=== block 1 ===
File: config.mk
export PLATFORM = sky130hd
export DESIGN_NAME = imem_boot_loader
export DESIGN_NICKNAME = d
export VERILOG_FILES = /design/src/rtl/imem_boot_loader_pkg.sv /design/src/rtl/imem_boot_loader_byte_to_word_packer.sv /design/src/rtl/imem_boot_loader.sv
export SDC_FILE = /design/constraint.sdc
export NUM_CORES = 1
export LEC_CHECK = 0
export ABC_AREA = 1
export ABC_CLOCK_PERIOD_IN_PS = 1500
export CAP_MARGIN = 15
export CORE_ASPECT_RATIO = 1.4
export CORE_UTILIZATION = 49
export DETAILED_ROUTE_END_ITERATION = 12
export PLACE_DENSITY = 0.82
export REMOVE_ABC_BUFFERS = 1
export SLEW_MARGIN = 15
export SYNTH_ARGS = -nofsm -noshare
export SYNTH_HDL_FRONTEND = slang
export SYNTH_SLANG_ARGS = --single-unit
File: constraint.sdc
create_clock -name clk -period 1.5 [get_ports clk]
set_clock_uncertainty 0.15 [all_clocks]
set_input_delay 0.3 -clock clk [delete_from_list [all_inputs] [get_ports clk]]
set_output_delay 0.3 -clock clk [all_outputs]
set_load 0.01 [all_outputs]
File: src/rtl/imem_boot_loader_pkg.sv
// Shared definitions for the IMEM boot loader.
//   boot_state_e   : loader FSM state encoding
//   HDR_BYTES      : bytes in the frame header (16-bit word count)
//   BYTES_PER_WORD : payload bytes per instruction word
//   BYTE_IDX_W     : width of the in-word byte index
package boot_pkg;

  typedef enum logic [2:0] {
    ST_IDLE   = 3'd0,
    ST_HDR_HI = 3'd1,
    ST_LOAD   = 3'd2,
    ST_CSUM   = 3'd3,
    ST_DONE   = 3'd4,
    ST_ERROR  = 3'd5
  } boot_state_e;

  localparam int HDR_BYTES      = 2;
  localparam int BYTES_PER_WORD = 4;
  localparam int BYTE_IDX_W     = $clog2(BYTES_PER_WORD);

  // States in which the loader accepts stream bytes.
  function automatic logic state_accepts(input boot_state_e st);
    return (st == ST_IDLE) || (st == ST_HDR_HI) ||
           (st == ST_LOAD) || (st == ST_CSUM);
  endfunction

endpackage

File: src/rtl/imem_boot_loader_byte_to_word_packer.sv
// Assembles little-endian 32-bit words from an accepted byte stream.
//   clk, rst    : clock, synchronous active-high reset
//   clear       : return to byte 0 (start of a new load)
//   byte_in     : payload byte
//   accept      : byte_in is taken this cycle
//   word        : completed word, valid while word_valid is high
//   word_valid  : high in the cycle the 4th byte of a word is accepted
// Only the first three bytes are stored; the 4th byte is merged
// combinationally so the caller can capture the whole word on the same
// edge and the assembly register is free for the next byte immediately.
module byte_to_word_packer
  import boot_pkg::*;
(
  input  logic        clk,
  input  logic        rst,
  input  logic        clear,
  input  logic [7:0]  byte_in,
  input  logic        accept,
  output logic [31:0] word,
  output logic        word_valid
);

  logic [BYTE_IDX_W-1:0] byte_idx_q;
  logic [23:0]           asm_q;

  always_ff @(posedge clk) begin
    if (rst || clear) begin
      byte_idx_q <= '0;
      asm_q      <= '0;
    end else if (accept) begin
      case (byte_idx_q)
        2'd0:    asm_q[7:0]   <= byte_in;
        2'd1:    asm_q[15:8]  <= byte_in;
        2'd2:    asm_q[23:16] <= byte_in;
        default: asm_q        <= asm_q;
      endcase
      byte_idx_q <= byte_idx_q + 1'b1;
    end
  end

  assign word       = {byte_in, asm_q};
  assign word_valid = accept && (byte_idx_q == 2'd3);

endmodule

File: src/rtl/imem_boot_loader.sv
// Framed byte-stream boot loader feeding the instruction memory.
//   clk, rst      : clock, synchronous active-high reset
//   in_data       : stream byte
//   in_valid      : in_data valid
//   in_ready      : loader accepts a byte (transfer on in_valid && in_ready)
//   reload        : pulse; from DONE/ERROR, return to IDLE
//   imem_we       : IMEM write strobe (single cycle)
//   imem_waddr    : IMEM word address
//   imem_wdata    : IMEM write data
//   core_run      : image loaded and checksum verified
//   load_err      : error flag, held until reload/reset
//   words_loaded  : words written in the current load
//
// state   | meaning
// IDLE    | waiting for word count low byte
// HDR_HI  | waiting for word count high byte, range check
// LOAD    | receiving payload bytes, writing words
// CSUM    | waiting for checksum byte
// DONE    | image verified, core running
// ERROR   | oversize frame or checksum mismatch
module imem_boot_loader
  import boot_pkg::*;
#(
  parameter int ADDR_W    = 6,
  parameter int MAX_WORDS = 64
) (
  input  logic              clk,
  input  logic              rst,
  input  logic [7:0]        in_data,
  input  logic              in_valid,
  output logic              in_ready,
  input  logic              reload,
  output logic              imem_we,
  output logic [ADDR_W-1:0] imem_waddr,
  output logic [31:0]       imem_wdata,
  output logic              core_run,
  output logic              load_err,
  output logic [ADDR_W:0]   words_loaded
);

  boot_state_e       state_q, state_d;
  logic [15:0]       n_q;
  logic [7:0]        csum_q;
  logic [ADDR_W:0]   word_cnt_q;
  logic [ADDR_W:0]   words_acc_q;
  logic              we_q;
  logic [31:0]       wdata_q;

  logic              acc;
  logic              go_idle;
  logic              load_acc;
  logic [15:0]       hdr_n;
  logic              last_word;
  logic [31:0]       pk_word;
  logic              pk_word_valid;

  assign acc      = in_valid && in_ready;
  assign go_idle  = reload && ((state_q == ST_DONE) || (state_q == ST_ERROR));
  assign load_acc = acc && (state_q == ST_LOAD);
  assign hdr_n    = {in_data, n_q[7:0]};
  // Words accepted so far plus the one completing now.
  assign last_word = ((16'(words_acc_q) + 16'd1) == n_q);

  byte_to_word_packer u_packer (
    .clk        (clk),
    .rst        (rst),
    .clear      (go_idle),
    .byte_in    (in_data),
    .accept     (load_acc),
    .word       (pk_word),
    .word_valid (pk_word_valid)
  );

  always_ff @(posedge clk) begin
    if (rst) begin
      state_q <= ST_IDLE;
    end else begin
      state_q <= state_d;
    end
  end

  always_comb begin
    state_d  = state_q;
    in_ready = state_accepts(state_q);
    case (state_q)
      ST_IDLE: begin
        if (acc) state_d = ST_HDR_HI;
      end
      ST_HDR_HI: begin
        if (acc) begin
          if (hdr_n > 16'(MAX_WORDS))  state_d = ST_ERROR;
          else if (hdr_n == 16'd0)     state_d = ST_CSUM;
          else                         state_d = ST_LOAD;
        end
      end
      ST_LOAD: begin
        if (pk_word_valid && last_word) state_d = ST_CSUM;
      end
      ST_CSUM: begin
        if (acc) state_d = (in_data == csum_q) ? ST_DONE : ST_ERROR;
      end
      ST_DONE, ST_ERROR: begin
        if (reload) state_d = ST_IDLE;
      end
      default: state_d = ST_IDLE;
    endcase
  end

  // Header, checksum and word counters.
  always_ff @(posedge clk) begin
    if (rst || go_idle) begin
      n_q         <= '0;
      csum_q      <= '0;
      word_cnt_q  <= '0;
      words_acc_q <= '0;
    end else begin
      if (acc && (state_q == ST_IDLE))   n_q[7:0]  <= in_data;
      if (acc && (state_q == ST_HDR_HI)) n_q[15:8] <= in_data;
      if (load_acc)                      csum_q    <= csum_q ^ in_data;
      if (pk_word_valid)                 words_acc_q <= words_acc_q + 1'b1;
      // The count advances at the end of the write cycle so imem_waddr
      // still shows this word's address while imem_we is high.
      if (we_q)                          word_cnt_q <= word_cnt_q + 1'b1;
    end
  end

  // IMEM write register: second buffer behind the packer, so the write
  // lands one cycle after the 4th byte while new bytes keep flowing in.
  always_ff @(posedge clk) begin
    if (rst) begin
      we_q    <= 1'b0;
      wdata_q <= '0;
    end else begin
      we_q <= pk_word_valid;
      if (pk_word_valid) wdata_q <= pk_word;
    end
  end

  assign imem_we      = we_q;
  assign imem_wdata   = wdata_q;
  assign imem_waddr   = word_cnt_q[ADDR_W-1:0];
  assign words_loaded = word_cnt_q;
  assign core_run     = (state_q == ST_DONE);
  assign load_err     = (state_q == ST_ERROR);

endmodule

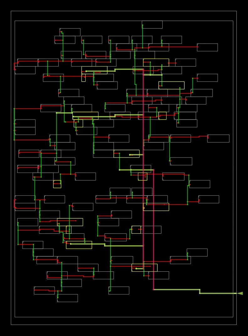
Figure 1: block 1, clock routing.
clk ins delay skew pair: 0.35 ns
clock buffers: 10

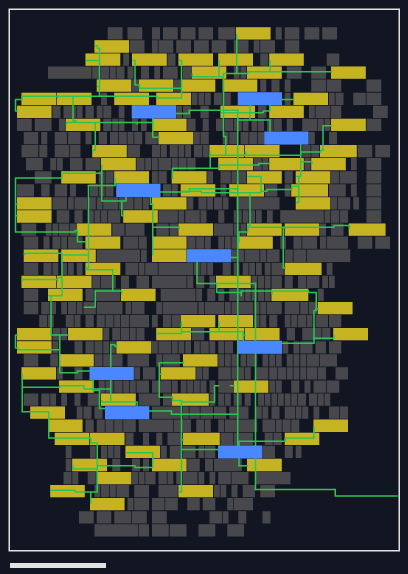
Figure 2: block 1, clock wires, drivers and flops.
Bar = 20 um.
[blue] clock-net drivers | count: 9
[yellow] flip-flops | count: 100
[green] clock wires | length: 1140 um
routed clock nets: 10
power in the clock group: 2.19 mW
clock share of power: 0.350

==> flow_summary.toml <==
# generated from flow reports
[cts]
cts_tree = "yes"
numCtsBuffers = 9
clk_pin_slew_ns = 0.07
cts_max_path_buffers = 2
cts_setup_buffers = 1
cts_sinks = 100

[sta]
final-setup-viol-count = 87
slew_viol_final = 0
setup_ws_ns = -0.277

[route]
vias = 4418
finalWirelength_um = 12500
drc = 0

[run]
openroad.warnings = 30
maxCapViolations = 0

[cells_and_area]
antennaDiodeCount = 0
flops = 100
bufAreaShareNonClock = 0.209
fill_cells = 626
lay_top_count = "nand2_1"
fin_nets = 704
nonClockInverterCount = 32

[yosys]
ys_sh_mux = 0.00235
top_cell = "nand2_1"
synth_top_area_share = 0.470
numSynthFlops = 100
avgSynthCellArea_um2 = 7.28
edf_count = 0

[status]
outcome = "finished with violations"
violations = "setup timing"

[setup_path]
worst-path-buf-inv = 0
max_stage_delay_ns = 0.36
crit_path_top_delay_cell = "dfxtp_2"
critPathKind = "reg -> reg"

[global_route]
grt_pass1_wl_um = 18100

[worst_hold_path]
holdPathStages = 2
hp-class = "reg -> reg"
whs_endpoint = "imem_wdata[1]"

[floorplan]
fp_util = 0.513

[placed_design]
gp_congestion = 0.848
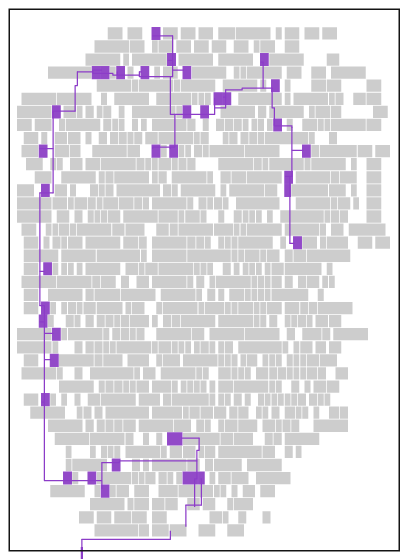
Figure 3: block 1, port wiring.
[purple] rst | direction: input | end cells: 36 | buffers: 2 | wire: 330 um

[power by group]
group	switching (mW)	leakage [nW]	internal, mW	total, mW
Clock	1.06	0.129	1.14	2.19
Sequential	0.0957	0.811	2.77	2.86
Combinational	0.708	1.47	0.496	1.20
Total	1.86	2.41	4.40	6.26
[routing by layer]
metal | up-vias | GRT usage | wire [um] | share of wire
met5 | - | 0 | 0 | 0
met4 | 0 | 0.145 | 833 | 0.066
met3 | 74 | 0.0496 | 835 | 0.067
met2 | 211 | 0.454 | 6370 | 0.51
met1 | 2053 | 0.282 | 4490 | 0.36
li1 | 2080 | - | - | -

=== block 2 ===
Figure 4. Clock wires, drivers and flops (block 2).
Bar = 20 um.
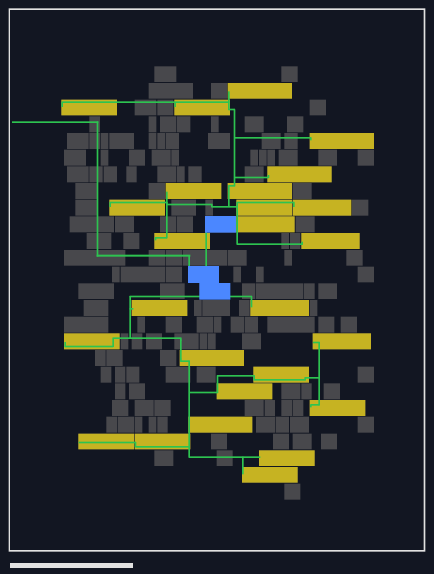
Figure 5. Port wiring (block 2).
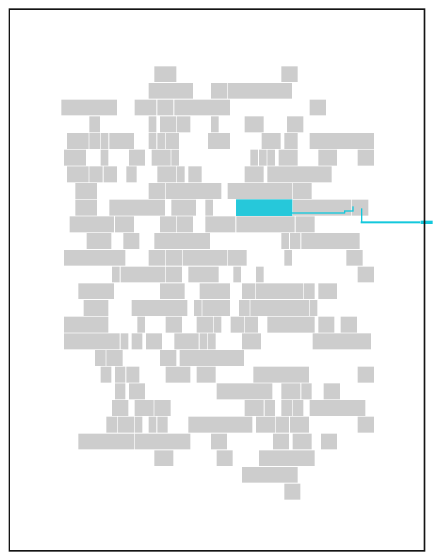
Figure 6. Logic cells by family (block 2).
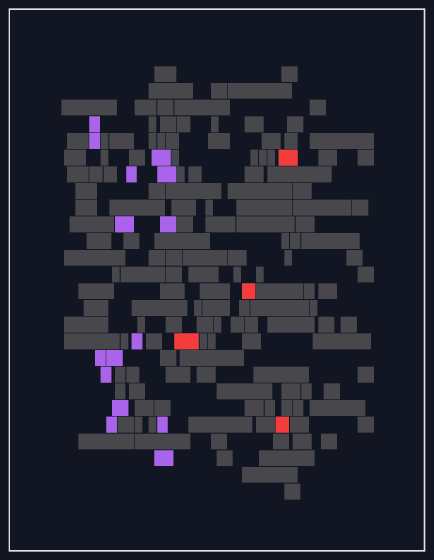
===== src/rtl/phase_sequencer_if.sv =====
// Sequencer bus: control requests in, phase/status/count out.
interface phase_sequencer_if #(
    parameter int ICOUNT_W = 16
);
    logic                RUN;
    logic                STEP;
    logic                HALT_REQ;
    logic [3:0]          OPCODE;
    logic [1:0]          PHASE;
    logic                BUSY;
    logic                HALTED;
    logic                INSTR_DONE;
    logic [ICOUNT_W-1:0] ICOUNT;

    modport master (
        output RUN, STEP, HALT_REQ, OPCODE,
        input  PHASE, BUSY, HALTED, INSTR_DONE, ICOUNT
    );

    modport slave (
        input  RUN, STEP, HALT_REQ, OPCODE,
        output PHASE, BUSY, HALTED, INSTR_DONE, ICOUNT
    );
endinterface


===== src/rtl/phase_sequencer.sv =====
// RISCY instruction-cycle sequencer: FETCH/DECODE/EXECUTE/UPDATE
// with RAM wait states, run/step/halt control and retire counter.
module phase_sequencer #(
    parameter int WAIT_STATES = 1,
    parameter int ICOUNT_W    = 16
) (
    input logic             CLK,
    input logic             RST,
    phase_sequencer_if.slave bus
);
    typedef enum logic [2:0] {
        S_IDLE,
        S_FETCH,
        S_DECODE,
        S_EXECUTE,
        S_UPDATE,
        S_HALT
    } state_t;

    localparam logic [2:0] WS_TERM = 3'(WAIT_STATES);
    localparam logic [3:0] OP_HLT  = 4'b1111;

    state_t              state, state_n;
    logic [2:0]          wcnt, wcnt_n;
    logic                step_mode, step_mode_n;
    logic                pend_halt;
    logic                run_q;
    logic                done;
    logic [ICOUNT_W-1:0] icount;
    logic                busy;

    assign busy = (state == S_FETCH) || (state == S_DECODE) ||
                  (state == S_EXECUTE) || (state == S_UPDATE);

    always_comb begin
        state_n     = state;
        wcnt_n      = wcnt;
        step_mode_n = step_mode;
        unique case (state)
            S_IDLE: begin
                if (bus.RUN) begin
                    state_n     = S_FETCH;
                    step_mode_n = 1'b0;
                end else if (bus.STEP) begin
                    state_n     = S_FETCH;
                    step_mode_n = 1'b1;
                end
            end
            S_FETCH: begin
                if (wcnt == WS_TERM) begin
                    state_n = S_DECODE;
                    wcnt_n  = 3'd0;
                end else begin
                    wcnt_n = wcnt + 3'd1;
                end
            end
            S_DECODE:  state_n = S_EXECUTE;
            S_EXECUTE: state_n = S_UPDATE;
            S_UPDATE: begin
                // A halt request arriving in UPDATE itself still stops here
                if (bus.OPCODE == OP_HLT)
                    state_n = S_HALT;
                else if (pend_halt || bus.HALT_REQ)
                    state_n = S_HALT;
                else if (step_mode || !bus.RUN)
                    state_n = S_IDLE;
                else
                    state_n = S_FETCH;
            end
            S_HALT: begin
                if (bus.STEP) begin
                    state_n     = S_FETCH;
                    step_mode_n = 1'b1;
                end else if (bus.RUN && !run_q) begin
                    state_n     = S_FETCH;
                    step_mode_n = 1'b0;
                end
            end
            default: begin
                state_n = S_IDLE;
                wcnt_n  = 3'd0;
            end
        endcase
    end

    always_ff @(posedge CLK or posedge RST) begin
        if (RST) begin
            state     <= S_IDLE;
            wcnt      <= 3'd0;
            step_mode <= 1'b0;
            pend_halt <= 1'b0;
            run_q     <= 1'b0;
            done      <= 1'b0;
            icount    <= '0;
        end else begin
            state     <= state_n;
            wcnt      <= wcnt_n;
            step_mode <= step_mode_n;
            run_q     <= bus.RUN;
            done      <= (state == S_UPDATE);
            if (state_n == S_HALT)
                pend_halt <= 1'b0;
            else if (busy && bus.HALT_REQ)
                pend_halt <= 1'b1;
            if (state == S_UPDATE)
                icount <= icount + 1'b1;
        end
    end

    always_comb begin
        bus.PHASE = 2'd0;
        unique case (state)
            S_DECODE:  bus.PHASE = 2'd1;
            S_EXECUTE: bus.PHASE = 2'd2;
            S_UPDATE:  bus.PHASE = 2'd3;
            default:   bus.PHASE = 2'd0;
        endcase
    end

    assign bus.BUSY       = busy;
    assign bus.HALTED     = (state == S_HALT);
    assign bus.INSTR_DONE = done;
    assign bus.ICOUNT     = icount;
endmodule

===== src/flat_wrapper.sv =====
// flat-port wrapper written by rule: the top's interface ports become plain ports
module phase_sequencer_flat 
#(
    parameter int WAIT_STATES = 1,
    parameter int ICOUNT_W    = 16
)
  (CLK, RST, bus_RUN, bus_STEP, bus_HALT_REQ, bus_OPCODE, bus_PHASE, bus_BUSY, bus_HALTED, bus_INSTR_DONE, bus_ICOUNT);
  phase_sequencer_if #(.ICOUNT_W(ICOUNT_W)) bus_i ();
  input logic CLK;
  input logic RST;
  input wire logic [$bits(bus_i.RUN)-1:0] bus_RUN;
  input wire logic [$bits(bus_i.STEP)-1:0] bus_STEP;
  input wire logic [$bits(bus_i.HALT_REQ)-1:0] bus_HALT_REQ;
  input wire logic [$bits(bus_i.OPCODE)-1:0] bus_OPCODE;
  output wire logic [$bits(bus_i.PHASE)-1:0] bus_PHASE;
  output wire logic [$bits(bus_i.BUSY)-1:0] bus_BUSY;
  output wire logic [$bits(bus_i.HALTED)-1:0] bus_HALTED;
  output wire logic [$bits(bus_i.INSTR_DONE)-1:0] bus_INSTR_DONE;
  output wire logic [$bits(bus_i.ICOUNT)-1:0] bus_ICOUNT;
  assign bus_i.RUN = bus_RUN;
  assign bus_i.STEP = bus_STEP;
  assign bus_i.HALT_REQ = bus_HALT_REQ;
  assign bus_i.OPCODE = bus_OPCODE;
  assign bus_PHASE = bus_i.PHASE;
  assign bus_BUSY = bus_i.BUSY;
  assign bus_HALTED = bus_i.HALTED;
  assign bus_INSTR_DONE = bus_i.INSTR_DONE;
  assign bus_ICOUNT = bus_i.ICOUNT;
  phase_sequencer #(.WAIT_STATES(WAIT_STATES), .ICOUNT_W(ICOUNT_W)) u_core (.CLK(CLK), .RST(RST), .bus(bus_i));
endmodule

===== config.mk =====
export PLATFORM = sky130hd
export DESIGN_NAME = phase_sequencer_flat
export DESIGN_NICKNAME = d
export VERILOG_FILES = /design/src/rtl/phase_sequencer_if.sv /design/src/rtl/phase_sequencer.sv /design/src/flat_wrapper.sv
export SDC_FILE = /design/constraint.sdc
export NUM_CORES = 1
export LEC_CHECK = 0
export CORE_ASPECT_RATIO = 1.4
export CORE_MARGIN = 8
export CORE_UTILIZATION = 35
export DETAILED_ROUTE_END_ITERATION = 10
export PLACE_DENSITY_LB_ADDON = 0.1
export SETUP_SLACK_MARGIN = 0.4
export SYNTH_ARGS = -nofsm -noshare
export SYNTH_HDL_FRONTEND = slang
export SYNTH_SLANG_ARGS = --single-unit

===== constraint.sdc =====
create_clock -name CLK -period 2.4 [get_ports CLK]
set_clock_uncertainty 0.2 [all_clocks]
set_input_delay 0.48 -clock CLK [delete_from_list [all_inputs] [get_ports CLK]]
set_output_delay 0.48 -clock CLK [all_outputs]
set_load 0.1 [all_outputs]

==> flow_summary.toml <==
# generated from flow reports
[route]
drtPass1Iterations = 4

[cts]
cts_tree = "yes"
clk_pin_slew_ns = 0.09
cts.repair.resized = 6
cts_max_path_buffers = 2

[yosys]
synth-simple-area-share = 0.243
synthAoiAreaFrac = 0.0812
ys_top_cells_by_area = "dfrtp_1 50%, xnor2_1 8.1%, nor2_1 3.5%"
async_reset_ff_frac = 1.00

[setup_path]
timing.rr.start = "u_core.state[0]"
cp-start-kind = "flip-flop"
cp-startpoint = "u_core.state[0]"

[cells_and_area]
fin_util = 0.511
layout-drive-gt1-share = 0.343

[run]
maxCapViolations = 0

[status]
outcome = "complete, no violations"

[sta]
tns_ns = 0
fmax_ghz = 0.487

[power_and_ir_drop]
leakagePower_nw = 0.828

[floorplan]
die_w_um = 67.4
## Picture notes: Figure 4
[blue] clock-net drivers | count: 3
[yellow] flip-flops | count: 26
[green] clock wires | length: 335 um
routed clock nets: 4
clock share of power: 0.119
clk ins delay skew pair: 0.26 ns

## Picture notes: Figure 5
[cyan] bus_INSTR_DONE | direction: output | end cells: 1 | buffers: 1 | wire: 22.8 um
Boundary Pins: 30
I/O Buffers: 29

## Picture notes: Figure 6
[purple] aoi and oai cells | cells: 15 | most used: a21oi_1
[red] and/or cells | cells: 4

==> metal layers <==
layer | wire length, um | up-vias | GRT usage
met5 | 0 | - | 0
met4 | 39 | 0 | 0.0382
met3 | 211 | 4 | 0.0282
met2 | 1490 | 29 | 0.182
met1 | 1210 | 512 | 0.116
li1 | - | 512 | -
==> final cells by class <==
class	count	area, um2	area share
sequential	26	679	0.368
multi-input combinational	89	643	0.349
timing repair buffer	41	398	0.216
tap	42	52.6	0.0285
clock buffer	4	45.0	0.0244
inverter	6	26.3	0.0142

=== block 3 ===
Figure 7. Signal wires by layer (block 3).
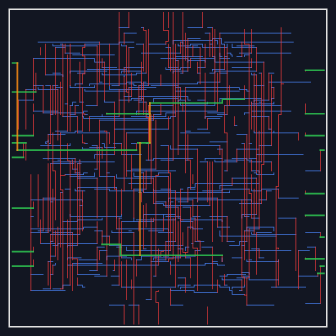
Figure 8. Logic cells by family (block 3).
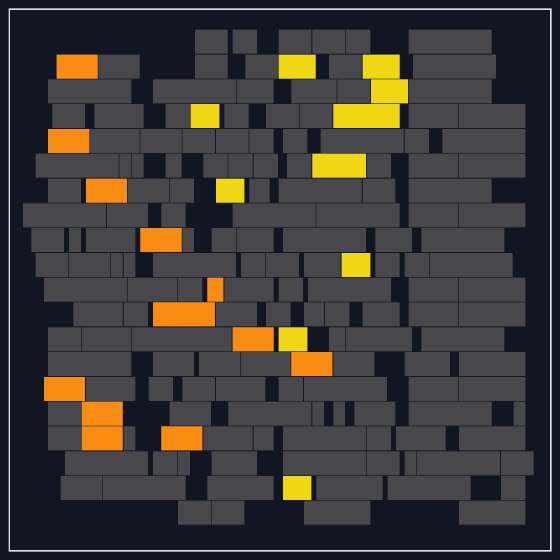
Figure 9. Port wiring (block 3).
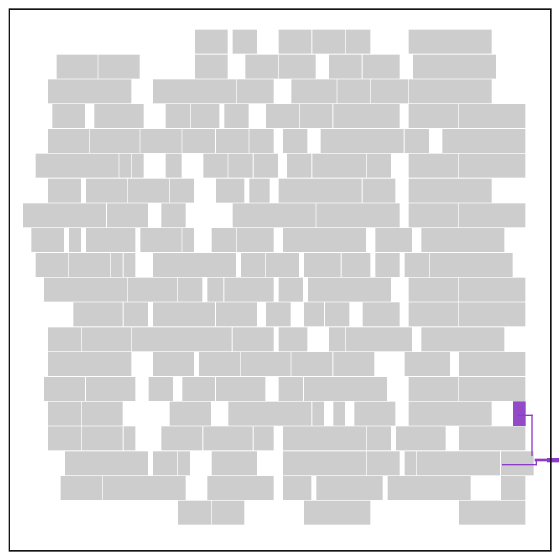
--- src/rtl/serial_sub_pkg.sv ---
// Shared definitions for the bit-serial subtractor: state encoding and default width.
package serial_sub_pkg;

  localparam int DEFAULT_WIDTH = 8;

  typedef enum logic [1:0] {
    IDLE  = 2'd0,
    SHIFT = 2'd1,
    DONE  = 2'd2
  } state_t;

endpackage

--- src/rtl/serial_sub_fs.sv ---
// One-bit full subtractor (a - b - bin), the per-bit datapath of serial_sub.
module fs (
  input  logic a,
  input  logic b,
  input  logic bin,
  output logic d,
  output logic bo
);

  logic axb;

  assign axb = a ^ b;
  assign d   = axb ^ bin;
  assign bo  = (~a & b) | (~axb & bin);

endmodule

--- src/rtl/serial_sub.sv ---
// Bit-serial subtractor: diff = a - b, one bit per cycle LSB-first, final borrow on bout.
// Optional signed-overflow flag on port ovf when SERIAL_SUB_OVF_EN is defined.
module serial_sub
  import serial_sub_pkg::*;
#(
  parameter int WIDTH = DEFAULT_WIDTH
) (
  input  logic             clk,
  input  logic             rst,
  input  logic             start,
  input  logic [WIDTH-1:0] a,
  input  logic [WIDTH-1:0] b,
  output logic             busy,
  output logic             done,
  output logic [WIDTH-1:0] diff,
  output logic             bout
`ifdef SERIAL_SUB_OVF_EN
  ,
  output logic             ovf
`endif
);

  localparam int CNT_W = $clog2(WIDTH);

  state_t           state, state_nxt;
  logic [WIDTH-1:0] a_sh, b_sh, res;
  logic [CNT_W-1:0] cnt;
  logic             bin;
  logic             d, bo;
  logic             last;
`ifdef SERIAL_SUB_OVF_EN
  logic             a_msb, b_msb;
`endif

  fs u_fs (
    .a  (a_sh[0]),
    .b  (b_sh[0]),
    .bin(bin),
    .d  (d),
    .bo (bo)
  );

  assign last = (cnt == CNT_W'(WIDTH - 1));

  always_ff @(posedge clk or posedge rst) begin
    if (rst) begin
      state <= IDLE;
      a_sh  <= '0;
      b_sh  <= '0;
      res   <= '0;
      cnt   <= '0;
      bin   <= 1'b0;
`ifdef SERIAL_SUB_OVF_EN
      a_msb <= 1'b0;
      b_msb <= 1'b0;
      ovf   <= 1'b0;
`endif
    end else begin
      state <= state_nxt;
      case (state)
        IDLE: begin
          if (start) begin
            a_sh <= a;
            b_sh <= b;
            cnt  <= '0;
            bin  <= 1'b0;
`ifdef SERIAL_SUB_OVF_EN
            a_msb <= a[WIDTH-1];
            b_msb <= b[WIDTH-1];
            ovf   <= 1'b0;
`endif
          end
        end
        SHIFT: begin
          res  <= {d, res[WIDTH-1:1]};
          a_sh <= a_sh >> 1;
          b_sh <= b_sh >> 1;
          bin  <= bo;
          cnt  <= cnt + CNT_W'(1);
`ifdef SERIAL_SUB_OVF_EN
          // d is the result MSB on the final shift, so the flag lands together with diff
          if (last) ovf <= (a_msb != b_msb) && (d != a_msb);
`endif
        end
        default: ;
      endcase
    end
  end

  always_comb begin
    state_nxt = state;
    case (state)
      IDLE:    if (start) state_nxt = SHIFT;
      SHIFT:   if (last) state_nxt = DONE;
      DONE:    state_nxt = IDLE;
      default: state_nxt = IDLE;
    endcase
  end

  assign busy = (state == SHIFT);
  assign done = (state == DONE);
  assign diff = res;
  assign bout = bin;

endmodule

--- config.mk ---
export PLATFORM = sky130hd
export DESIGN_NAME = serial_sub
export DESIGN_NICKNAME = d
export VERILOG_FILES = /design/src/rtl/serial_sub_pkg.sv /design/src/rtl/serial_sub_fs.sv /design/src/rtl/serial_sub.sv
export SDC_FILE = /design/constraint.sdc
export NUM_CORES = 1
export LEC_CHECK = 0
export ABC_AREA = 0
export CAP_MARGIN = 20
export CORE_UTILIZATION = 52
export DETAILED_ROUTE_END_ITERATION = 10
export PLACE_DENSITY_LB_ADDON = 0.15
export SLEW_MARGIN = 20
export SYNTH_ARGS = -nofsm -noshare
export SYNTH_HDL_FRONTEND = slang
export SYNTH_SLANG_ARGS = --single-unit
--- constraint.sdc ---
create_clock -name clk -period 1.38 [get_ports clk]
set_input_delay 0.138 -clock clk [delete_from_list [all_inputs] [get_ports clk]]
set_output_delay 0.138 -clock clk [all_outputs]
set_load 0.05 [all_outputs]
==> flow_summary.toml <==
# generated from flow reports
[global_route]
grt_use_total = 0.215
gr-usage-met1 = 0.254

[cts]
cts_tree = "yes"
htreeDepth = 2
clk_pin_slew_ns = 0.09
cts.repair.resized = 8

[route]
drtPass1Iterations = 4

[cells_and_area]
nClkBuffers = 5
fill_cells = 205
final_cells = 218

[setup_path]
end_kind = "flip-flop"
r2r_slack_ns = -0.05
cp-startpoint = "state[1]"
path_max_fanout = 6
regToRegEndpoint = "b_sh[6]"

[sta]
finalCriticalPeriod_ns = 1.43
final-setup-viol-count = 5
setup_ws_ns = -0.0471
tns_ns = -0.117

[yosys]
ys_top_cells_by_area = "dfrtp_1 44%, nor4b_2 7.9%, a211oi_2 7.3%"
fa_ha_area_frac = 0.0264
synthCells = 120
synthesis.nets = 142
largest_area_cell = "dfrtp_1"

[power_and_ir_drop]
finalPower_mw = 5.75

[status]
violations = "setup timing"
outcome = "finished with violations"

[run]
openroad.warnings = 28
About Figure 7:
[green] M3 | wire length: 124 um
[red] M2 | wire length: 1720 um
[orange] M4 | wire length: 44.9 um
[blue] M1 | wire length: 1380 um

About Figure 8:
[yellow] non-inverting ao/oa cells | cells: 10
[orange] aoi and oai cells | cells: 12 | most used: a211oi_2

About Figure 9:
[purple] rst | direction: input | end cells: 1 | buffers: 1 | wire: 11.2 um

synth_stat cells:
cell,n
a211o_1,2
buf_2,2
inv_8,1
dfrtp_1,30
nor4b_1,1
or4b_1,4
o21bai_4,1
buf_6,4
mux2i_1,2
o221a_2,4
buf_4,3
a21oi_1,1
a211oi_2,10
nand2b_1,3
nor3b_2,10
nor4bb_1,2
o21ba_4,1
and2_1,1
mux2_4,7
a22o_1,3
inv_1,12
nor4b_2,9
nor2b_1,1
nor3b_1,2
fa_1,1
buf_12,1
ha_1,2

=== block 4 ===
Figure 10. Port wiring (block 4).
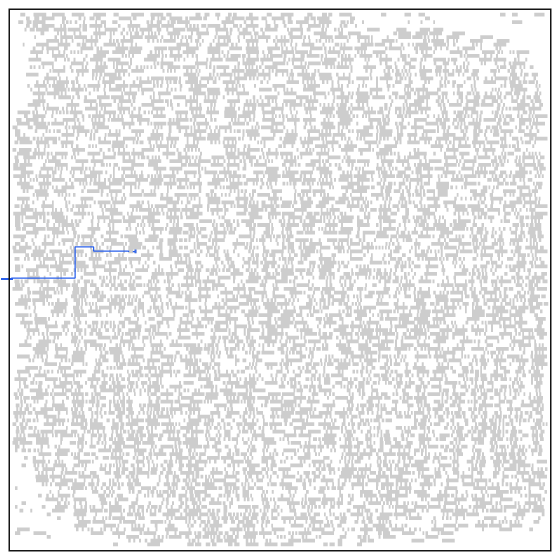
Figure 11. Signal wires by layer (block 4).
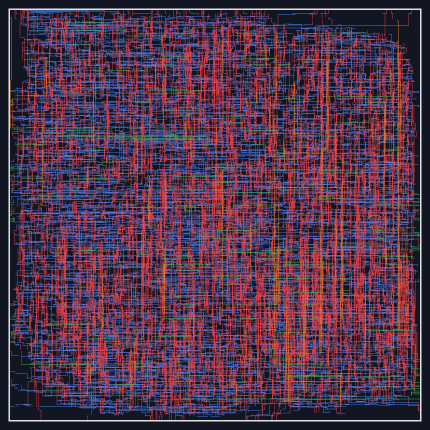
Figure 12. Logic cells by family (block 4).
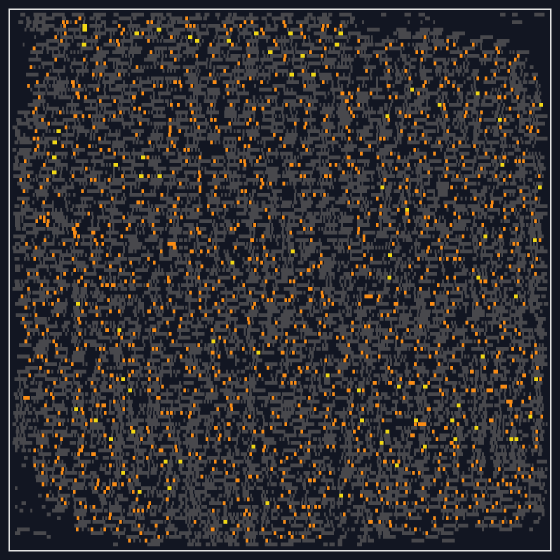
**config.mk**
```make
export PLATFORM = sky130hd
export DESIGN_NAME = box_overlay_flat
export DESIGN_NICKNAME = d
export VERILOG_FILES = /design/src/rtl/box_if.sv /design/src/rtl/box_overlay.sv /design/src/flat_wrapper.sv
export SDC_FILE = /design/constraint.sdc
export NUM_CORES = 2
export LEC_CHECK = 0
export ABC_AREA = 1
export CAP_MARGIN = 15
export CELL_PAD_IN_SITES_DETAIL_PLACEMENT = 1
export CELL_PAD_IN_SITES_GLOBAL_PLACEMENT = 2
export CORE_UTILIZATION = 39
export CTS_CLUSTER_SIZE = 10
export DETAILED_ROUTE_END_ITERATION = 10
export PLACE_DENSITY_LB_ADDON = 0.1
export SETUP_SLACK_MARGIN = 0.4
export SLEW_MARGIN = 20
export SYNTH_ARGS = -nofsm -noshare
export SYNTH_HDL_FRONTEND = slang
export SYNTH_SLANG_ARGS = --single-unit
```
**constraint.sdc**
```tcl
create_clock -name clk -period 2.9 [get_ports clk]
set_input_delay 0.87 -clock clk [delete_from_list [all_inputs] [get_ports clk]]
set_output_delay 0.87 -clock clk [all_outputs]
set_load 0.1 [all_outputs]
```
**src/rtl/box_if.sv**
```systemverilog
// box_if: valid/ready channel that carries box descriptors from the inference side.
interface box_if #(parameter int COORD_W = 10);
    logic               box_valid;
    logic               box_ready;
    logic [COORD_W-1:0] box_x0;
    logic [COORD_W-1:0] box_y0;
    logic [COORD_W-1:0] box_x1;
    logic [COORD_W-1:0] box_y1;
    logic [23:0]        box_color;
    logic               box_last;
    modport master (output box_valid, box_x0, box_y0, box_x1, box_y1, box_color, box_last, input box_ready);
    modport slave  (input box_valid, box_x0, box_y0, box_x1, box_y1, box_color, box_last, output box_ready);
endinterface

```
**src/rtl/box_overlay.sv**
```systemverilog
// box_overlay: draws rectangle outlines over the video stream with a fixed 2-cycle latency.
// Defining BOX_FILL_EN also half-blends the interior of the lowest covering box.
module box_overlay #(
    parameter int MAX_BOXES = 8,
    parameter int THICK     = 2,
    parameter int COORD_W   = 10
) (
    input  logic               clk,
    input  logic               reset,
    box_if.slave               bx,
    input  logic [COORD_W-1:0] x,
    input  logic [COORD_W-1:0] y,
    input  logic               vde,
    input  logic               hsync,
    input  logic               vsync,
    input  logic [7:0]         base_red,
    input  logic [7:0]         base_green,
    input  logic [7:0]         base_blue,
    output logic [7:0]         red,
    output logic [7:0]         green,
    output logic [7:0]         blue,
    output logic               hsync_o,
    output logic               vsync_o,
    output logic               vde_o,
    output logic [4:0]         active_count,
    output logic [7:0]         bad_count
);
    localparam int IW = MAX_BOXES > 1 ? $clog2(MAX_BOXES) : 1;
    typedef logic [COORD_W:0] cw_t;
    typedef enum logic [1:0] {FILL, FULL, WAIT} state_t;
    typedef struct packed {
        logic [COORD_W-1:0] x0, y0, x1, y1;
        logic [23:0]        col;
    } box_t;
    state_t               state, state_n;
    box_t                 shd [MAX_BOXES];
    box_t                 act [MAX_BOXES];
    logic [4:0]           ptr;
    logic                 xfer, bad, wr, swap;
    logic [MAX_BOXES-1:0] ins, edg, edg_q;
    logic [23:0]          base1, edge_col, pick;
    logic                 hs1, vs1, de1, hit;
`ifdef BOX_FILL_EN
    logic [MAX_BOXES-1:0] ins_q;
    logic [23:0]          in_col, blend;
    logic                 in_hit;
`endif

    always_ff @(posedge clk or negedge reset) begin
        if (!reset) state <= FILL;
        else        state <= state_n;
    end

    // vs1 doubles as the registered vsync for the frame-boundary edge detect
    always_comb begin
        bx.box_ready = reset && state != WAIT;
        xfer    = bx.box_valid && bx.box_ready;
        bad     = bx.box_x0 > bx.box_x1 || bx.box_y0 > bx.box_y1;
        wr      = xfer && state == FILL && !bad;
        swap    = state == WAIT && vsync && !vs1;
        state_n = (xfer && bx.box_last) ? WAIT :
                  (wr && ptr == 5'(MAX_BOXES - 1)) ? FULL :
                  swap ? FILL : state;
    end

    always_ff @(posedge clk or negedge reset) begin
        if (!reset) begin
            ptr          <= '0;
            active_count <= '0;
            bad_count    <= '0;
        end else begin
            if (xfer && (bad || state == FULL) && bad_count != 8'hFF) bad_count <= bad_count + 8'd1;
            ptr <= swap ? '0 : ptr + 5'(wr);
            if (swap) active_count <= ptr;
        end
    end

    always_ff @(posedge clk or negedge reset) begin
        if (!reset) begin
            for (int i = 0; i < MAX_BOXES; i++) begin
                shd[i] <= '0;
                act[i] <= '0;
            end
        end else begin
            if (wr) shd[ptr[IW-1:0]] <= '{bx.box_x0, bx.box_y0, bx.box_x1, bx.box_y1, bx.box_color};
            if (swap) act <= shd;
        end
    end

    // one extra bit on the sums keeps boxes touching the last column/row from wrapping
    always_comb begin
        ins = '0;
        edg = '0;
        for (int i = 0; i < MAX_BOXES; i++) begin
            ins[i] = 5'(i) < active_count && x >= act[i].x0 && x <= act[i].x1 &&
                     y >= act[i].y0 && y <= act[i].y1;
            edg[i] = ins[i] && ({1'b0, x} < {1'b0, act[i].x0} + cw_t'(THICK) ||
                                {1'b0, x} + cw_t'(THICK) > {1'b0, act[i].x1} ||
                                {1'b0, y} < {1'b0, act[i].y0} + cw_t'(THICK) ||
                                {1'b0, y} + cw_t'(THICK) > {1'b0, act[i].y1});
        end
    end

    always_ff @(posedge clk or negedge reset) begin
        if (!reset) begin
            edg_q <= '0;
            base1 <= '0;
            hs1   <= 1'b0;
            vs1   <= 1'b0;
            de1   <= 1'b0;
        end else begin
            edg_q <= edg;
            base1 <= {base_red, base_green, base_blue};
            hs1   <= hsync;
            vs1   <= vsync;
            de1   <= vde;
        end
    end

`ifdef BOX_FILL_EN
    always_ff @(posedge clk or negedge reset) begin
        if (!reset) ins_q <= '0;
        else        ins_q <= ins;
    end
`endif

    // descending scans so the lowest index is the last one written
    always_comb begin
        hit      = 1'b0;
        edge_col = '0;
        for (int i = MAX_BOXES - 1; i >= 0; i--) begin
            if (edg_q[i]) begin
                hit      = 1'b1;
                edge_col = act[i].col;
            end
        end
`ifdef BOX_FILL_EN
        in_hit = 1'b0;
        in_col = '0;
        for (int i = MAX_BOXES - 1; i >= 0; i--) begin
            if (ins_q[i]) begin
                in_hit = 1'b1;
                in_col = act[i].col;
            end
        end
        blend = '0;
        for (int c = 0; c < 3; c++)
            blend[8*c +: 8] = 8'((9'(base1[8*c +: 8]) + 9'(in_col[8*c +: 8])) >> 1);
        pick = hit ? edge_col : in_hit ? blend : base1;
`else
        pick = hit ? edge_col : base1;
`endif
    end

    always_ff @(posedge clk or negedge reset) begin
        if (!reset) begin
            {red, green, blue} <= '0;
            hsync_o            <= 1'b0;
            vsync_o            <= 1'b0;
            vde_o              <= 1'b0;
        end else begin
            {red, green, blue} <= de1 ? pick : 24'h0;
            hsync_o            <= hs1;
            vsync_o            <= vs1;
            vde_o              <= de1;
        end
    end
endmodule

```
**src/flat_wrapper.sv**
```systemverilog
// flat-port wrapper written by rule: the top's interface ports become plain ports
module box_overlay_flat 
#(
    parameter int MAX_BOXES = 8,
    parameter int THICK     = 2,
    parameter int COORD_W   = 10
)
  (clk, reset, x, y, vde, hsync, vsync, base_red, base_green, base_blue, red, green, blue, hsync_o, vsync_o, vde_o, active_count, bad_count, bx_box_valid, bx_box_x0, bx_box_y0, bx_box_x1, bx_box_y1, bx_box_color, bx_box_last, bx_box_ready);
  box_if #(.COORD_W(COORD_W)) bx_i ();
  input  logic clk;
  input  logic reset;
  input  logic [COORD_W-1:0] x;
  input  logic [COORD_W-1:0] y;
  input  logic vde;
  input  logic hsync;
  input  logic vsync;
  input  logic [7:0] base_red;
  input  logic [7:0] base_green;
  input  logic [7:0] base_blue;
  output logic [7:0] red;
  output logic [7:0] green;
  output logic [7:0] blue;
  output logic hsync_o;
  output logic vsync_o;
  output logic vde_o;
  output logic [4:0] active_count;
  output logic [7:0] bad_count;
  input wire logic [$bits(bx_i.box_valid)-1:0] bx_box_valid;
  input wire logic [$bits(bx_i.box_x0)-1:0] bx_box_x0;
  input wire logic [$bits(bx_i.box_y0)-1:0] bx_box_y0;
  input wire logic [$bits(bx_i.box_x1)-1:0] bx_box_x1;
  input wire logic [$bits(bx_i.box_y1)-1:0] bx_box_y1;
  input wire logic [$bits(bx_i.box_color)-1:0] bx_box_color;
  input wire logic [$bits(bx_i.box_last)-1:0] bx_box_last;
  output wire logic [$bits(bx_i.box_ready)-1:0] bx_box_ready;
  assign bx_i.box_valid = bx_box_valid;
  assign bx_i.box_x0 = bx_box_x0;
  assign bx_i.box_y0 = bx_box_y0;
  assign bx_i.box_x1 = bx_box_x1;
  assign bx_i.box_y1 = bx_box_y1;
  assign bx_i.box_color = bx_box_color;
  assign bx_i.box_last = bx_box_last;
  assign bx_box_ready = bx_i.box_ready;
  box_overlay #(.MAX_BOXES(MAX_BOXES), .THICK(THICK), .COORD_W(COORD_W)) u_core (.clk(clk), .reset(reset), .bx(bx_i), .x(x), .y(y), .vde(vde), .hsync(hsync), .vsync(vsync), .base_red(base_red), .base_green(base_green), .base_blue(base_blue), .red(red), .green(green), .blue(blue), .hsync_o(hsync_o), .vsync_o(vsync_o), .vde_o(vde_o), .active_count(active_count), .bad_count(bad_count));
endmodule
```
==> flow_summary.toml <==
# generated from flow reports
[yosys]
synth-simple-area-share = 0.196
fa_ha_area_frac = 0.138
edf_count = 0
top_cell = "nand2_1"
xor_share = 0.0190
flop_cell = "dfrtp_1"

[setup_path]
rr_worst_depth = 14
cp.required_ns = 2.03

[power_and_ir_drop]
leakagePower_nw = 35.0

[sta]
final-setup-viol-count = 0
slew_viol_final = 0
maxSlewHeadroom = 0.460

[cts]
numCtsBuffers = 139

[cells_and_area]
layout.area.comb_um2 = 29200
flops = 1106
layout_top_cells = "2144 x nand2_1, 1105 x dfrtp_1, 614 x ha_1"
lay_top_count = "nand2_1"
top_regs = "u_core.act: 512 flops, u_core.shd: 512 flops, u_core.base1: 24 flops"
seq_area_um2 = 27700

[route]
met3_length_um = 6540
drtPass1Iterations = 5
highest_layer = "met4"

[placed_design]
dp_slack_ns = -0.819
gp_congestion = 0.870
dp_hpwl_um = 145000

[status]
outcome = "complete, no violations"
About Figure 10:
[blue] bx_box_last | direction: input | end cells: 1 | buffers: 1 | wire: 113 um
Boundary Pins: 156
I/O Buffers: 155

About Figure 11:
[blue] M1 | wire length: 96.3 mm
[orange] M4 | wire length: 5450 um
[green] M3 | wire length: 6540 um
[red] M2 | wire length: 98.0 mm
Routed WL: 206000 um
total number of vias: 49907
routed length per instance: 21.5 um
Global Route Usage Sum: 0.274

About Figure 12:
[orange] aoi and oai cells | cells: 1274 | most used: o21ai_1 | where: all over the die
[yellow] non-inverting ao/oa cells | cells: 80 | most used: a21o_1 | where: all over the die

## routing by layer
| metal | track usage | vias up |
|---|---|---|
| met5 | 0 | - |
| met4 | 0.0759 | 0 |
| met3 | 0.0291 | 265 |
| met2 | 0.460 | 693 |
| met1 | 0.375 | 25075 |
| li1 | - | 23874 |
## power by group
part / switching, mW / internal (mW)
registers: 1.17 / 17.4
logic: 7.20 / 4.13
clock network: 7.11 / 9.53
## repair_timing
item,4_1_cts,5_1_grt
endpoints found under the hold margin,0,0
gates cloned,8,0
setup buffers,17,22
resized,135,174
pin swaps,32,80
setup endpoints to repair,535,328

=== block 5 ===
Figure 13. Clock wires, drivers and flops (block 5).
Bar = 20 um.
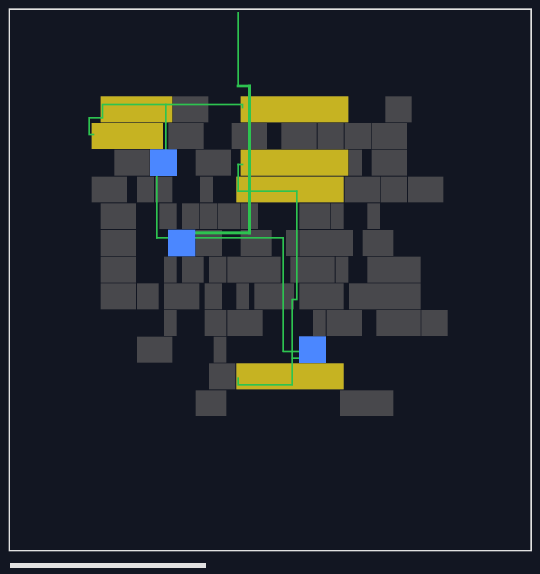
Figure 14. Port wiring (block 5).
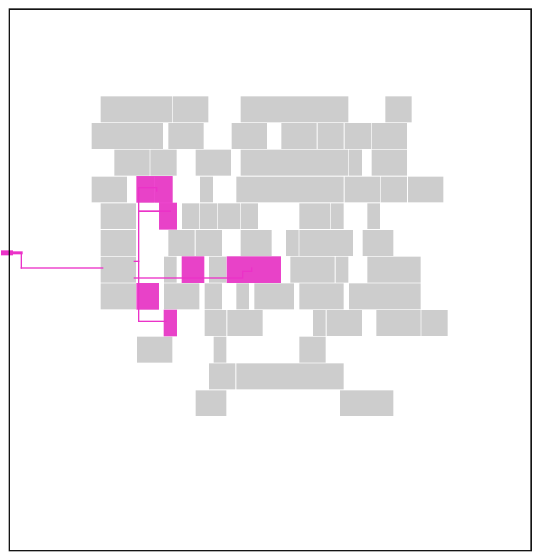
Figure 15. Logic cells by family (block 5).
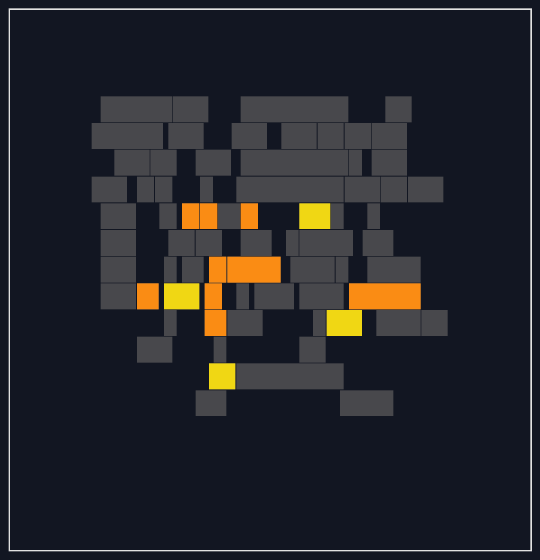
`src/rtl/ring_pkg.sv`:
```
`default_nettype none
// ============================================================================
// Module      : ring_pkg
// Description : Shared constants and home-state helper for the ring/Johnson
//               sequencer family.
// Revision    : 1.0 - initial release
// ============================================================================
package ring_pkg;

    localparam logic MODE_RING    = 1'b0;
    localparam logic MODE_JOHNSON = 1'b1;
    localparam logic DIR_UP       = 1'b0;
    localparam logic DIR_DOWN     = 1'b1;

    // Widest counter the home-state helper can describe.
    localparam int MAX_WIDTH = 64;

    // The caller truncates the result to its own WIDTH.
    function automatic logic [MAX_WIDTH-1:0] home_state(
        input logic                 mode,
        input logic [MAX_WIDTH-1:0] ring_seed
    );
        return (mode == MODE_JOHNSON) ? '0 : ring_seed;
    endfunction

endpackage
`default_nettype wire

```
`src/rtl/ring_legal_chk.sv`:
```
`default_nettype none
// ============================================================================
// Module      : ring_legal_chk
// Description : Combinational legality check of a ring (one-hot) or Johnson
//               (thermometer) counter state.
// Revision    : 1.0 - initial release
// ============================================================================
module ring_legal_chk
    import ring_pkg::*;
#(
    parameter int WIDTH = 4
) (
    input  logic [WIDTH-1:0] count,
    input  logic             mode,
    output logic             legal
);

    logic [WIDTH-2:0] w_diff;
    logic             w_ring_ok;
    logic             w_johnson_ok;

    // Each set bit of w_diff marks a boundary between adjacent unequal bits.
    assign w_diff       = count[WIDTH-2:0] ^ count[WIDTH-1:1];
    assign w_ring_ok    = (count != '0) && ((count & (count - WIDTH'(1))) == '0);
    assign w_johnson_ok = ((w_diff & (w_diff - (WIDTH-1)'(1))) == '0);

    assign legal = (mode == MODE_JOHNSON) ? w_johnson_ok : w_ring_ok;

endmodule
`default_nettype wire

```
`src/rtl/ring_counter_param.sv`:
```
`default_nettype none
// ============================================================================
// Module      : ring_counter_param
// Description : WIDTH-bit ring / Johnson shift counter with direction, enable,
//               parallel load and self-correction of illegal states.
// Revision    : 1.0 - initial release
// ============================================================================
module ring_counter_param
    import ring_pkg::*;
#(
    parameter int               WIDTH     = 4,
    parameter logic [WIDTH-1:0] RING_SEED = {{(WIDTH-1){1'b0}}, 1'b1}
) (
    input  logic             clk,
    input  logic             init_n,
    input  logic             mode,
    input  logic             dir,
    input  logic             en,
    input  logic             load,
    input  logic [WIDTH-1:0] load_val,
    output logic [WIDTH-1:0] count,
    output logic             wrap,
    output logic             err
);

    generate
        if (WIDTH < 2 || WIDTH > MAX_WIDTH) begin : g_bad_width
            $error("ring_counter_param: WIDTH must be in 2..%0d", MAX_WIDTH);
        end
        if ($countones(RING_SEED) != 1) begin : g_bad_seed
            $error("ring_counter_param: RING_SEED must be one-hot");
        end
    endgenerate

    localparam logic [WIDTH-1:0] c_home_ring =
        WIDTH'(home_state(MODE_RING, MAX_WIDTH'(RING_SEED)));
    localparam logic [WIDTH-1:0] c_home_johnson =
        WIDTH'(home_state(MODE_JOHNSON, MAX_WIDTH'(RING_SEED)));

    logic [WIDTH-1:0] r_count;
    logic             r_wrap;
    logic             r_err;

    logic [WIDTH-1:0] w_home;
    logic [WIDTH-1:0] w_step;
    logic [WIDTH-1:0] w_next;
    logic             w_legal;
    logic             w_wrap_next;
    logic             w_err_next;

    assign w_home = (mode == MODE_JOHNSON) ? c_home_johnson : c_home_ring;

    ring_legal_chk #(
        .WIDTH (WIDTH)
    ) u_legal_chk (
        .count (r_count),
        .mode  (mode),
        .legal (w_legal)
    );

    always_comb begin
        w_step = r_count;
        case ({mode, dir})
            {MODE_RING,    DIR_UP}:   w_step = {r_count[WIDTH-2:0], r_count[WIDTH-1]};
            {MODE_RING,    DIR_DOWN}: w_step = {r_count[0], r_count[WIDTH-1:1]};
            {MODE_JOHNSON, DIR_UP}:   w_step = {r_count[WIDTH-2:0], ~r_count[WIDTH-1]};
            {MODE_JOHNSON, DIR_DOWN}: w_step = {~r_count[0], r_count[WIDTH-1:1]};
            default:                  w_step = r_count;
        endcase
    end

    // Load bypasses the legality check; correction outranks stepping.
    always_comb begin
        w_next      = r_count;
        w_wrap_next = 1'b0;
        w_err_next  = 1'b0;
        if (load) begin
            w_next = load_val;
        end else if (!w_legal) begin
            w_next     = w_home;
            w_err_next = 1'b1;
        end else if (en) begin
            w_next      = w_step;
            w_wrap_next = (w_step == w_home);
        end
    end

    always_ff @(posedge clk) begin
        if (!init_n) begin
            r_count <= w_home;
            r_wrap  <= 1'b0;
            r_err   <= 1'b0;
        end else begin
            r_count <= w_next;
            r_wrap  <= w_wrap_next;
            r_err   <= w_err_next;
        end
    end

    assign count = r_count;
    assign wrap  = r_wrap;
    assign err   = r_err;

endmodule
`default_nettype wire

```
`config.mk`:
```
export PLATFORM = sky130hd
export DESIGN_NAME = ring_counter_param
export DESIGN_NICKNAME = d
export VERILOG_FILES = /design/src/rtl/ring_pkg.sv /design/src/rtl/ring_legal_chk.sv /design/src/rtl/ring_counter_param.sv
export SDC_FILE = /design/constraint.sdc
export NUM_CORES = 1
export LEC_CHECK = 0
export CAP_MARGIN = 5
export CORE_AREA = 8 8 45 47
export CTS_CLUSTER_DIAMETER = 200
export DETAILED_ROUTE_END_ITERATION = 12
export DIE_AREA = 0 0 53 55
export GPL_ROUTABILITY_DRIVEN = 0
export PLACE_DENSITY = 0.78
export SYNTH_ARGS = -nofsm -noshare
export SYNTH_HDL_FRONTEND = slang
export SYNTH_SLANG_ARGS = --single-unit
```
`constraint.sdc`:
```
create_clock -name clk -period 2.1 [get_ports clk]
set_input_delay 0.42 -clock clk [delete_from_list [all_inputs] [get_ports clk]]
set_output_delay 0.42 -clock clk [all_outputs]
set_load 0.05 [all_outputs]
```
==> flow_summary.toml <==
# generated from flow reports
[global_route]
met2_usage = 0.168

[route]
highest_layer = "met4"
vias = 433

[status]
outcome = "complete, no violations"

[cts]
cts_hold_buf = 0
htreeDepth = 1

[cells_and_area]
flops = 6
antennaDiodeCount = 0
syn_to_final_growth_pct = 41.9

[placed_design]
dp_slack_ns = 0.205

[power_and_ir_drop]
leakagePower_nw = 0.294
p_comb_mw = 0.284

[run]
openroad.warnings = 29

[setup_path]
cp.required_ns = 1.68

[floorplan]
num_rows = 14

[yosys]
synthDistinctLibCells = 27
synthAoiAreaFrac = 0.216
fa_ha_area_frac = 0.144

[sta]
finalCriticalPeriod_ns = 1.99
Notes on Figure 13 above:
[blue] clock-net drivers | count: 3
[yellow] flip-flops | count: 6
[green] clock wires | length: 129 um
routed clock nets: 4
clk ins delay skew pair: 0.25 ns
clk_skew: 0.00933 ns
power in the clock group: 0.120 mW

Notes on Figure 14 above:
[magenta] init_n | direction: input | end cells: 7 | buffers: 1 | wire: 45.7 um
I/O Buffers: 15
Boundary Pins: 16

Notes on Figure 15 above:
[yellow] non-inverting ao/oa cells | cells: 4 | where: centre
[orange] aoi and oai cells | cells: 9 | most used: o21ai_1 | where: centre

flip-flops by register name, indices dropped and copies added, names as in the netlist:
name	count
count	4
err	1
wrap	1
worst max path at each step:
stage	start	endpoint	depth (start not counted)
2_1_floorplan	count[3]	count[0]	6
3_3_place_gp	count[2]	count[3]	6
5_1_grt	count[1]	count[1]	2
3_5_place_dp	count[2]	count[1]	6
6_report	count[1]	count[1]	2
4_1_cts	count[1]	count[1]	2
worst max-delay path, stage by stage (launching register included):
cell	delay (ns)
edfxtp_1	0.36
buf_4	0.15
clkdlybuf4s50_1	0.81

=== block 6 ===
### config.mk
export PLATFORM = sky130hd
export DESIGN_NAME = unified_mem_arbiter_flat
export DESIGN_NICKNAME = d
export VERILOG_FILES = /design/src/rtl/unified_mem_arbiter_pkg.sv /design/src/rtl/unified_mem_arbiter_if.sv /design/src/rtl/unified_mem_arbiter_wait_timer.sv /design/src/rtl/unified_mem_arbiter.sv /design/src/flat_wrapper.sv
export SDC_FILE = /design/constraint.sdc
export NUM_CORES = 1
export LEC_CHECK = 0
export ABC_AREA = 1
export CAP_MARGIN = 20
export CORE_MARGIN = 5
export CORE_UTILIZATION = 40
export DETAILED_ROUTE_END_ITERATION = 10
export PLACE_DENSITY = 0.83
export SETUP_SLACK_MARGIN = 0.02
export SLEW_MARGIN = 20
export SYNTH_ARGS = -nofsm -noshare
export SYNTH_HDL_FRONTEND = slang
export SYNTH_SLANG_ARGS = --single-unit
### constraint.sdc
create_clock -name clk -period 8.8 [get_ports clk]
set_input_delay 0.88 -clock clk [delete_from_list [all_inputs] [get_ports clk]]
set_output_delay 0.88 -clock clk [all_outputs]
set_load 0.05 [all_outputs]
### src/rtl/unified_mem_arbiter_pkg.sv
`default_nettype none
// ============================================================================
//  Module      : unified_mem_arbiter_pkg
//  Description : Shared types and constants for the unified memory arbiter.
//                Provides the arbiter state encoding, the owner encoding and
//                the default read data returned when an access times out.
//  Ports       : none (package)
//  Revision    : 1.0 - initial release
// ============================================================================
package unified_mem_arbiter_pkg;

  typedef enum logic [1:0] {
    IDLE  = 2'd0,
    ISSUE = 2'd1,
    WAIT  = 2'd2,
    RESP  = 2'd3
  } arb_state_t;

  localparam logic OWN_IF = 1'b0;
  localparam logic OWN_DM = 1'b1;

  localparam logic [31:0] ERR_DATA_DEFAULT = 32'hDEADBEEF;

endpackage
`default_nettype wire

### src/rtl/unified_mem_arbiter_if.sv
`default_nettype none
// ============================================================================
//  Module      : unified_mem_arbiter_if
//  Description : Bundles the fetch port, the data port, the memory port and
//                the error flag of the unified memory arbiter.
//  Modports    : slave  - arbiter view (takes requests, drives memory)
//                master - environment view (pipeline stages + memory)
//  Revision    : 1.0 - initial release
// ============================================================================
interface unified_mem_arbiter_if #(
  parameter int AW = 32,
  parameter int DW = 32
);

  // Instruction fetch port
  logic          if_req;
  logic [AW-1:0] if_addr;
  logic [DW-1:0] if_rdata;
  logic          if_ack;
  logic          if_stall;

  // Data (load/store) port
  logic          dm_req;
  logic          dm_we;
  logic [AW-1:0] dm_addr;
  logic [DW-1:0] dm_wdata;
  logic [DW-1:0] dm_rdata;
  logic          dm_ack;
  logic          dm_stall;

  // Single-port memory
  logic          mem_en;
  logic          mem_we;
  logic [AW-1:0] mem_addr;
  logic [DW-1:0] mem_wdata;
  logic [DW-1:0] mem_rdata;
  logic          mem_ready;

  // Sticky timeout flag
  logic          err;

  modport slave (
    input  if_req, if_addr, dm_req, dm_we, dm_addr, dm_wdata, mem_rdata, mem_ready,
    output if_rdata, if_ack, if_stall, dm_rdata, dm_ack, dm_stall,
           mem_en, mem_we, mem_addr, mem_wdata, err
  );

  modport master (
    output if_req, if_addr, dm_req, dm_we, dm_addr, dm_wdata, mem_rdata, mem_ready,
    input  if_rdata, if_ack, if_stall, dm_rdata, dm_ack, dm_stall,
           mem_en, mem_we, mem_addr, mem_wdata, err
  );

endinterface
`default_nettype wire

### src/rtl/unified_mem_arbiter_wait_timer.sv
`default_nettype none
// ============================================================================
//  Module      : mem_arb_wait_timer
//  Description : Counts cycles spent waiting for the memory. Flags expiry
//                when the count reaches TIMEOUT-1 and holds there.
//  Ports       : clk, rst     - clock, asynchronous active-high reset
//                clear_i      - restart the count at zero
//                enable_i     - advance the count by one
//                expired_o    - count has reached TIMEOUT-1
//  Revision    : 1.0 - initial release
// ============================================================================
module mem_arb_wait_timer #(
  parameter int TIMEOUT = 16
) (
  input  wire logic clk,
  input  wire logic rst,
  input  wire logic clear_i,
  input  wire logic enable_i,
  output logic      expired_o
);

  localparam int CW = (TIMEOUT > 1) ? $clog2(TIMEOUT) : 1;
  localparam logic [CW-1:0] LAST = CW'(TIMEOUT - 1);

  logic [CW-1:0] cnt_q;

  always_ff @(posedge clk or posedge rst) begin
    if (rst) begin
      cnt_q <= '0;
    end else if (clear_i) begin
      cnt_q <= '0;
    end else if (enable_i && (cnt_q != LAST)) begin
      cnt_q <= cnt_q + CW'(1);
    end
  end

  assign expired_o = (cnt_q == LAST);

endmodule
`default_nettype wire

### src/rtl/unified_mem_arbiter.sv
`default_nettype none
// ============================================================================
//  Module      : unified_mem_arbiter
//  Description : Shares one single-port memory between instruction fetch and
//                the load/store stage. Each access runs IDLE->ISSUE->WAIT->
//                RESP. Data accesses win ties unless FAIR_N consecutive data
//                grants have been made while a fetch was pending. A WAIT
//                lasting TIMEOUT cycles returns ERR_DATA and sets sticky err.
//  Ports       : clk, rst  - clock, asynchronous active-high reset
//                bus       - fetch, data, memory and error signals (slave)
//  Revision    : 1.0 - initial release
// ============================================================================
module unified_mem_arbiter
  import unified_mem_arbiter_pkg::*;
#(
  parameter int            AW       = 32,
  parameter int            DW       = 32,
  parameter int            TIMEOUT  = 16,
  parameter int            FAIR_N   = 4,
  parameter logic [DW-1:0] ERR_DATA = ERR_DATA_DEFAULT
) (
  input wire logic             clk,
  input wire logic             rst,
  unified_mem_arbiter_if.slave bus
);

  localparam int SW = $clog2(FAIR_N + 1);
  localparam logic [SW-1:0] FAIR_MAX = SW'(FAIR_N);

  arb_state_t    state_q, state_d;
  logic          owner_q, owner_d;
  logic [SW-1:0] dm_streak_q, dm_streak_d;
  logic          mem_we_q, mem_we_d;
  logic [AW-1:0] mem_addr_q, mem_addr_d;
  logic [DW-1:0] mem_wdata_q, mem_wdata_d;
  logic [DW-1:0] if_rdata_q, if_rdata_d;
  logic [DW-1:0] dm_rdata_q, dm_rdata_d;
  logic          err_q, err_d;

  logic          timer_clear;
  logic          timer_enable;
  logic          timer_expired;

  mem_arb_wait_timer #(
    .TIMEOUT (TIMEOUT)
  ) u_wait_timer (
    .clk       (clk),
    .rst       (rst),
    .clear_i   (timer_clear),
    .enable_i  (timer_enable),
    .expired_o (timer_expired)
  );

  always_ff @(posedge clk or posedge rst) begin
    if (rst) begin
      state_q     <= IDLE;
      owner_q     <= OWN_IF;
      dm_streak_q <= '0;
      mem_we_q    <= 1'b0;
      mem_addr_q  <= '0;
      mem_wdata_q <= '0;
      if_rdata_q  <= '0;
      dm_rdata_q  <= '0;
      err_q       <= 1'b0;
    end else begin
      state_q     <= state_d;
      owner_q     <= owner_d;
      dm_streak_q <= dm_streak_d;
      mem_we_q    <= mem_we_d;
      mem_addr_q  <= mem_addr_d;
      mem_wdata_q <= mem_wdata_d;
      if_rdata_q  <= if_rdata_d;
      dm_rdata_q  <= dm_rdata_d;
      err_q       <= err_d;
    end
  end

  always_comb begin
    state_d      = state_q;
    owner_d      = owner_q;
    dm_streak_d  = dm_streak_q;
    mem_we_d     = mem_we_q;
    mem_addr_d   = mem_addr_q;
    mem_wdata_d  = mem_wdata_q;
    if_rdata_d   = if_rdata_q;
    dm_rdata_d   = dm_rdata_q;
    err_d        = err_q;
    timer_clear  = 1'b0;
    timer_enable = 1'b0;

    case (state_q)
      IDLE: begin
        if (bus.if_req || bus.dm_req) begin
          state_d = ISSUE;
          // Data wins unless it has already taken FAIR_N grants in a row
          // while a fetch was waiting.
          if (bus.dm_req && !(bus.if_req && (dm_streak_q == FAIR_MAX))) begin
            owner_d     = OWN_DM;
            mem_addr_d  = bus.dm_addr;
            mem_we_d    = bus.dm_we;
            mem_wdata_d = bus.dm_wdata;
            if (!bus.if_req) begin
              dm_streak_d = '0;
            end else if (dm_streak_q != FAIR_MAX) begin
              dm_streak_d = dm_streak_q + SW'(1);
            end
          end else begin
            owner_d     = OWN_IF;
            mem_addr_d  = bus.if_addr;
            mem_we_d    = 1'b0;
            mem_wdata_d = '0;
            dm_streak_d = '0;
          end
        end
      end

      ISSUE: begin
        state_d     = WAIT;
        timer_clear = 1'b1;
      end

      WAIT: begin
        // A ready arriving on the expiry cycle still counts as a response.
        if (bus.mem_ready) begin
          state_d = RESP;
          if (owner_q == OWN_DM) begin
            dm_rdata_d = mem_we_q ? '0 : bus.mem_rdata;
          end else begin
            if_rdata_d = bus.mem_rdata;
          end
        end else if (timer_expired) begin
          state_d = RESP;
          err_d   = 1'b1;
          if (owner_q == OWN_DM) begin
            dm_rdata_d = ERR_DATA;
          end else begin
            if_rdata_d = ERR_DATA;
          end
        end else begin
          timer_enable = 1'b1;
        end
      end

      RESP: begin
        // Requests are deliberately not sampled here so the requester can
        // drop req during its ack cycle.
        state_d = IDLE;
      end

      default: begin
        state_d = IDLE;
      end
    endcase
  end

  assign bus.mem_en    = (state_q == ISSUE);
  assign bus.mem_we    = mem_we_q;
  assign bus.mem_addr  = mem_addr_q;
  assign bus.mem_wdata = mem_wdata_q;
  assign bus.if_ack    = (state_q == RESP) && (owner_q == OWN_IF);
  assign bus.dm_ack    = (state_q == RESP) && (owner_q == OWN_DM);
  assign bus.if_rdata  = if_rdata_q;
  assign bus.dm_rdata  = dm_rdata_q;
  assign bus.if_stall  = bus.if_req & ~bus.if_ack;
  assign bus.dm_stall  = bus.dm_req & ~bus.dm_ack;
  assign bus.err       = err_q;

endmodule
`default_nettype wire

### src/flat_wrapper.sv
// flat-port wrapper written by rule: the top's interface ports become plain ports
module unified_mem_arbiter_flat import unified_mem_arbiter_pkg::*;
#(
  parameter int            AW       = 32,
  parameter int            DW       = 32,
  parameter int            TIMEOUT  = 16,
  parameter int            FAIR_N   = 4,
  parameter logic [DW-1:0] ERR_DATA = ERR_DATA_DEFAULT
)
  (clk, rst, bus_if_req, bus_if_addr, bus_dm_req, bus_dm_we, bus_dm_addr, bus_dm_wdata, bus_mem_rdata, bus_mem_ready, bus_if_rdata, bus_if_ack, bus_if_stall, bus_dm_rdata, bus_dm_ack, bus_dm_stall, bus_mem_en, bus_mem_we, bus_mem_addr, bus_mem_wdata, bus_err);
  unified_mem_arbiter_if #(.AW(AW), .DW(DW)) bus_i ();
  input wire logic clk;
  input wire logic rst;
  input wire logic [$bits(bus_i.if_req)-1:0] bus_if_req;
  input wire logic [$bits(bus_i.if_addr)-1:0] bus_if_addr;
  input wire logic [$bits(bus_i.dm_req)-1:0] bus_dm_req;
  input wire logic [$bits(bus_i.dm_we)-1:0] bus_dm_we;
  input wire logic [$bits(bus_i.dm_addr)-1:0] bus_dm_addr;
  input wire logic [$bits(bus_i.dm_wdata)-1:0] bus_dm_wdata;
  input wire logic [$bits(bus_i.mem_rdata)-1:0] bus_mem_rdata;
  input wire logic [$bits(bus_i.mem_ready)-1:0] bus_mem_ready;
  output wire logic [$bits(bus_i.if_rdata)-1:0] bus_if_rdata;
  output wire logic [$bits(bus_i.if_ack)-1:0] bus_if_ack;
  output wire logic [$bits(bus_i.if_stall)-1:0] bus_if_stall;
  output wire logic [$bits(bus_i.dm_rdata)-1:0] bus_dm_rdata;
  output wire logic [$bits(bus_i.dm_ack)-1:0] bus_dm_ack;
  output wire logic [$bits(bus_i.dm_stall)-1:0] bus_dm_stall;
  output wire logic [$bits(bus_i.mem_en)-1:0] bus_mem_en;
  output wire logic [$bits(bus_i.mem_we)-1:0] bus_mem_we;
  output wire logic [$bits(bus_i.mem_addr)-1:0] bus_mem_addr;
  output wire logic [$bits(bus_i.mem_wdata)-1:0] bus_mem_wdata;
  output wire logic [$bits(bus_i.err)-1:0] bus_err;
  assign bus_i.if_req = bus_if_req;
  assign bus_i.if_addr = bus_if_addr;
  assign bus_i.dm_req = bus_dm_req;
  assign bus_i.dm_we = bus_dm_we;
  assign bus_i.dm_addr = bus_dm_addr;
  assign bus_i.dm_wdata = bus_dm_wdata;
  assign bus_i.mem_rdata = bus_mem_rdata;
  assign bus_i.mem_ready = bus_mem_ready;
  assign bus_if_rdata = bus_i.if_rdata;
  assign bus_if_ack = bus_i.if_ack;
  assign bus_if_stall = bus_i.if_stall;
  assign bus_dm_rdata = bus_i.dm_rdata;
  assign bus_dm_ack = bus_i.dm_ack;
  assign bus_dm_stall = bus_i.dm_stall;
  assign bus_mem_en = bus_i.mem_en;
  assign bus_mem_we = bus_i.mem_we;
  assign bus_mem_addr = bus_i.mem_addr;
  assign bus_mem_wdata = bus_i.mem_wdata;
  assign bus_err = bus_i.err;
  unified_mem_arbiter #(.AW(AW), .DW(DW), .TIMEOUT(TIMEOUT), .FAIR_N(FAIR_N), .ERR_DATA(ERR_DATA)) u_core (.clk(clk), .rst(rst), .bus(bus_i));
endmodule
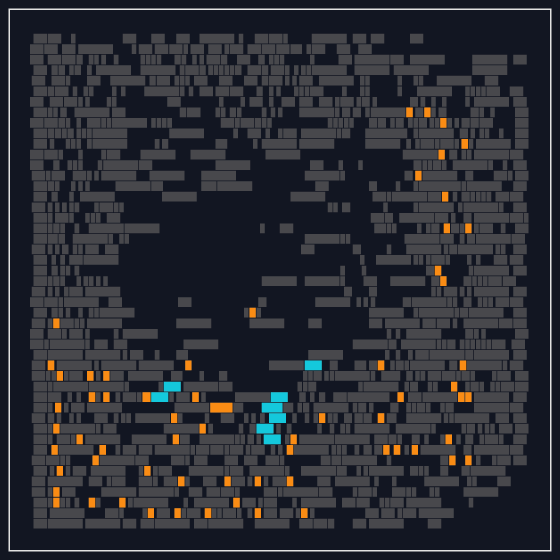
Figure 16: block 6, logic cells by family.
[cyan] fa/ha/maj cells | cells: 8 | most used: ha_1 | where: bottom centre
[orange] aoi and oai cells | cells: 64 | most used: o21ai_1

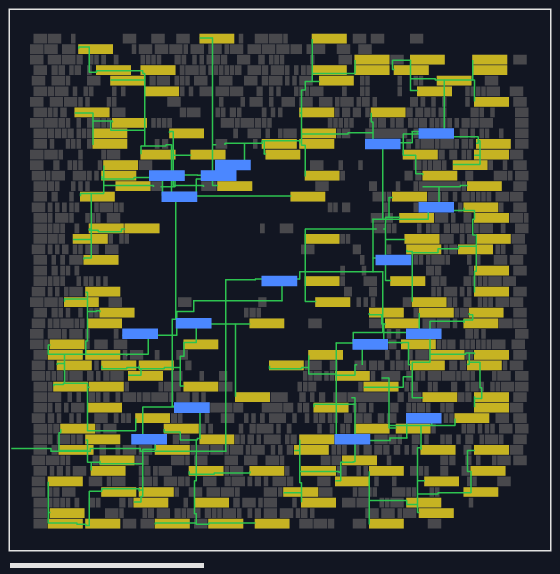
Figure 17: block 6, clock wires, drivers and flops.
Bar = 50 um.
[blue] clock-net drivers | count: 17
[green] clock wires | length: 1870 um
[yellow] flip-flops | count: 140
routed clock nets: 18
flops lie: all over the die
power in the clock group: 0.739 mW
clk ins delay skew pair: 0.42 ns

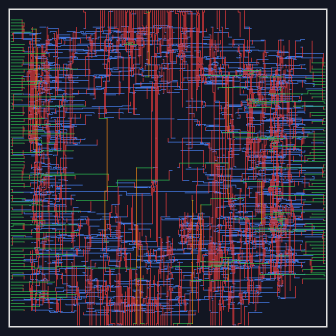
Figure 18: block 6, signal wires by layer.
[blue] M1 | wire length: 8060 um
[orange] M4 | wire length: 380 um
[green] M3 | wire length: 2010 um
[red] M2 | wire length: 9690 um

==> flow_summary.toml <==
# generated from flow reports
[status]
outcome = "complete, no violations"

[cells_and_area]
bufAreaShareNonClock = 0.273
flops = 140
seq_share = 0.351
antennaDiodeCount = 0

[placed_design]
dpl_cell_area_um2 = 9360

[sta]
final-setup-viol-count = 0
skew_ns = 0.00893
finalClockPeriodUsage = 0.415
finalCriticalPeriod_ns = 3.65
slew_viol_final = 0

[setup_path]
crit_top_cell = "clkdlybuf4s50_1"
timing.rr.start = "u_core.u_wait_timer.cnt_q[0]"
path_max_fanout = 37
max_stage_delay_ns = 0.82

[yosys]
yosysWarningCount = 0
ys_top_cells_by_area = "dfrtp_1 52%, nand2_1 21%, nand4_1 6.4%"
ys_sh_mux = 0
ys_cells = 846

[global_route]
grt_pass1_vias = 6286
gr-usage-met1 = 0.257
grt_use_total = 0.207

[power_and_ir_drop]
top_power_group = "combinational cells"
p_comb_frac = 0.551
power_switching_mw = 2.03
peakVddDrop_v = 0.000206

[route]
finalWirelength_um = 20100
met3_length_um = 2010

[cts]
cts.repair.resized = 0
cts-root-buf = "clkbuf_16"
numCtsBuffers = 17

[floorplan]
num_rows = 47
io_pins = 269

[worst_hold_path]
hp-class = "reg -> reg"
==> stage by stage <==
step	worst slack, ns	hold WS [ns]	cells	util
floorplan	4.17	0.472	846	-
global placement	5.13	0.450	1281	0.569
detailed placement	5.13	0.451	1281	0.569
CTS	5.13	0.466	1313	0.606
global route	5.04	0.491	1313	0.606
finish	5.15	0.464	1313	0.606
==> critical path, delay by kind of cell <==
kind | cells | cell delay (ns)
buffers and inverters | 4 | 1.77
AND/OR/NAND/NOR | 1 | 0.12

=== block 7 ===
--- config.mk ---
export PLATFORM = sky130hd
export DESIGN_NAME = ssd_scan_flat
export DESIGN_NICKNAME = d
export VERILOG_FILES = /design/src/rtl/ssd_pkg.sv /design/src/rtl/ssd_scan_if.sv /design/src/rtl/ssd_refresh_tick.sv /design/src/rtl/ssd_scan.sv /design/src/flat_wrapper.sv
export SDC_FILE = /design/constraint.sdc
export NUM_CORES = 1
export LEC_CHECK = 0
export ABC_AREA = 1
export CAP_MARGIN = 20
export CORE_UTILIZATION = 60
export DETAILED_ROUTE_END_ITERATION = 8
export PLACE_DENSITY = 0.83
export SYNTH_ARGS = -nofsm -noshare
export SYNTH_HDL_FRONTEND = slang
export SYNTH_SLANG_ARGS = --single-unit
--- constraint.sdc ---
create_clock -name clk -period 5.1 [get_ports clk]
set_input_delay 0.765 -clock clk [delete_from_list [all_inputs] [get_ports clk]]
set_output_delay 0.765 -clock clk [all_outputs]
set_load 0.01 [all_outputs]
--- src/rtl/ssd_pkg.sv ---
// ssd_pkg: shared definitions for the seven-segment scan slice.
//   NIBBLE_W  width of one hex digit
//   ANODE_OFF per-bit level that switches a common-anode digit off
//   nibble_t  one hex digit
//   idx_w()   index width that stays >= 1 for counts of 1 or 2
package ssd_pkg;
  localparam int NIBBLE_W = 4;
  localparam logic ANODE_OFF = '1;

  typedef logic [NIBBLE_W-1:0] nibble_t;

  function automatic int idx_w(input int n);
    return (n <= 2) ? 1 : $clog2(n);
  endfunction
endpackage

--- src/rtl/ssd_scan_if.sv ---
// ssd_scan_if: producer/display bundle of the scan driver.
//   data_in     packed nibbles, nibble 0 = rightmost digit
//   load        capture data_in this cycle
//   digit_value nibble of the digit currently selected
//   anode       active-low digit enables
//   digit_idx   index of the current slot
//   frame_start one-cycle pulse on the first cycle of slot 0
// master: data producer side; slave: ssd_scan.
interface ssd_scan_if #(
  parameter int DIGITS = 4
);
  import ssd_pkg::*;

  localparam int IDX_W = idx_w(DIGITS);

  logic [NIBBLE_W*DIGITS-1:0] data_in;
  logic                       load;
  nibble_t                    digit_value;
  logic [DIGITS-1:0]          anode;
  logic [IDX_W-1:0]           digit_idx;
  logic                       frame_start;

  modport master (
    output data_in, load,
    input  digit_value, anode, digit_idx, frame_start
  );

  modport slave (
    input  data_in, load,
    output digit_value, anode, digit_idx, frame_start
  );
endinterface

--- src/rtl/ssd_refresh_tick.sv ---
// ssd_refresh_tick: digit-slot timer of the scan driver.
//   clk, rst_n  clock, asynchronous active-low reset
//   slot_cnt    position inside the slot, 0..REFRESH_DIV-1
//   slot_wrap   high on the last cycle of a slot
//   dead        high when the cycle after the coming edge lies in the dead time
module ssd_refresh_tick #(
  parameter int REFRESH_DIV = 100000,
  parameter int DEAD_CYCLES = 1000,
  parameter int CNT_W       = ssd_pkg::idx_w(REFRESH_DIV)
) (
  input  logic             clk,
  input  logic             rst_n,
  output logic [CNT_W-1:0] slot_cnt,
  output logic             slot_wrap,
  output logic             dead
);
  localparam logic [CNT_W-1:0] LAST = CNT_W'(REFRESH_DIV - 1);

  assign slot_wrap = (slot_cnt == LAST);

  // dead looks one cycle ahead so the registered anode in the top lines up with slot_cnt.
  always_comb begin
    dead = 1'b0;
    if (slot_wrap) dead = (DEAD_CYCLES > 0);
    else           dead = ((int'(slot_cnt) + 1) < DEAD_CYCLES);
  end

  always_ff @(posedge clk or negedge rst_n) begin
    if (!rst_n)         slot_cnt <= '0;
    else if (slot_wrap) slot_cnt <= '0;
    else                slot_cnt <= slot_cnt + CNT_W'(1);
  end
endmodule

--- src/rtl/ssd_scan.sv ---
// ssd_scan: time-multiplexed driver for a common-anode multi-digit display.
//   clk    system clock
//   rst_n  asynchronous active-low reset, synchronous release
//   bus    ssd_scan_if.slave: data_in/load in; digit_value/anode/digit_idx/frame_start out
// A loaded word is parked in hold and copied to disp only at a frame boundary, so a
// frame never mixes old and new digits. Each slot opens with DEAD_CYCLES of all anodes off.
// Build option SSD_LZ_BLANK_EN: leading-zero blanking (digit 0 is always shown).
module ssd_scan #(
  parameter int DIGITS      = 4,
  parameter int REFRESH_DIV = 100000,
  parameter int DEAD_CYCLES = 1000
) (
  input  logic      clk,
  input  logic      rst_n,
  ssd_scan_if.slave bus
);
  import ssd_pkg::*;

  localparam int IDX_W  = idx_w(DIGITS);
  localparam int CNT_W  = idx_w(REFRESH_DIV);
  localparam int WORD_W = NIBBLE_W * DIGITS;
  localparam logic [IDX_W-1:0] LAST_IDX = IDX_W'(DIGITS - 1);

  logic [CNT_W-1:0]  unused_slot_cnt;
  logic              slot_wrap;
  logic              dead;
  logic              frame_wrap;
  logic              show_p0;
  logic [IDX_W-1:0]  idx_p0, idx_p1;
  logic [WORD_W-1:0] disp_p0, disp_p1;
  logic [WORD_W-1:0] hold_p1;
  logic [DIGITS-1:0] anode_p0, anode_p1;
  nibble_t           digit_value_p1;
  logic              frame_start_p1;

  // Slot position is only needed inside the tick; the top acts on its strobes.
  ssd_refresh_tick #(
    .REFRESH_DIV (REFRESH_DIV),
    .DEAD_CYCLES (DEAD_CYCLES),
    .CNT_W       (CNT_W)
  ) u_tick (
    .clk       (clk),
    .rst_n     (rst_n),
    .slot_cnt  (unused_slot_cnt),
    .slot_wrap (slot_wrap),
    .dead      (dead)
  );

  // p0: next-state of the scan, evaluated ahead of the output register
  assign frame_wrap = slot_wrap && (idx_p1 == LAST_IDX);
  assign disp_p0    = frame_wrap ? hold_p1 : disp_p1;

  always_comb begin
    idx_p0 = idx_p1;
    if (frame_wrap)     idx_p0 = '0;
    else if (slot_wrap) idx_p0 = idx_p1 + IDX_W'(1);
  end

`ifdef SSD_LZ_BLANK_EN
  logic [DIGITS-1:0] blank_p0, blank_p1;

  function automatic logic [DIGITS-1:0] lz_flags(input logic [WORD_W-1:0] word);
    logic [DIGITS-1:0] flags;
    logic              zero_above;
    flags      = '0;
    zero_above = 1'b1;
    for (int i = DIGITS - 1; i >= 0; i--) begin
      zero_above = zero_above && (word[i*NIBBLE_W +: NIBBLE_W] == '0);
      flags[i]   = zero_above && (i != 0);
    end
    return flags;
  endfunction

  assign blank_p0 = frame_wrap ? lz_flags(hold_p1) : blank_p1;
  assign show_p0  = !dead && !blank_p0[idx_p0];

  always_ff @(posedge clk or negedge rst_n) begin
    if (!rst_n) blank_p1 <= lz_flags('0);
    else        blank_p1 <= blank_p0;
  end
`else
  assign show_p0 = !dead;
`endif

  always_comb begin
    anode_p0 = {DIGITS{ANODE_OFF}};
    if (show_p0) anode_p0[idx_p0] = ~ANODE_OFF;
  end

  // p1: registered scan state and outputs
  always_ff @(posedge clk or negedge rst_n) begin
    if (!rst_n) begin
      hold_p1        <= '0;
      disp_p1        <= '0;
      idx_p1         <= '0;
      digit_value_p1 <= '0;
      anode_p1       <= {DIGITS{ANODE_OFF}};
      frame_start_p1 <= 1'b0;
    end else begin
      if (bus.load) hold_p1 <= bus.data_in;
      disp_p1        <= disp_p0;
      idx_p1         <= idx_p0;
      if (slot_wrap) digit_value_p1 <= disp_p0[idx_p0*NIBBLE_W +: NIBBLE_W];
      anode_p1       <= anode_p0;
      frame_start_p1 <= frame_wrap;
    end
  end

  assign bus.digit_value = digit_value_p1;
  assign bus.anode       = anode_p1;
  assign bus.digit_idx   = idx_p1;
  assign bus.frame_start = frame_start_p1;
endmodule

--- src/flat_wrapper.sv ---
// flat-port wrapper written by rule: the top's interface ports become plain ports
module ssd_scan_flat import ssd_pkg::*;
#(
  parameter int DIGITS      = 4,
  parameter int REFRESH_DIV = 100000,
  parameter int DEAD_CYCLES = 1000
)
  (clk, rst_n, bus_data_in, bus_load, bus_digit_value, bus_anode, bus_digit_idx, bus_frame_start);
  ssd_scan_if #(.DIGITS(DIGITS)) bus_i ();
  input  logic clk;
  input  logic rst_n;
  input wire logic [$bits(bus_i.data_in)-1:0] bus_data_in;
  input wire logic [$bits(bus_i.load)-1:0] bus_load;
  output wire logic [$bits(bus_i.digit_value)-1:0] bus_digit_value;
  output wire logic [$bits(bus_i.anode)-1:0] bus_anode;
  output wire logic [$bits(bus_i.digit_idx)-1:0] bus_digit_idx;
  output wire logic [$bits(bus_i.frame_start)-1:0] bus_frame_start;
  assign bus_i.data_in = bus_data_in;
  assign bus_i.load = bus_load;
  assign bus_digit_value = bus_i.digit_value;
  assign bus_anode = bus_i.anode;
  assign bus_digit_idx = bus_i.digit_idx;
  assign bus_frame_start = bus_i.frame_start;
  ssd_scan #(.DIGITS(DIGITS), .REFRESH_DIV(REFRESH_DIV), .DEAD_CYCLES(DEAD_CYCLES)) u_core (.clk(clk), .rst_n(rst_n), .bus(bus_i));
endmodule
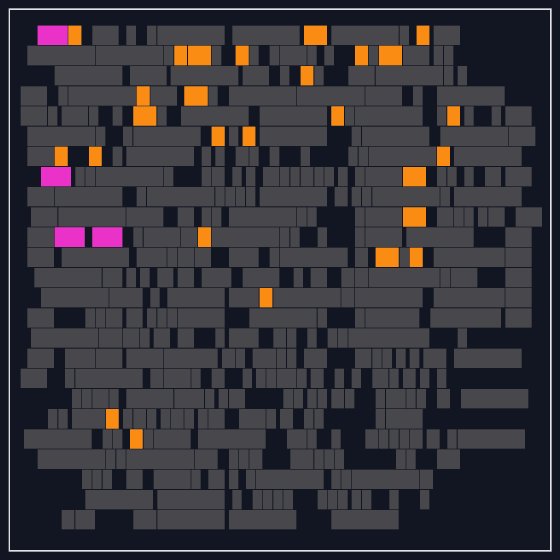
Figure 19: block 7, logic cells by family.
[orange] aoi and oai cells | cells: 27 | most used: o21ai_0
[magenta] mux cells | cells: 4 | most used: mux2_2

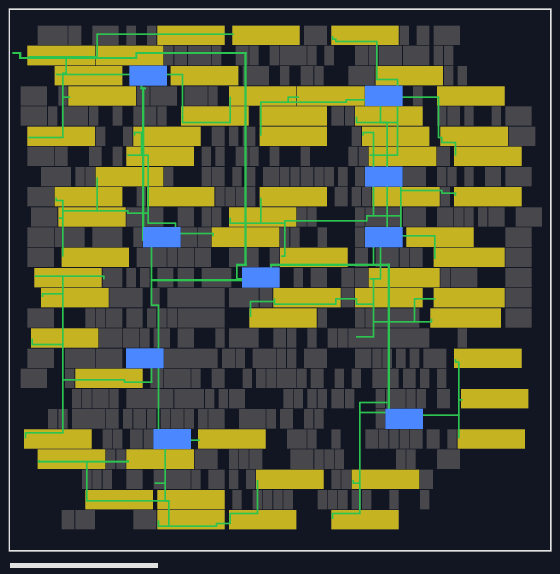
Figure 20: block 7, clock wires, drivers and flops.
Bar = 20 um.
[blue] clock-net drivers | count: 9
[green] clock wires | length: 719 um
[yellow] flip-flops | count: 60
flops lie: all over the die
clock share of power: 0.453
clk ins delay skew pair: 0.33 ns
power in the clock group: 0.441 mW

==> flow_summary.toml <==
# generated from flow reports
[status]
outcome = "complete, no violations"

[yosys]
yosys_area_um2 = 3010
yosysWarningCount = 0

[power_and_ir_drop]
power_switching_mw = 0.205
power_density_nw_per_um2 = 275

[cells_and_area]
syn_to_final_growth_pct = 18.0
layout.area.comb_um2 = 1270

[setup_path]
regToRegEndpoint = "u_core.bus.digit_value[3]"
cp-start-kind = "flip-flop"
path_max_fanout = 28

[floorplan]
die_h_um = 72.8
num_rows = 25

[placed_design]
placed_cells = 439

[cts]
numCtsBuffers = 9

[worst_hold_path]
hp-class = "reg -> reg"
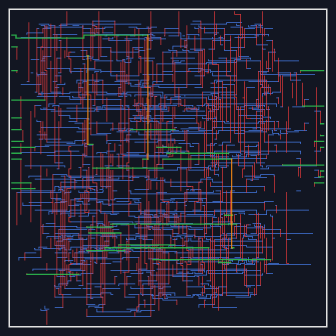
Figure 21: block 7, signal wires by layer.
[orange] M4 | wire length: 69.4 um
[green] M3 | wire length: 291 um
[blue] M1 | wire length: 2830 um
[red] M2 | wire length: 2630 um
routed length per instance: 12.8 um
Routed WL: 5820 um

==> how the worst min path moves through the flow <==
stage | end | cells past startpoint | startpoint
4_1_cts | u_core.disp_p1[3] | 2 | u_core.disp_p1[3]
3_3_place_gp | u_core.disp_p1[3] | 2 | u_core.disp_p1[3]
5_1_grt | u_core.disp_p1[12] | 2 | u_core.disp_p1[12]
2_1_floorplan | u_core.disp_p1[0] | 2 | u_core.disp_p1[0]
6_report | u_core.disp_p1[3] | 2 | u_core.disp_p1[3]
3_5_place_dp | u_core.disp_p1[0] | 2 | u_core.disp_p1[0]

=== block 8 ===
## src/rtl/elevator_scheduler.sv

```systemverilog
// SCAN request scheduler and motion/door sequencer for one elevator car.
// Optional emergency stop (estop port, HALT state) is built when SCHED_ESTOP_EN is defined.
module elevator_scheduler #(
    parameter int FLOORS      = 8,
    parameter int FLOOR_W     = 3,
    parameter int DOOR_CYCLES = 16
) (
    input  logic               CLK,
    input  logic               RST,
    input  logic               enable,
    input  logic               int_valid,
    input  logic [FLOOR_W-1:0] int_floor,
    input  logic               ext_valid,
    input  logic [FLOOR_W-1:0] ext_floor,
    input  logic               floor_tick,
`ifdef SCHED_ESTOP_EN
    input  logic               estop,
`endif
    output logic [1:0]         engine,
    output logic [2:0]         doors,
    output logic [FLOOR_W-1:0] cur_floor,
    output logic [FLOORS-1:0]  pending,
    output logic               busy
);

    localparam int TMR_W = $clog2(DOOR_CYCLES);
    localparam logic [TMR_W-1:0]   TMR_LOAD  = TMR_W'(DOOR_CYCLES - 1);
    localparam logic [FLOOR_W-1:0] TOP_FLOOR = FLOOR_W'(FLOORS - 1);
    localparam logic [FLOOR_W:0]   FLOORS_X  = (FLOOR_W + 1)'(FLOORS);

    localparam logic [1:0] ENG_STOP = 2'b00;
    localparam logic [1:0] ENG_UP   = 2'b01;
    localparam logic [1:0] ENG_DOWN = 2'b10;
    localparam logic [2:0] DOORS_CLOSED  = 3'b001;
    localparam logic [2:0] DOORS_OPEN    = 3'b010;
    localparam logic [2:0] DOORS_CLOSING = 3'b100;

    typedef enum logic [2:0] {
        S_IDLE,
        S_UP,
        S_DOWN,
        S_DOOR,
        S_CLOSE
`ifdef SCHED_ESTOP_EN
        , S_HALT
`endif
    } state_t;

    state_t               state_q, state_d;
    logic [FLOOR_W-1:0]   cur_floor_q, cur_floor_d;
    logic [FLOORS-1:0]    pending_q, pending_d;
    logic                 dir_up_q, dir_up_d;
    logic [TMR_W-1:0]     timer_q, timer_d;
    logic [1:0]           engine_q, engine_d;
    logic [2:0]           doors_q, doors_d;
    logic                 busy_q, busy_d;

    logic                 int_ok, ext_ok, door_phase, reopen;
    logic                 any_above, any_below, at_top, at_bottom;
    logic [FLOOR_W-1:0]   up_floor, down_floor;
    logic [FLOORS-1:0]    set_mask, above_mask, below_mask;

    assign int_ok     = enable && int_valid && ({1'b0, int_floor} < FLOORS_X);
    assign ext_ok     = enable && ext_valid && ({1'b0, ext_floor} < FLOORS_X);
    assign door_phase = (state_q == S_DOOR) || (state_q == S_CLOSE);
    // A call for the floor the car is standing at with doors open keeps them open instead of queuing.
    assign reopen     = door_phase &&
                        ((int_ok && int_floor == cur_floor_q) || (ext_ok && ext_floor == cur_floor_q));

    for (genvar gi = 0; gi < FLOORS; gi++) begin : g_floor
        localparam logic [FLOOR_W-1:0] FI = FLOOR_W'(gi);
        assign set_mask[gi]   = ((int_ok && int_floor == FI) || (ext_ok && ext_floor == FI)) &&
                                !(door_phase && cur_floor_q == FI);
        assign above_mask[gi] = pending_q[gi] && (FI > cur_floor_q);
        assign below_mask[gi] = pending_q[gi] && (FI < cur_floor_q);
    end

    assign any_above  = |above_mask;
    assign any_below  = |below_mask;
    assign at_top     = (cur_floor_q == TOP_FLOOR);
    assign at_bottom  = (cur_floor_q == '0);
    assign up_floor   = cur_floor_q + 1'b1;
    assign down_floor = cur_floor_q - 1'b1;

    always_comb begin
        state_d     = state_q;
        cur_floor_d = cur_floor_q;
        pending_d   = pending_q | set_mask;
        dir_up_d    = dir_up_q;
        timer_d     = timer_q;

        case (state_q)
            S_IDLE: begin
                if (pending_q[cur_floor_q]) begin
                    state_d                = S_DOOR;
                    pending_d[cur_floor_q] = 1'b0;
                    timer_d                = TMR_LOAD;
                end else if (any_above && (dir_up_q || !any_below)) begin
                    state_d  = S_UP;
                    dir_up_d = 1'b1;
                end else if (any_below) begin
                    state_d  = S_DOWN;
                    dir_up_d = 1'b0;
                end
            end
            S_UP: begin
                if (floor_tick && !at_top) begin
                    cur_floor_d = up_floor;
                    if (pending_q[up_floor]) begin
                        state_d             = S_DOOR;
                        pending_d[up_floor] = 1'b0;
                        timer_d             = TMR_LOAD;
                    end
                end
            end
            S_DOWN: begin
                if (floor_tick && !at_bottom) begin
                    cur_floor_d = down_floor;
                    if (pending_q[down_floor]) begin
                        state_d               = S_DOOR;
                        pending_d[down_floor] = 1'b0;
                        timer_d               = TMR_LOAD;
                    end
                end
            end
            S_DOOR: begin
                if (reopen) begin
                    timer_d = TMR_LOAD;
                end else if (timer_q == '0) begin
                    state_d = S_CLOSE;
                end else begin
                    timer_d = timer_q - 1'b1;
                end
            end
            S_CLOSE: begin
                // Keep sweeping the same way while work remains ahead, otherwise turn around.
                if (reopen) begin
                    state_d = S_DOOR;
                    timer_d = TMR_LOAD;
                end else if (dir_up_q ? any_above : any_below) begin
                    state_d = dir_up_q ? S_UP : S_DOWN;
                end else if (dir_up_q ? any_below : any_above) begin
                    state_d  = dir_up_q ? S_DOWN : S_UP;
                    dir_up_d = !dir_up_q;
                end else begin
                    state_d = S_IDLE;
                end
            end
`ifdef SCHED_ESTOP_EN
            S_HALT: begin
                state_d = S_IDLE;
            end
`endif
            default: begin
                state_d = S_IDLE;
            end
        endcase

`ifdef SCHED_ESTOP_EN
        // Emergency stop freezes position and keeps every outstanding call.
        if (estop) begin
            state_d     = S_HALT;
            cur_floor_d = cur_floor_q;
            pending_d   = pending_q | set_mask;
            dir_up_d    = dir_up_q;
            timer_d     = '0;
        end
`endif
    end

    always_comb begin
        engine_d = ENG_STOP;
        doors_d  = DOORS_CLOSED;
        if (state_d == S_UP)   engine_d = ENG_UP;
        if (state_d == S_DOWN) engine_d = ENG_DOWN;
        if (state_d == S_DOOR)  doors_d = DOORS_OPEN;
        if (state_d == S_CLOSE) doors_d = DOORS_CLOSING;
        busy_d = (state_d != S_IDLE);
    end

    always_ff @(posedge CLK or negedge RST) begin
        if (!RST) begin
            state_q     <= S_IDLE;
            cur_floor_q <= '0;
            pending_q   <= '0;
            dir_up_q    <= 1'b1;
            timer_q     <= '0;
            engine_q    <= ENG_STOP;
            doors_q     <= DOORS_CLOSED;
            busy_q      <= 1'b0;
        end else begin
            state_q     <= state_d;
            cur_floor_q <= cur_floor_d;
            pending_q   <= pending_d;
            dir_up_q    <= dir_up_d;
            timer_q     <= timer_d;
            engine_q    <= engine_d;
            doors_q     <= doors_d;
            busy_q      <= busy_d;
        end
    end

    assign engine    = engine_q;
    assign doors     = doors_q;
    assign cur_floor = cur_floor_q;
    assign pending   = pending_q;
    assign busy      = busy_q;

endmodule
```

## config.mk

```make
export PLATFORM = sky130hd
export DESIGN_NAME = elevator_scheduler
export DESIGN_NICKNAME = d
export VERILOG_FILES = /design/src/rtl/elevator_scheduler.sv
export SDC_FILE = /design/constraint.sdc
export NUM_CORES = 1
export LEC_CHECK = 0
export ABC_AREA = 1
export CORE_MARGIN = 2
export CORE_UTILIZATION = 40
export CTS_CLUSTER_DIAMETER = 50
export CTS_CLUSTER_SIZE = 10
export DETAILED_ROUTE_END_ITERATION = 10
export GPL_ROUTABILITY_DRIVEN = 0
export PLACE_DENSITY_LB_ADDON = 0.1
export SETUP_SLACK_MARGIN = 0.15
export SYNTH_ARGS = -nofsm -noshare
export SYNTH_HDL_FRONTEND = slang
export SYNTH_SLANG_ARGS = --single-unit
export TNS_END_PERCENT = 20
```

## constraint.sdc

```tcl
create_clock -name CLK -period 5 [get_ports CLK]
set_input_delay 0.75 -clock CLK [delete_from_list [all_inputs] [get_ports CLK]]
set_output_delay 0.75 -clock CLK [all_outputs]
set_load 0.02 [all_outputs]
```

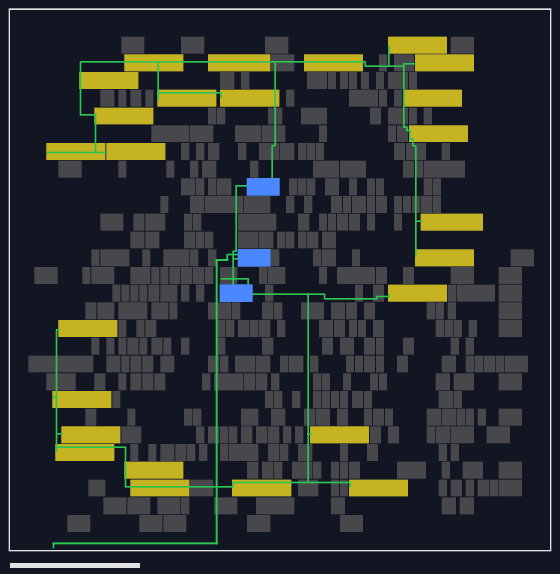
Figure 22: block 8, clock wires, drivers and flops.
Bar = 20 um.
[green] clock wires | length: 379 um
[yellow] flip-flops | count: 25
[blue] clock-net drivers | count: 3
routed clock nets: 4
flops lie: all over the die

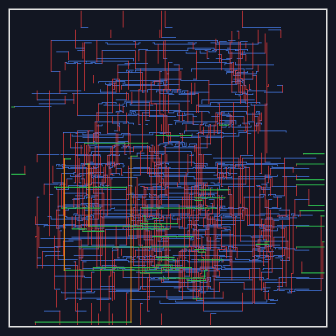
Figure 23: block 8, signal wires by layer.
[blue] M1 | wire length: 3300 um
[green] M3 | wire length: 385 um
[red] M2 | wire length: 2940 um
[orange] M4 | wire length: 89.1 um

==> flow_summary.toml <==
# generated from flow reports
[placed_design]
placed_cells = 455
dpl_cell_area_um2 = 2770

[status]
outcome = "complete, no violations"

[yosys]
ys_cells = 359
async_reset_ff_frac = 1.00
avgSynthCellArea_um2 = 6.94
ys_sh_mux = 0.00402
synthCells = 359
synthesis.nets = 378
numSynthFlops = 25

[route]
vias = 2399
ant_nets = 0
avgViaCountPerCell = 5.23

[sta]
maxSlewHeadroom = 0.370

[global_route]
antenna_found_initial = 0

[floorplan]
dieArea_um2 = 6870
die_h_um = 82.9

[setup_path]
max_stage_delay_ns = 0.79
path_depth = 13
timing.rr.start = "cur_floor[1]"

[cts]
cts-root-buf = "clkbuf_8"

[cells_and_area]
antennaDiodeCount = 0
final_cell_area_um2 = 2810

[worst_hold_path]
hold_start = "dir_up_q"

[power_and_ir_drop]
finalPower_mw = 2.23
switching_share = 0.574
## routing by layer
metal / vias up / share of wire / routed length (um) / track usage
li1: 1218 / - / - / -
met1: 1088 / 0.49 / 3300 / 0.300
met2: 87 / 0.44 / 2940 / 0.308
met3: 6 / 0.057 / 384 / 0.0258
met4: 0 / 0.013 / 89 / 0.0537
met5: - / 0 / 0 / 0
## area by class of cell
class	count	area, um2	share of cell area
tap	75	93.8	0.0333
timing repair buffer	30	295	0.105
sequential	25	628	0.223
multi-input combinational	278	1570	0.558
inverter	47	176	0.0627
clock inverter	1	7.51	0.00267
clock buffer	3	41.3	0.0147

=== block 9 ===
File: config.mk
export PLATFORM = sky130hd
export DESIGN_NAME = mest_pro_run_ctrl_flat
export DESIGN_NICKNAME = d
export VERILOG_FILES = /design/src/rtl/mest_pro_run_ctrl_if.sv /design/src/rtl/mest_pro_run_ctrl.sv /design/src/flat_wrapper.sv
export SDC_FILE = /design/constraint.sdc
export NUM_CORES = 1
export LEC_CHECK = 0
export CELL_PAD_IN_SITES_DETAIL_PLACEMENT = 1
export CELL_PAD_IN_SITES_GLOBAL_PLACEMENT = 2
export CORE_MARGIN = 2
export CORE_UTILIZATION = 33
export DETAILED_ROUTE_END_ITERATION = 7
export PLACE_DENSITY_LB_ADDON = 0.1
export REMOVE_ABC_BUFFERS = 1
export SYNTH_ARGS = -nofsm -noshare
export SYNTH_HDL_FRONTEND = slang
export SYNTH_SLANG_ARGS = --single-unit
File: constraint.sdc
create_clock -name clk -period 4.8 [get_ports clk]
set_input_delay 0.96 -clock clk [delete_from_list [all_inputs] [get_ports clk]]
set_output_delay 0.96 -clock clk [all_outputs]
set_load 0.1 [all_outputs]
File: src/rtl/mest_pro_run_ctrl_if.sv
// rtl/mest_pro_run_ctrl_if.sv - run controller to mest_pro core handshake bundle
interface mest_pro_run_ctrl_if #(
   parameter int DATA_W = 8
);
   logic              memory_reset;
   logic              start;
   logic [DATA_W-1:0] result;
   logic              valid_result;
   logic              carry;
   logic              zero_flag;
   logic              all_done;

   // controller side: drives core reset/start, observes results
   modport master (
      output memory_reset, start,
      input  result, valid_result, carry, zero_flag, all_done
   );

   // core side
   modport slave (
      input  memory_reset, start,
      output result, valid_result, carry, zero_flag, all_done
   );
endinterface

File: src/rtl/mest_pro_run_ctrl.sv
// rtl/mest_pro_run_ctrl.sv - run sequencer with watchdog and result statistics
module mest_pro_run_ctrl #(
   parameter int DATA_W         = 8,
   parameter int MEM_RST_CYCLES = 4,
   parameter int TIMEOUT_W      = 16,
   parameter int CNT_W          = 8
) (
   input  logic                 clk,
   input  logic                 i_reset,
   input  logic                 i_run_req,
   input  logic                 i_abort,
   input  logic [TIMEOUT_W-1:0] i_timeout_limit,
   output logic                 o_busy,
   mest_pro_run_ctrl_if.master  core,
   output logic [CNT_W-1:0]     o_result_count,
   output logic [15:0]          o_checksum,
   output logic [DATA_W-1:0]    o_last_result,
   output logic                 o_last_carry,
   output logic                 o_last_zero,
   output logic                 o_run_done,
   output logic                 o_run_timeout,
   output logic                 o_run_aborted
);

   localparam int MC_W = (MEM_RST_CYCLES > 1) ? $clog2(MEM_RST_CYCLES) : 1;

   typedef enum logic [2:0] {
      IDLE, MEM_RST, START, RUN, DONE, TIMEOUT, ABORT
   } state_t;

   state_t               state;
   logic [MC_W-1:0]      mem_cnt;
   logic [TIMEOUT_W-1:0] limit_q;
   logic [TIMEOUT_W-1:0] wdog;
   logic                 mem_rst_q;
   logic                 start_q;

   assign core.memory_reset = mem_rst_q;
   assign core.start        = start_q;

   // run sequencer: all outputs registered, stats captured only in RUN
   always_ff @(posedge clk) begin
      if (i_reset) begin
         state          <= IDLE;
         mem_cnt        <= '0;
         limit_q        <= '0;
         wdog           <= '0;
         mem_rst_q      <= 1'b0;
         start_q        <= 1'b0;
         o_busy         <= 1'b0;
         o_result_count <= '0;
         o_checksum     <= '0;
         o_last_result  <= '0;
         o_last_carry   <= 1'b0;
         o_last_zero    <= 1'b0;
         o_run_done     <= 1'b0;
         o_run_timeout  <= 1'b0;
         o_run_aborted  <= 1'b0;
      end else begin
         case (state)
            IDLE: begin
               if (i_run_req) begin
                  state          <= MEM_RST;
                  o_busy         <= 1'b1;
                  mem_rst_q      <= 1'b1;
                  mem_cnt        <= MC_W'(MEM_RST_CYCLES - 1);
                  limit_q        <= i_timeout_limit;
                  o_result_count <= '0;
                  o_checksum     <= '0;
                  o_last_result  <= '0;
                  o_last_carry   <= 1'b0;
                  o_last_zero    <= 1'b0;
               end
            end
            MEM_RST: begin
               if (i_abort) begin
                  state         <= ABORT;
                  mem_rst_q     <= 1'b0;
                  o_run_aborted <= 1'b1;
               end else if (mem_cnt == '0) begin
                  state     <= START;
                  mem_rst_q <= 1'b0;
                  start_q   <= 1'b1;
               end else begin
                  mem_cnt <= mem_cnt - 1'b1;
               end
            end
            START: begin
               start_q <= 1'b0;
               if (i_abort) begin
                  state         <= ABORT;
                  o_run_aborted <= 1'b1;
               end else begin
                  state <= RUN;
                  wdog  <= limit_q;
               end
            end
            RUN: begin
               // abort wins over everything and freezes the statistics
               if (i_abort) begin
                  state         <= ABORT;
                  o_run_aborted <= 1'b1;
               end else begin
                  if (core.valid_result) begin
                     if (o_result_count != '1)
                        o_result_count <= o_result_count + 1'b1;
                     o_checksum    <= o_checksum + 16'(core.result);
                     o_last_result <= core.result;
                     o_last_carry  <= core.carry;
                     o_last_zero   <= core.zero_flag;
                  end
                  if (core.all_done) begin
                     state      <= DONE;
                     o_run_done <= 1'b1;
                  end else if (limit_q != '0 && wdog == TIMEOUT_W'(1)) begin
                     state         <= TIMEOUT;
                     o_run_timeout <= 1'b1;
                  end else if (limit_q != '0) begin
                     wdog <= wdog - 1'b1;
                  end
               end
            end
            DONE, TIMEOUT, ABORT: begin
               state         <= IDLE;
               o_busy        <= 1'b0;
               o_run_done    <= 1'b0;
               o_run_timeout <= 1'b0;
               o_run_aborted <= 1'b0;
            end
            default: state <= IDLE;
         endcase
      end
   end

endmodule
File: src/flat_wrapper.sv
// flat-port wrapper written by rule: the top's interface ports become plain ports
module mest_pro_run_ctrl_flat 
#(
   parameter int DATA_W         = 8,
   parameter int MEM_RST_CYCLES = 4,
   parameter int TIMEOUT_W      = 16,
   parameter int CNT_W          = 8
)
  (clk, i_reset, i_run_req, i_abort, i_timeout_limit, o_busy, o_result_count, o_checksum, o_last_result, o_last_carry, o_last_zero, o_run_done, o_run_timeout, o_run_aborted, core_memory_reset, core_start, core_result, core_valid_result, core_carry, core_zero_flag, core_all_done);
  mest_pro_run_ctrl_if #(.DATA_W(DATA_W)) core_i ();
  input  logic clk;
  input  logic i_reset;
  input  logic i_run_req;
  input  logic i_abort;
  input  logic [TIMEOUT_W-1:0] i_timeout_limit;
  output logic o_busy;
  output logic [CNT_W-1:0] o_result_count;
  output logic [15:0] o_checksum;
  output logic [DATA_W-1:0] o_last_result;
  output logic o_last_carry;
  output logic o_last_zero;
  output logic o_run_done;
  output logic o_run_timeout;
  output logic o_run_aborted;
  output wire logic [$bits(core_i.memory_reset)-1:0] core_memory_reset;
  output wire logic [$bits(core_i.start)-1:0] core_start;
  input wire logic [$bits(core_i.result)-1:0] core_result;
  input wire logic [$bits(core_i.valid_result)-1:0] core_valid_result;
  input wire logic [$bits(core_i.carry)-1:0] core_carry;
  input wire logic [$bits(core_i.zero_flag)-1:0] core_zero_flag;
  input wire logic [$bits(core_i.all_done)-1:0] core_all_done;
  assign core_memory_reset = core_i.memory_reset;
  assign core_start = core_i.start;
  assign core_i.result = core_result;
  assign core_i.valid_result = core_valid_result;
  assign core_i.carry = core_carry;
  assign core_i.zero_flag = core_zero_flag;
  assign core_i.all_done = core_all_done;
  mest_pro_run_ctrl #(.DATA_W(DATA_W), .MEM_RST_CYCLES(MEM_RST_CYCLES), .TIMEOUT_W(TIMEOUT_W), .CNT_W(CNT_W)) u_core (.clk(clk), .i_reset(i_reset), .i_run_req(i_run_req), .i_abort(i_abort), .i_timeout_limit(i_timeout_limit), .o_busy(o_busy), .core(core_i), .o_result_count(o_result_count), .o_checksum(o_checksum), .o_last_result(o_last_result), .o_last_carry(o_last_carry), .o_last_zero(o_last_zero), .o_run_done(o_run_done), .o_run_timeout(o_run_timeout), .o_run_aborted(o_run_aborted));
endmodule
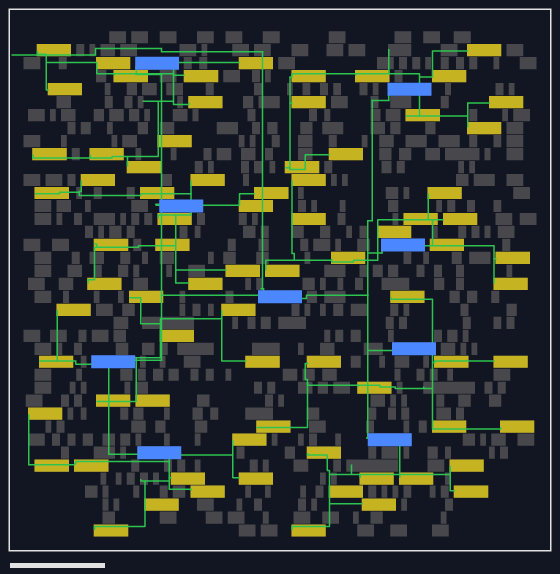
Figure 24: block 9, clock wires, drivers and flops.
Bar = 20 um.
[yellow] flip-flops | count: 77
[green] clock wires | length: 1190 um
[blue] clock-net drivers | count: 9
routed clock nets: 10
power in the clock group: 0.795 mW
clk ins delay skew pair: 0.34 ns
clk_skew: 0.00503 ns
clock share of power: 0.411

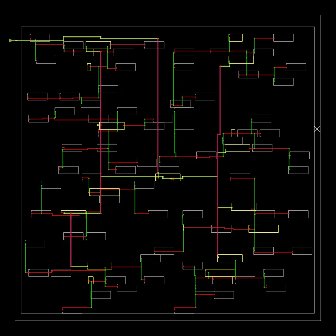
Figure 25: block 9, clock routing.
TritonCTS Buffers: 9
number of sequential cells: 77
Clock Sinks: 77

==> flow_summary.toml <==
# generated from flow reports
[floorplan]
io_pins = 72
coreArea_um2 = 11500
die_h_um = 113

[power_and_ir_drop]
power_density_nw_per_um2 = 383
p_comb_frac = 0.216
seq_cell_power_mw = 0.723
leakagePower_nw = 1.89
p_comb_mw = 0.417

[placed_design]
io_buffers = 71
dp_slack_ns = 1.43

[worst_hold_path]
hp-class = "reg -> reg"

[cts]
htreeDepth = 3
cts.repair.resized = 0
clk_pin_slew_ns = 0.06

[yosys]
ys_cells = 492
async_reset_ff_frac = 0
synthAoiAreaFrac = 0.188

[route]
drc = 1
met3_length_um = 378
avgViaCountPerCell = 5.23
vias = 3678
ant_nets = 0

[status]
violations = "DRC"
outcome = "finished with violations"

[global_route]
grt-ovfl-total = 0
top_usage_layer = "met2"
antenna_found_initial = 0

[sta]
slew_viol_final = 0
final-setup-viol-count = 0
hold_viol = 0

[setup_path]
cp.required_ns = 5.01
path_max_fanout = 4

[cells_and_area]
antennaDiodeCount = 0
final_cells = 703

[run]
maxCapViolations = 0
path summary, 6_finish.rpt:
check	start	endpoint	slack [ns]
max	core_result[0]	u_core.o_checksum[12]	1.79
min	u_core.o_last_result[4]	u_core.o_last_result[4]	0.45
max reg2reg	u_core.limit_q[7]	u_core.wdog[14]	2.32
min reg2reg	u_core.o_last_result[4]	u_core.o_last_result[4]	0.45
layout make-up:
type,instances,share of cell area
Multi-Input combinational cell,374,0.431
Clock buffer,12,0.0488
Inverter,15,0.0111
Clock inverter,4,0.0188
Timing Repair Buffer,78,0.150
Tap cell,143,0.0354
Sequential cell,77,0.305

=== block 10 ===
## config.mk

```make
export PLATFORM = sky130hd
export DESIGN_NAME = prog_sequencer
export DESIGN_NICKNAME = d
export VERILOG_FILES = /design/src/rtl/prog_seq_pkg.sv /design/src/rtl/jump_lut.sv /design/src/rtl/prog_sequencer.sv
export SDC_FILE = /design/constraint.sdc
export NUM_CORES = 1
export LEC_CHECK = 0
export CAP_MARGIN = 20
export CELL_PAD_IN_SITES_DETAIL_PLACEMENT = 1
export CELL_PAD_IN_SITES_GLOBAL_PLACEMENT = 1
export CORE_MARGIN = 5
export CORE_UTILIZATION = 50
export CTS_CLUSTER_SIZE = 28
export DETAILED_ROUTE_END_ITERATION = 8
export PLACE_DENSITY_LB_ADDON = 0.15
export SLEW_MARGIN = 15
export SYNTH_ARGS = -nofsm -noshare
export SYNTH_HDL_FRONTEND = slang
export SYNTH_SLANG_ARGS = --single-unit
```

## constraint.sdc

```tcl
create_clock -name clk -period 2.95 [get_ports clk]
set_input_delay 0.59 -clock clk [delete_from_list [all_inputs] [get_ports clk]]
set_output_delay 0.59 -clock clk [all_outputs]
set_load 0.01 [all_outputs]
```

## src/rtl/prog_seq_pkg.sv

```systemverilog
// Shared types and defaults for the program sequencer and its jump LUT.
package prog_seq_pkg;

    typedef enum logic [1:0] {IDLE, RUN, DONE} seq_state_t;

    localparam int PC_W_DEF      = 10;
    localparam int LUT_DEPTH_DEF = 16;

    typedef logic [PC_W_DEF-1:0] pc_t;

endpackage

```

## src/rtl/jump_lut.sv

```systemverilog
// Jump-target LUT: synchronous write, combinational read-before-write.
// Entries beyond LUT_DEPTH read as zero and ignore writes.
module jump_lut
    import prog_seq_pkg::*;
#(
    parameter int PC_W      = PC_W_DEF,
    parameter int LUT_DEPTH = LUT_DEPTH_DEF
) (
    input  logic            clk,
    input  logic            reset,
    input  logic            wr_en,
    input  logic [3:0]      wr_addr,
    input  logic [PC_W-1:0] wr_data,
    input  logic [3:0]      rd_addr,
    output logic [PC_W-1:0] rd_data
);

    localparam int PTR_W = (LUT_DEPTH > 1) ? $clog2(LUT_DEPTH) : 1;

    logic [LUT_DEPTH-1:0][PC_W-1:0] mem;

    // Storage: cleared by reset, one entry written per cycle.
    always_ff @(posedge clk) begin
        if (reset) begin
            mem <= '0;
        end else if (wr_en && (int'(wr_addr) < LUT_DEPTH)) begin
            mem[wr_addr[PTR_W-1:0]] <= wr_data;
        end
    end

    // Read sees the pre-write contents, so a same-cycle jump uses the old target.
    assign rd_data = (int'(rd_addr) < LUT_DEPTH) ? mem[rd_addr[PTR_W-1:0]] : '0;

endmodule

```

## src/rtl/prog_sequencer.sv

```systemverilog
// Program sequencer: owns the PC, the jump LUT and the start/done handshake.
// Optional macro PROG_SEQ_CYCLE_COUNT_EN adds a saturating RUN-cycle counter
// on output cycle_cnt.
module prog_sequencer
    import prog_seq_pkg::*;
#(
    parameter int PC_W      = PC_W_DEF,
    parameter int LUT_DEPTH = LUT_DEPTH_DEF
) (
    input  logic            clk,
    input  logic            reset,
    input  logic            start,
    output logic            done,
    output logic [PC_W-1:0] pc,
    output logic            instr_valid,
    input  logic            pc_jmp_en,
    input  logic [3:0]      lut_ptr,
    input  logic            halt,
    input  logic            stall,
`ifdef PROG_SEQ_CYCLE_COUNT_EN
    output logic [31:0]     cycle_cnt,
`endif
    input  logic            lut_wr_en,
    input  logic [3:0]      lut_wr_addr,
    input  logic [PC_W-1:0] lut_wr_data
);

    seq_state_t      state;
    logic [PC_W-1:0] jmp_tgt;

    jump_lut #(
        .PC_W      (PC_W),
        .LUT_DEPTH (LUT_DEPTH)
    ) u_lut (
        .clk     (clk),
        .reset   (reset),
        .wr_en   (lut_wr_en),
        .wr_addr (lut_wr_addr),
        .wr_data (lut_wr_data),
        .rd_addr (lut_ptr),
        .rd_data (jmp_tgt)
    );

    // An instruction issues only in RUN while the data memory is ready.
    assign instr_valid = (state == RUN) && !stall;

    // Sequencer FSM; pc and done are registered alongside the state.
    always_ff @(posedge clk) begin
        if (reset) begin
            state <= IDLE;
            pc    <= '0;
            done  <= 1'b0;
        end else begin
            case (state)
                IDLE: begin
                    if (start) begin
                        state <= RUN;
                        pc    <= '0;
                        done  <= 1'b0;
                    end
                end
                RUN: begin
                    // stall > halt > jump > increment; start is ignored here.
                    if (stall) begin
                        pc <= pc;
                    end else if (halt) begin
                        state <= DONE;
                        done  <= 1'b1;
                    end else if (pc_jmp_en) begin
                        pc <= jmp_tgt;
                    end else begin
                        pc <= pc + 1'b1;
                    end
                end
                DONE: begin
                    if (start) begin
                        state <= RUN;
                        pc    <= '0;
                        done  <= 1'b0;
                    end
                end
                default: begin
                    state <= IDLE;
                end
            endcase
        end
    end

`ifdef PROG_SEQ_CYCLE_COUNT_EN
    // Counts every RUN cycle (stalls included), saturating; cleared on accepted start.
    always_ff @(posedge clk) begin
        if (reset) begin
            cycle_cnt <= '0;
        end else if ((state == IDLE || state == DONE) && start) begin
            cycle_cnt <= '0;
        end else if (state == RUN && cycle_cnt != 32'hFFFF_FFFF) begin
            cycle_cnt <= cycle_cnt + 32'd1;
        end
    end
`endif

endmodule

```

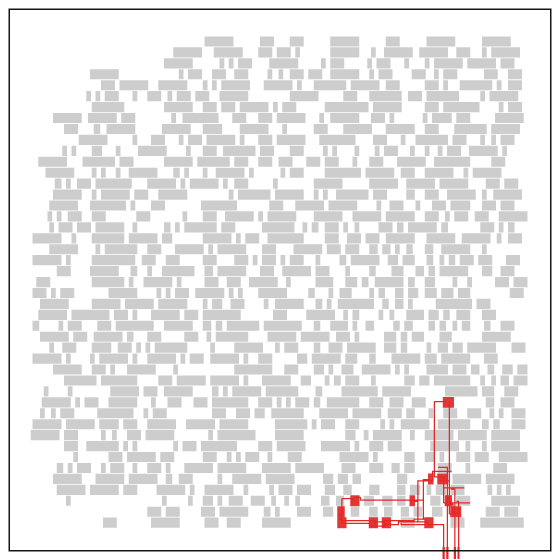
Figure 26: block 10, port wiring.
[red] lut_wr_addr | direction: input | end cells: 12 | buffers: 4 | wire: 255 um

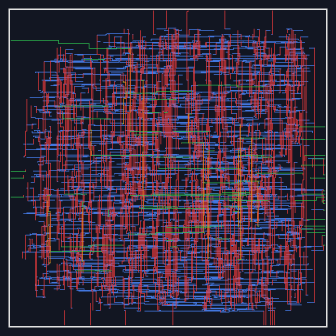
Figure 27: block 10, signal wires by layer.
[orange] M4 | wire length: 424 um
[red] M2 | wire length: 10800 um
[blue] M1 | wire length: 10100 um
[green] M3 | wire length: 865 um

==> flow_summary.toml <==
# generated from flow reports
[power_and_ir_drop]
intPower_mw = 3.95
p_comb_mw = 0.359
top_power_group = "sequential cells"
power_clock_mw = 2.36

[yosys]
async_reset_ff_frac = 0
edf_count = 0
numSynthFlops = 173

[sta]
finalCriticalPeriod_ns = 2.61
tightest_slew_ns = 0.728

[setup_path]
endpoint = "instr_valid"
path_max_fanout = 3
end_kind = "primary output"
critPathKind = "in -> out"
cp-start-kind = "input pin"

[floorplan]
die_h_um = 134
dieArea_um2 = 18000

[cts]
cts.repair.resized = 0
htreeDepth = 4
cts_max_path_buffers = 2

[cells_and_area]
largest-register = "u_lut.mem"
top_regs = "u_lut.mem: 160 flops, pc: 10 flops, state: 2 flops"

[route]
ant_nets = 0
wl_met2_um = 10800
highest_layer = "met4"

[global_route]
grt_max_degree = 114
grt_use_met3 = 0.0484

[status]
outcome = "complete, no violations"

[run]
openroad.warnings = 28
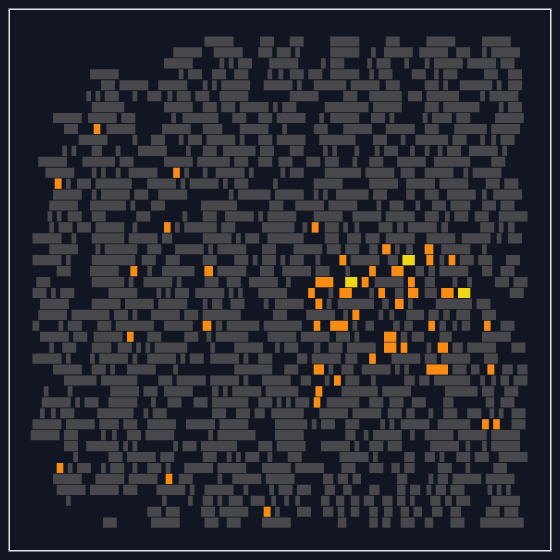
Figure 28: block 10, logic cells by family.
[yellow] non-inverting ao/oa cells | cells: 3 | most used: a22o_1
[orange] aoi and oai cells | cells: 47 | most used: a21oi_1
Layout Cells excl Fill: 970
combinational share of cell area: 0.446
dominant logic cell type in the layout: mux2i_1

worst max-delay path, stage by stage:
cell,delay (ns)
clkdlybuf4s50_1,0.42
or3b_1,0.39
inv_1,0.09
clkdlybuf4s50_1,0.53
final cells by class:
| type | count | area, um2 |
|---|---|---|
| clock buffers | 23 | 498 |
| clock inverters | 8 | 129 |
| fillers | 1598 | 6290 |
| inverters | 5 | 18.8 |
| multi-input cells | 508 | 3980 |
| flip-flops and latches | 173 | 3460 |
| well taps | 188 | 235 |
| repair buffers | 65 | 591 |

=== block 11 ===
Figure 29. Logic cells by family (block 11).
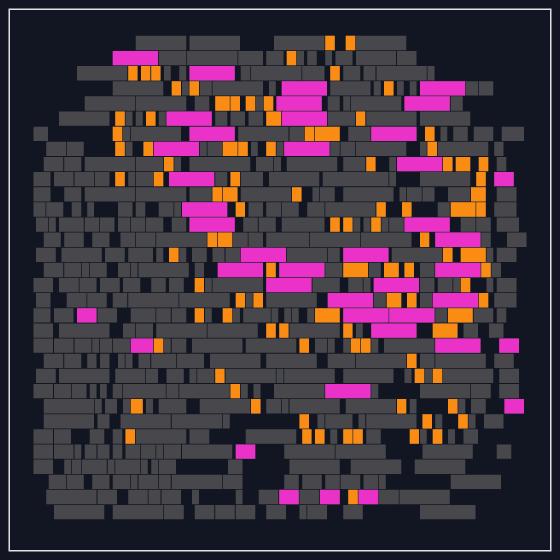
Figure 30. Clock wires, drivers and flops (block 11).
Bar = 20 um.
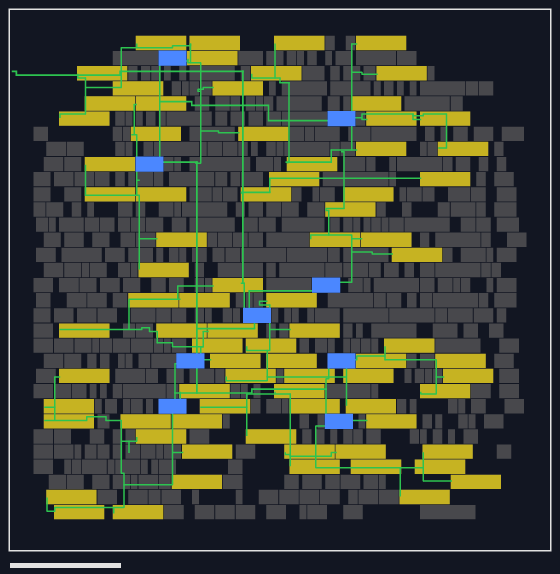
--- config.mk ---
export PLATFORM = sky130hd
export DESIGN_NAME = wb_stage_regfile
export DESIGN_NICKNAME = d
export VERILOG_FILES = /design/src/rtl/wb_stage_regfile.sv
export SDC_FILE = /design/constraint.sdc
export NUM_CORES = 1
export LEC_CHECK = 0
export ABC_AREA = 0
export CAP_MARGIN = 20
export CORE_MARGIN = 4
export CORE_UTILIZATION = 58
export CTS_BUF_LIST = sky130_fd_sc_hd__clkbuf_4 sky130_fd_sc_hd__clkbuf_8 sky130_fd_sc_hd__clkbuf_16
export CTS_CLUSTER_SIZE = 20
export DETAILED_ROUTE_END_ITERATION = 10
export HOLD_SLACK_MARGIN = 0.08
export PLACE_DENSITY = 0.86
export SYNTH_ARGS = -nofsm -noshare
export SYNTH_HDL_FRONTEND = slang
export SYNTH_SLANG_ARGS = --single-unit
--- constraint.sdc ---
create_clock -name Clk -period 2.6 [get_ports Clk]
set_input_delay 0.39 -clock Clk [delete_from_list [all_inputs] [get_ports Clk]]
set_output_delay 0.39 -clock Clk [all_outputs]
set_load 0.02 [all_outputs]
--- src/rtl/wb_stage_regfile.sv ---
// ----------------------------------------------------------------------------
// wb_stage_regfile
//   Write-back stage register file of the pipeline: 8 x 8-bit registers.
//   It also drives the write-back data mux, the EX-stage forwarding selects
//   and a saturating count of committed register writes.
//
// Ports
//   Clk                      clock, rising-edge
//   Reset                    asynchronous, active-low reset
//   EX_WB_Shift_Result[7:0]  shift-unit result from EX/WB
//   EX_WB_Data1[7:0]         move/store operand from EX/WB
//   EX_WB_RegWrite           WB instruction writes the register file
//   EX_WB_SMCtrl             write-back select (0 = shift, 1 = Data1)
//   EX_WB_Write_Reg_Num[2:0] destination register
//   Read_Reg_Num1/2[2:0]     ID-stage source registers
//   ID_EX_Read_Reg_Num1/2    EX-stage source registers
//   Read_Data1/2[7:0]        ID-stage read data (write-through bypassed)
//   WB_Data[7:0]             selected write-back value
//   FwdCtrl1/2[1:0]          EX forwarding select (00 none, 10 shift, 11 Data1)
//   Retire_Count[15:0]       committed-write count, saturating
// ----------------------------------------------------------------------------
module wb_stage_regfile #(
   parameter int unsigned RESET_INIT = 0
) (
   input  logic        Clk,
   input  logic        Reset,
   input  logic [7:0]  EX_WB_Shift_Result,
   input  logic [7:0]  EX_WB_Data1,
   input  logic        EX_WB_RegWrite,
   input  logic        EX_WB_SMCtrl,
   input  logic [2:0]  EX_WB_Write_Reg_Num,
   input  logic [2:0]  Read_Reg_Num1,
   input  logic [2:0]  Read_Reg_Num2,
   input  logic [2:0]  ID_EX_Read_Reg_Num1,
   input  logic [2:0]  ID_EX_Read_Reg_Num2,
   output logic [7:0]  Read_Data1,
   output logic [7:0]  Read_Data2,
   output logic [7:0]  WB_Data,
   output logic [1:0]  FwdCtrl1,
   output logic [1:0]  FwdCtrl2,
   output logic [15:0] Retire_Count
);

   logic [7:0]  r_regs [8];
   logic [15:0] r_retire_count;

   logic [7:0]  w_wb_data;
   logic        w_byp1;
   logic        w_byp2;
   logic        w_fwd_hit1;
   logic        w_fwd_hit2;

   assign w_wb_data = EX_WB_SMCtrl ? EX_WB_Data1 : EX_WB_Shift_Result;

   // Bypass is gated by Reset: while held in reset no write can land, so
   // the read ports must show the reset contents rather than WB_Data.
   assign w_byp1 = Reset && EX_WB_RegWrite && (EX_WB_Write_Reg_Num == Read_Reg_Num1);
   assign w_byp2 = Reset && EX_WB_RegWrite && (EX_WB_Write_Reg_Num == Read_Reg_Num2);

   assign w_fwd_hit1 = EX_WB_RegWrite && (EX_WB_Write_Reg_Num == ID_EX_Read_Reg_Num1);
   assign w_fwd_hit2 = EX_WB_RegWrite && (EX_WB_Write_Reg_Num == ID_EX_Read_Reg_Num2);

   always_ff @(posedge Clk or negedge Reset) begin
      if (!Reset) begin
         for (int i = 0; i < 8; i++) begin
            r_regs[i] <= (RESET_INIT != 0) ? 8'(i) : 8'h00;
         end
         r_retire_count <= 16'h0000;
      end else if (EX_WB_RegWrite) begin
         r_regs[EX_WB_Write_Reg_Num] <= w_wb_data;
         if (r_retire_count != 16'hFFFF) begin
            r_retire_count <= r_retire_count + 16'd1;
         end
      end
   end

   assign WB_Data      = w_wb_data;
   assign Read_Data1   = w_byp1 ? w_wb_data : r_regs[Read_Reg_Num1];
   assign Read_Data2   = w_byp2 ? w_wb_data : r_regs[Read_Reg_Num2];
   // Encoding {1, SMCtrl} gives 10 for shift and 11 for Data1; 01 is unreachable.
   assign FwdCtrl1     = w_fwd_hit1 ? {1'b1, EX_WB_SMCtrl} : 2'b00;
   assign FwdCtrl2     = w_fwd_hit2 ? {1'b1, EX_WB_SMCtrl} : 2'b00;
   assign Retire_Count = r_retire_count;

endmodule

==> flow_summary.toml <==
# generated from flow reports
[status]
outcome = "complete, no violations"

[yosys]
netlist_area_um2 = 4600
synthDistinctLibCells = 37
ys_sh_mux = 0.177
ys_seq_share = 0.435
synthesis.nets = 468
edf_count = 0
synth-simple-area-share = 0.165

[setup_path]
max_stage_delay_ns = 0.51
endpoint = "Read_Data2[0]"
crit_path_top_delay_cell = "clkdlybuf4s50_1"
end_kind = "primary output"
cp-start-kind = "input pin"

[route]
ant_nets = 0
drc = 0
wl_met2_um = 6620
wl_per_cell_um = 19.9
drtPass1Iterations = 5
highest_layer = "met4"
avgViaCountPerCell = 6.08

[cts]
cts_max_path_buffers = 2
cts_setup_buffers = 1
cts_hold_buf = 0
clock_latency_ns = 0.36

[cells_and_area]
clock_area_frac = 0.0316
bufAreaShareNonClock = 0.215
comb_cells = 305
seq_share = 0.333
layout-drive-gt1-share = 0.260

[power_and_ir_drop]
power_switching_mw = 1.37
power_density_nw_per_um2 = 669
leakagePower_nw = 2.66

[placed_design]
dp_hpwl_um = 9150

[floorplan]
die_h_um = 97.1

[sta]
skew_ns = 0.00761
hold_slack_ns = 0.506
finalClockPeriodUsage = 0.980
final-setup-viol-count = 0

[worst_hold_path]
hp-class = "in -> async"

[global_route]
grt_use_total = 0.282
## Picture notes: Figure 29
[magenta] mux cells | cells: 41 | most used: mux4_2
[orange] aoi and oai cells | cells: 99 | most used: a21oi_1
dominant logic cell type in the layout: dfrtp_1
combinational share of cell area: 0.394
Layout Cells excl Fill: 649

## Picture notes: Figure 30
[yellow] flip-flops | count: 80
[blue] clock-net drivers | count: 9
[green] clock wires | length: 929 um
routed clock nets: 10

power groups by stage:
stage | Clock (mW) | Combinational, mW | Sequential [mW]
after detailed placement | 0 | 1.37 | 1.78
after CTS | 0.907 | 1.37 | 1.76
after global placement | 0 | 1.31 | 1.75
final | 0.899 | 1.36 | 1.77
after global routing | 0.973 | 1.47 | 1.79
after floorplan | 0 | 0.787 | 1.76
worst max-delay path: cells and delay by family:
family | cells | cell delay (ns)
buffers and inverters | 3 | 1.03
AND/OR/NAND/NOR | 2 | 0.51
AND-OR/OR-AND | 2 | 0.23
sequential cells by signal, summed over array words and instances (netlist names):
name and count:
Retire_Count 16, r_regs 64


==> layout pictures side by side <==
Signal wires by layer.
panel A
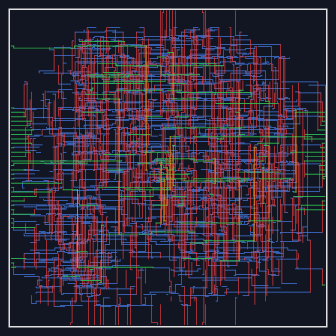
panel B
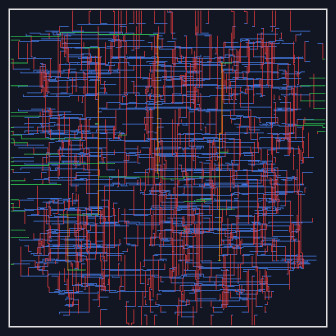
panel C
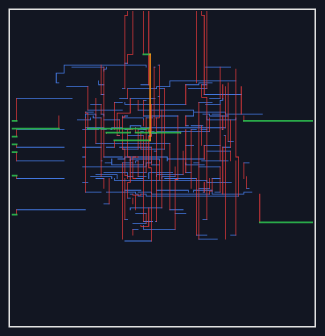
panel D
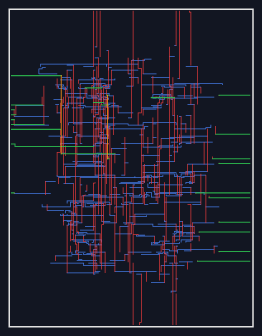
panel E
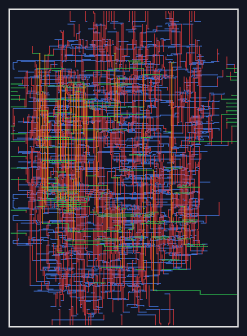
Of these, least wire: panel C
| from | picture |
|---|---|
| block 11 | panel A |
| block 9 | panel B |
| block 5 | panel C |
| block 1 | panel E |
| block 2 | panel D |

Key to panel E:
[blue] M1 | wire length: 4490 um
[red] M2 | wire length: 6370 um
[green] M3 | wire length: 836 um
[orange] M4 | wire length: 833 um


==> screenshots <==
Logic cells by family.
image #1
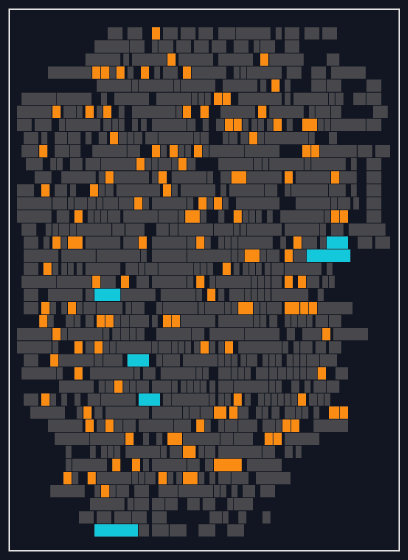
image #2
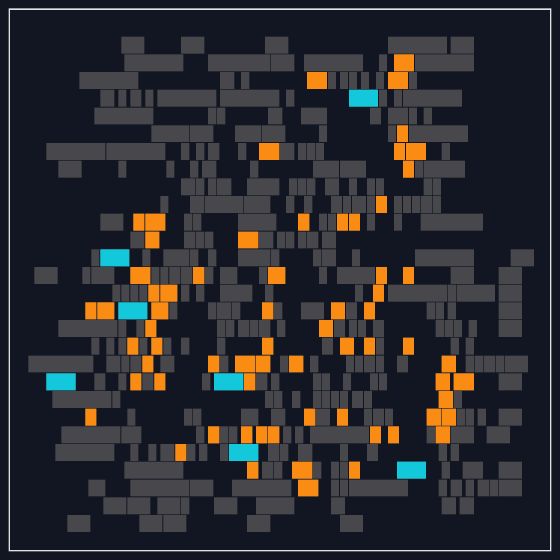
image #3
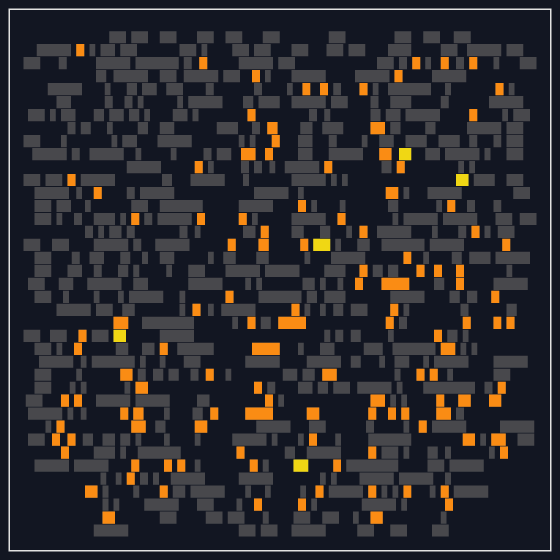
Image #1 comes from block 1.
Image #2 comes from block 8.
Image #3 comes from block 9.
The one with the fewest cells is image #2.

No activity file was given, so power comes from the tool's default toggle rates.
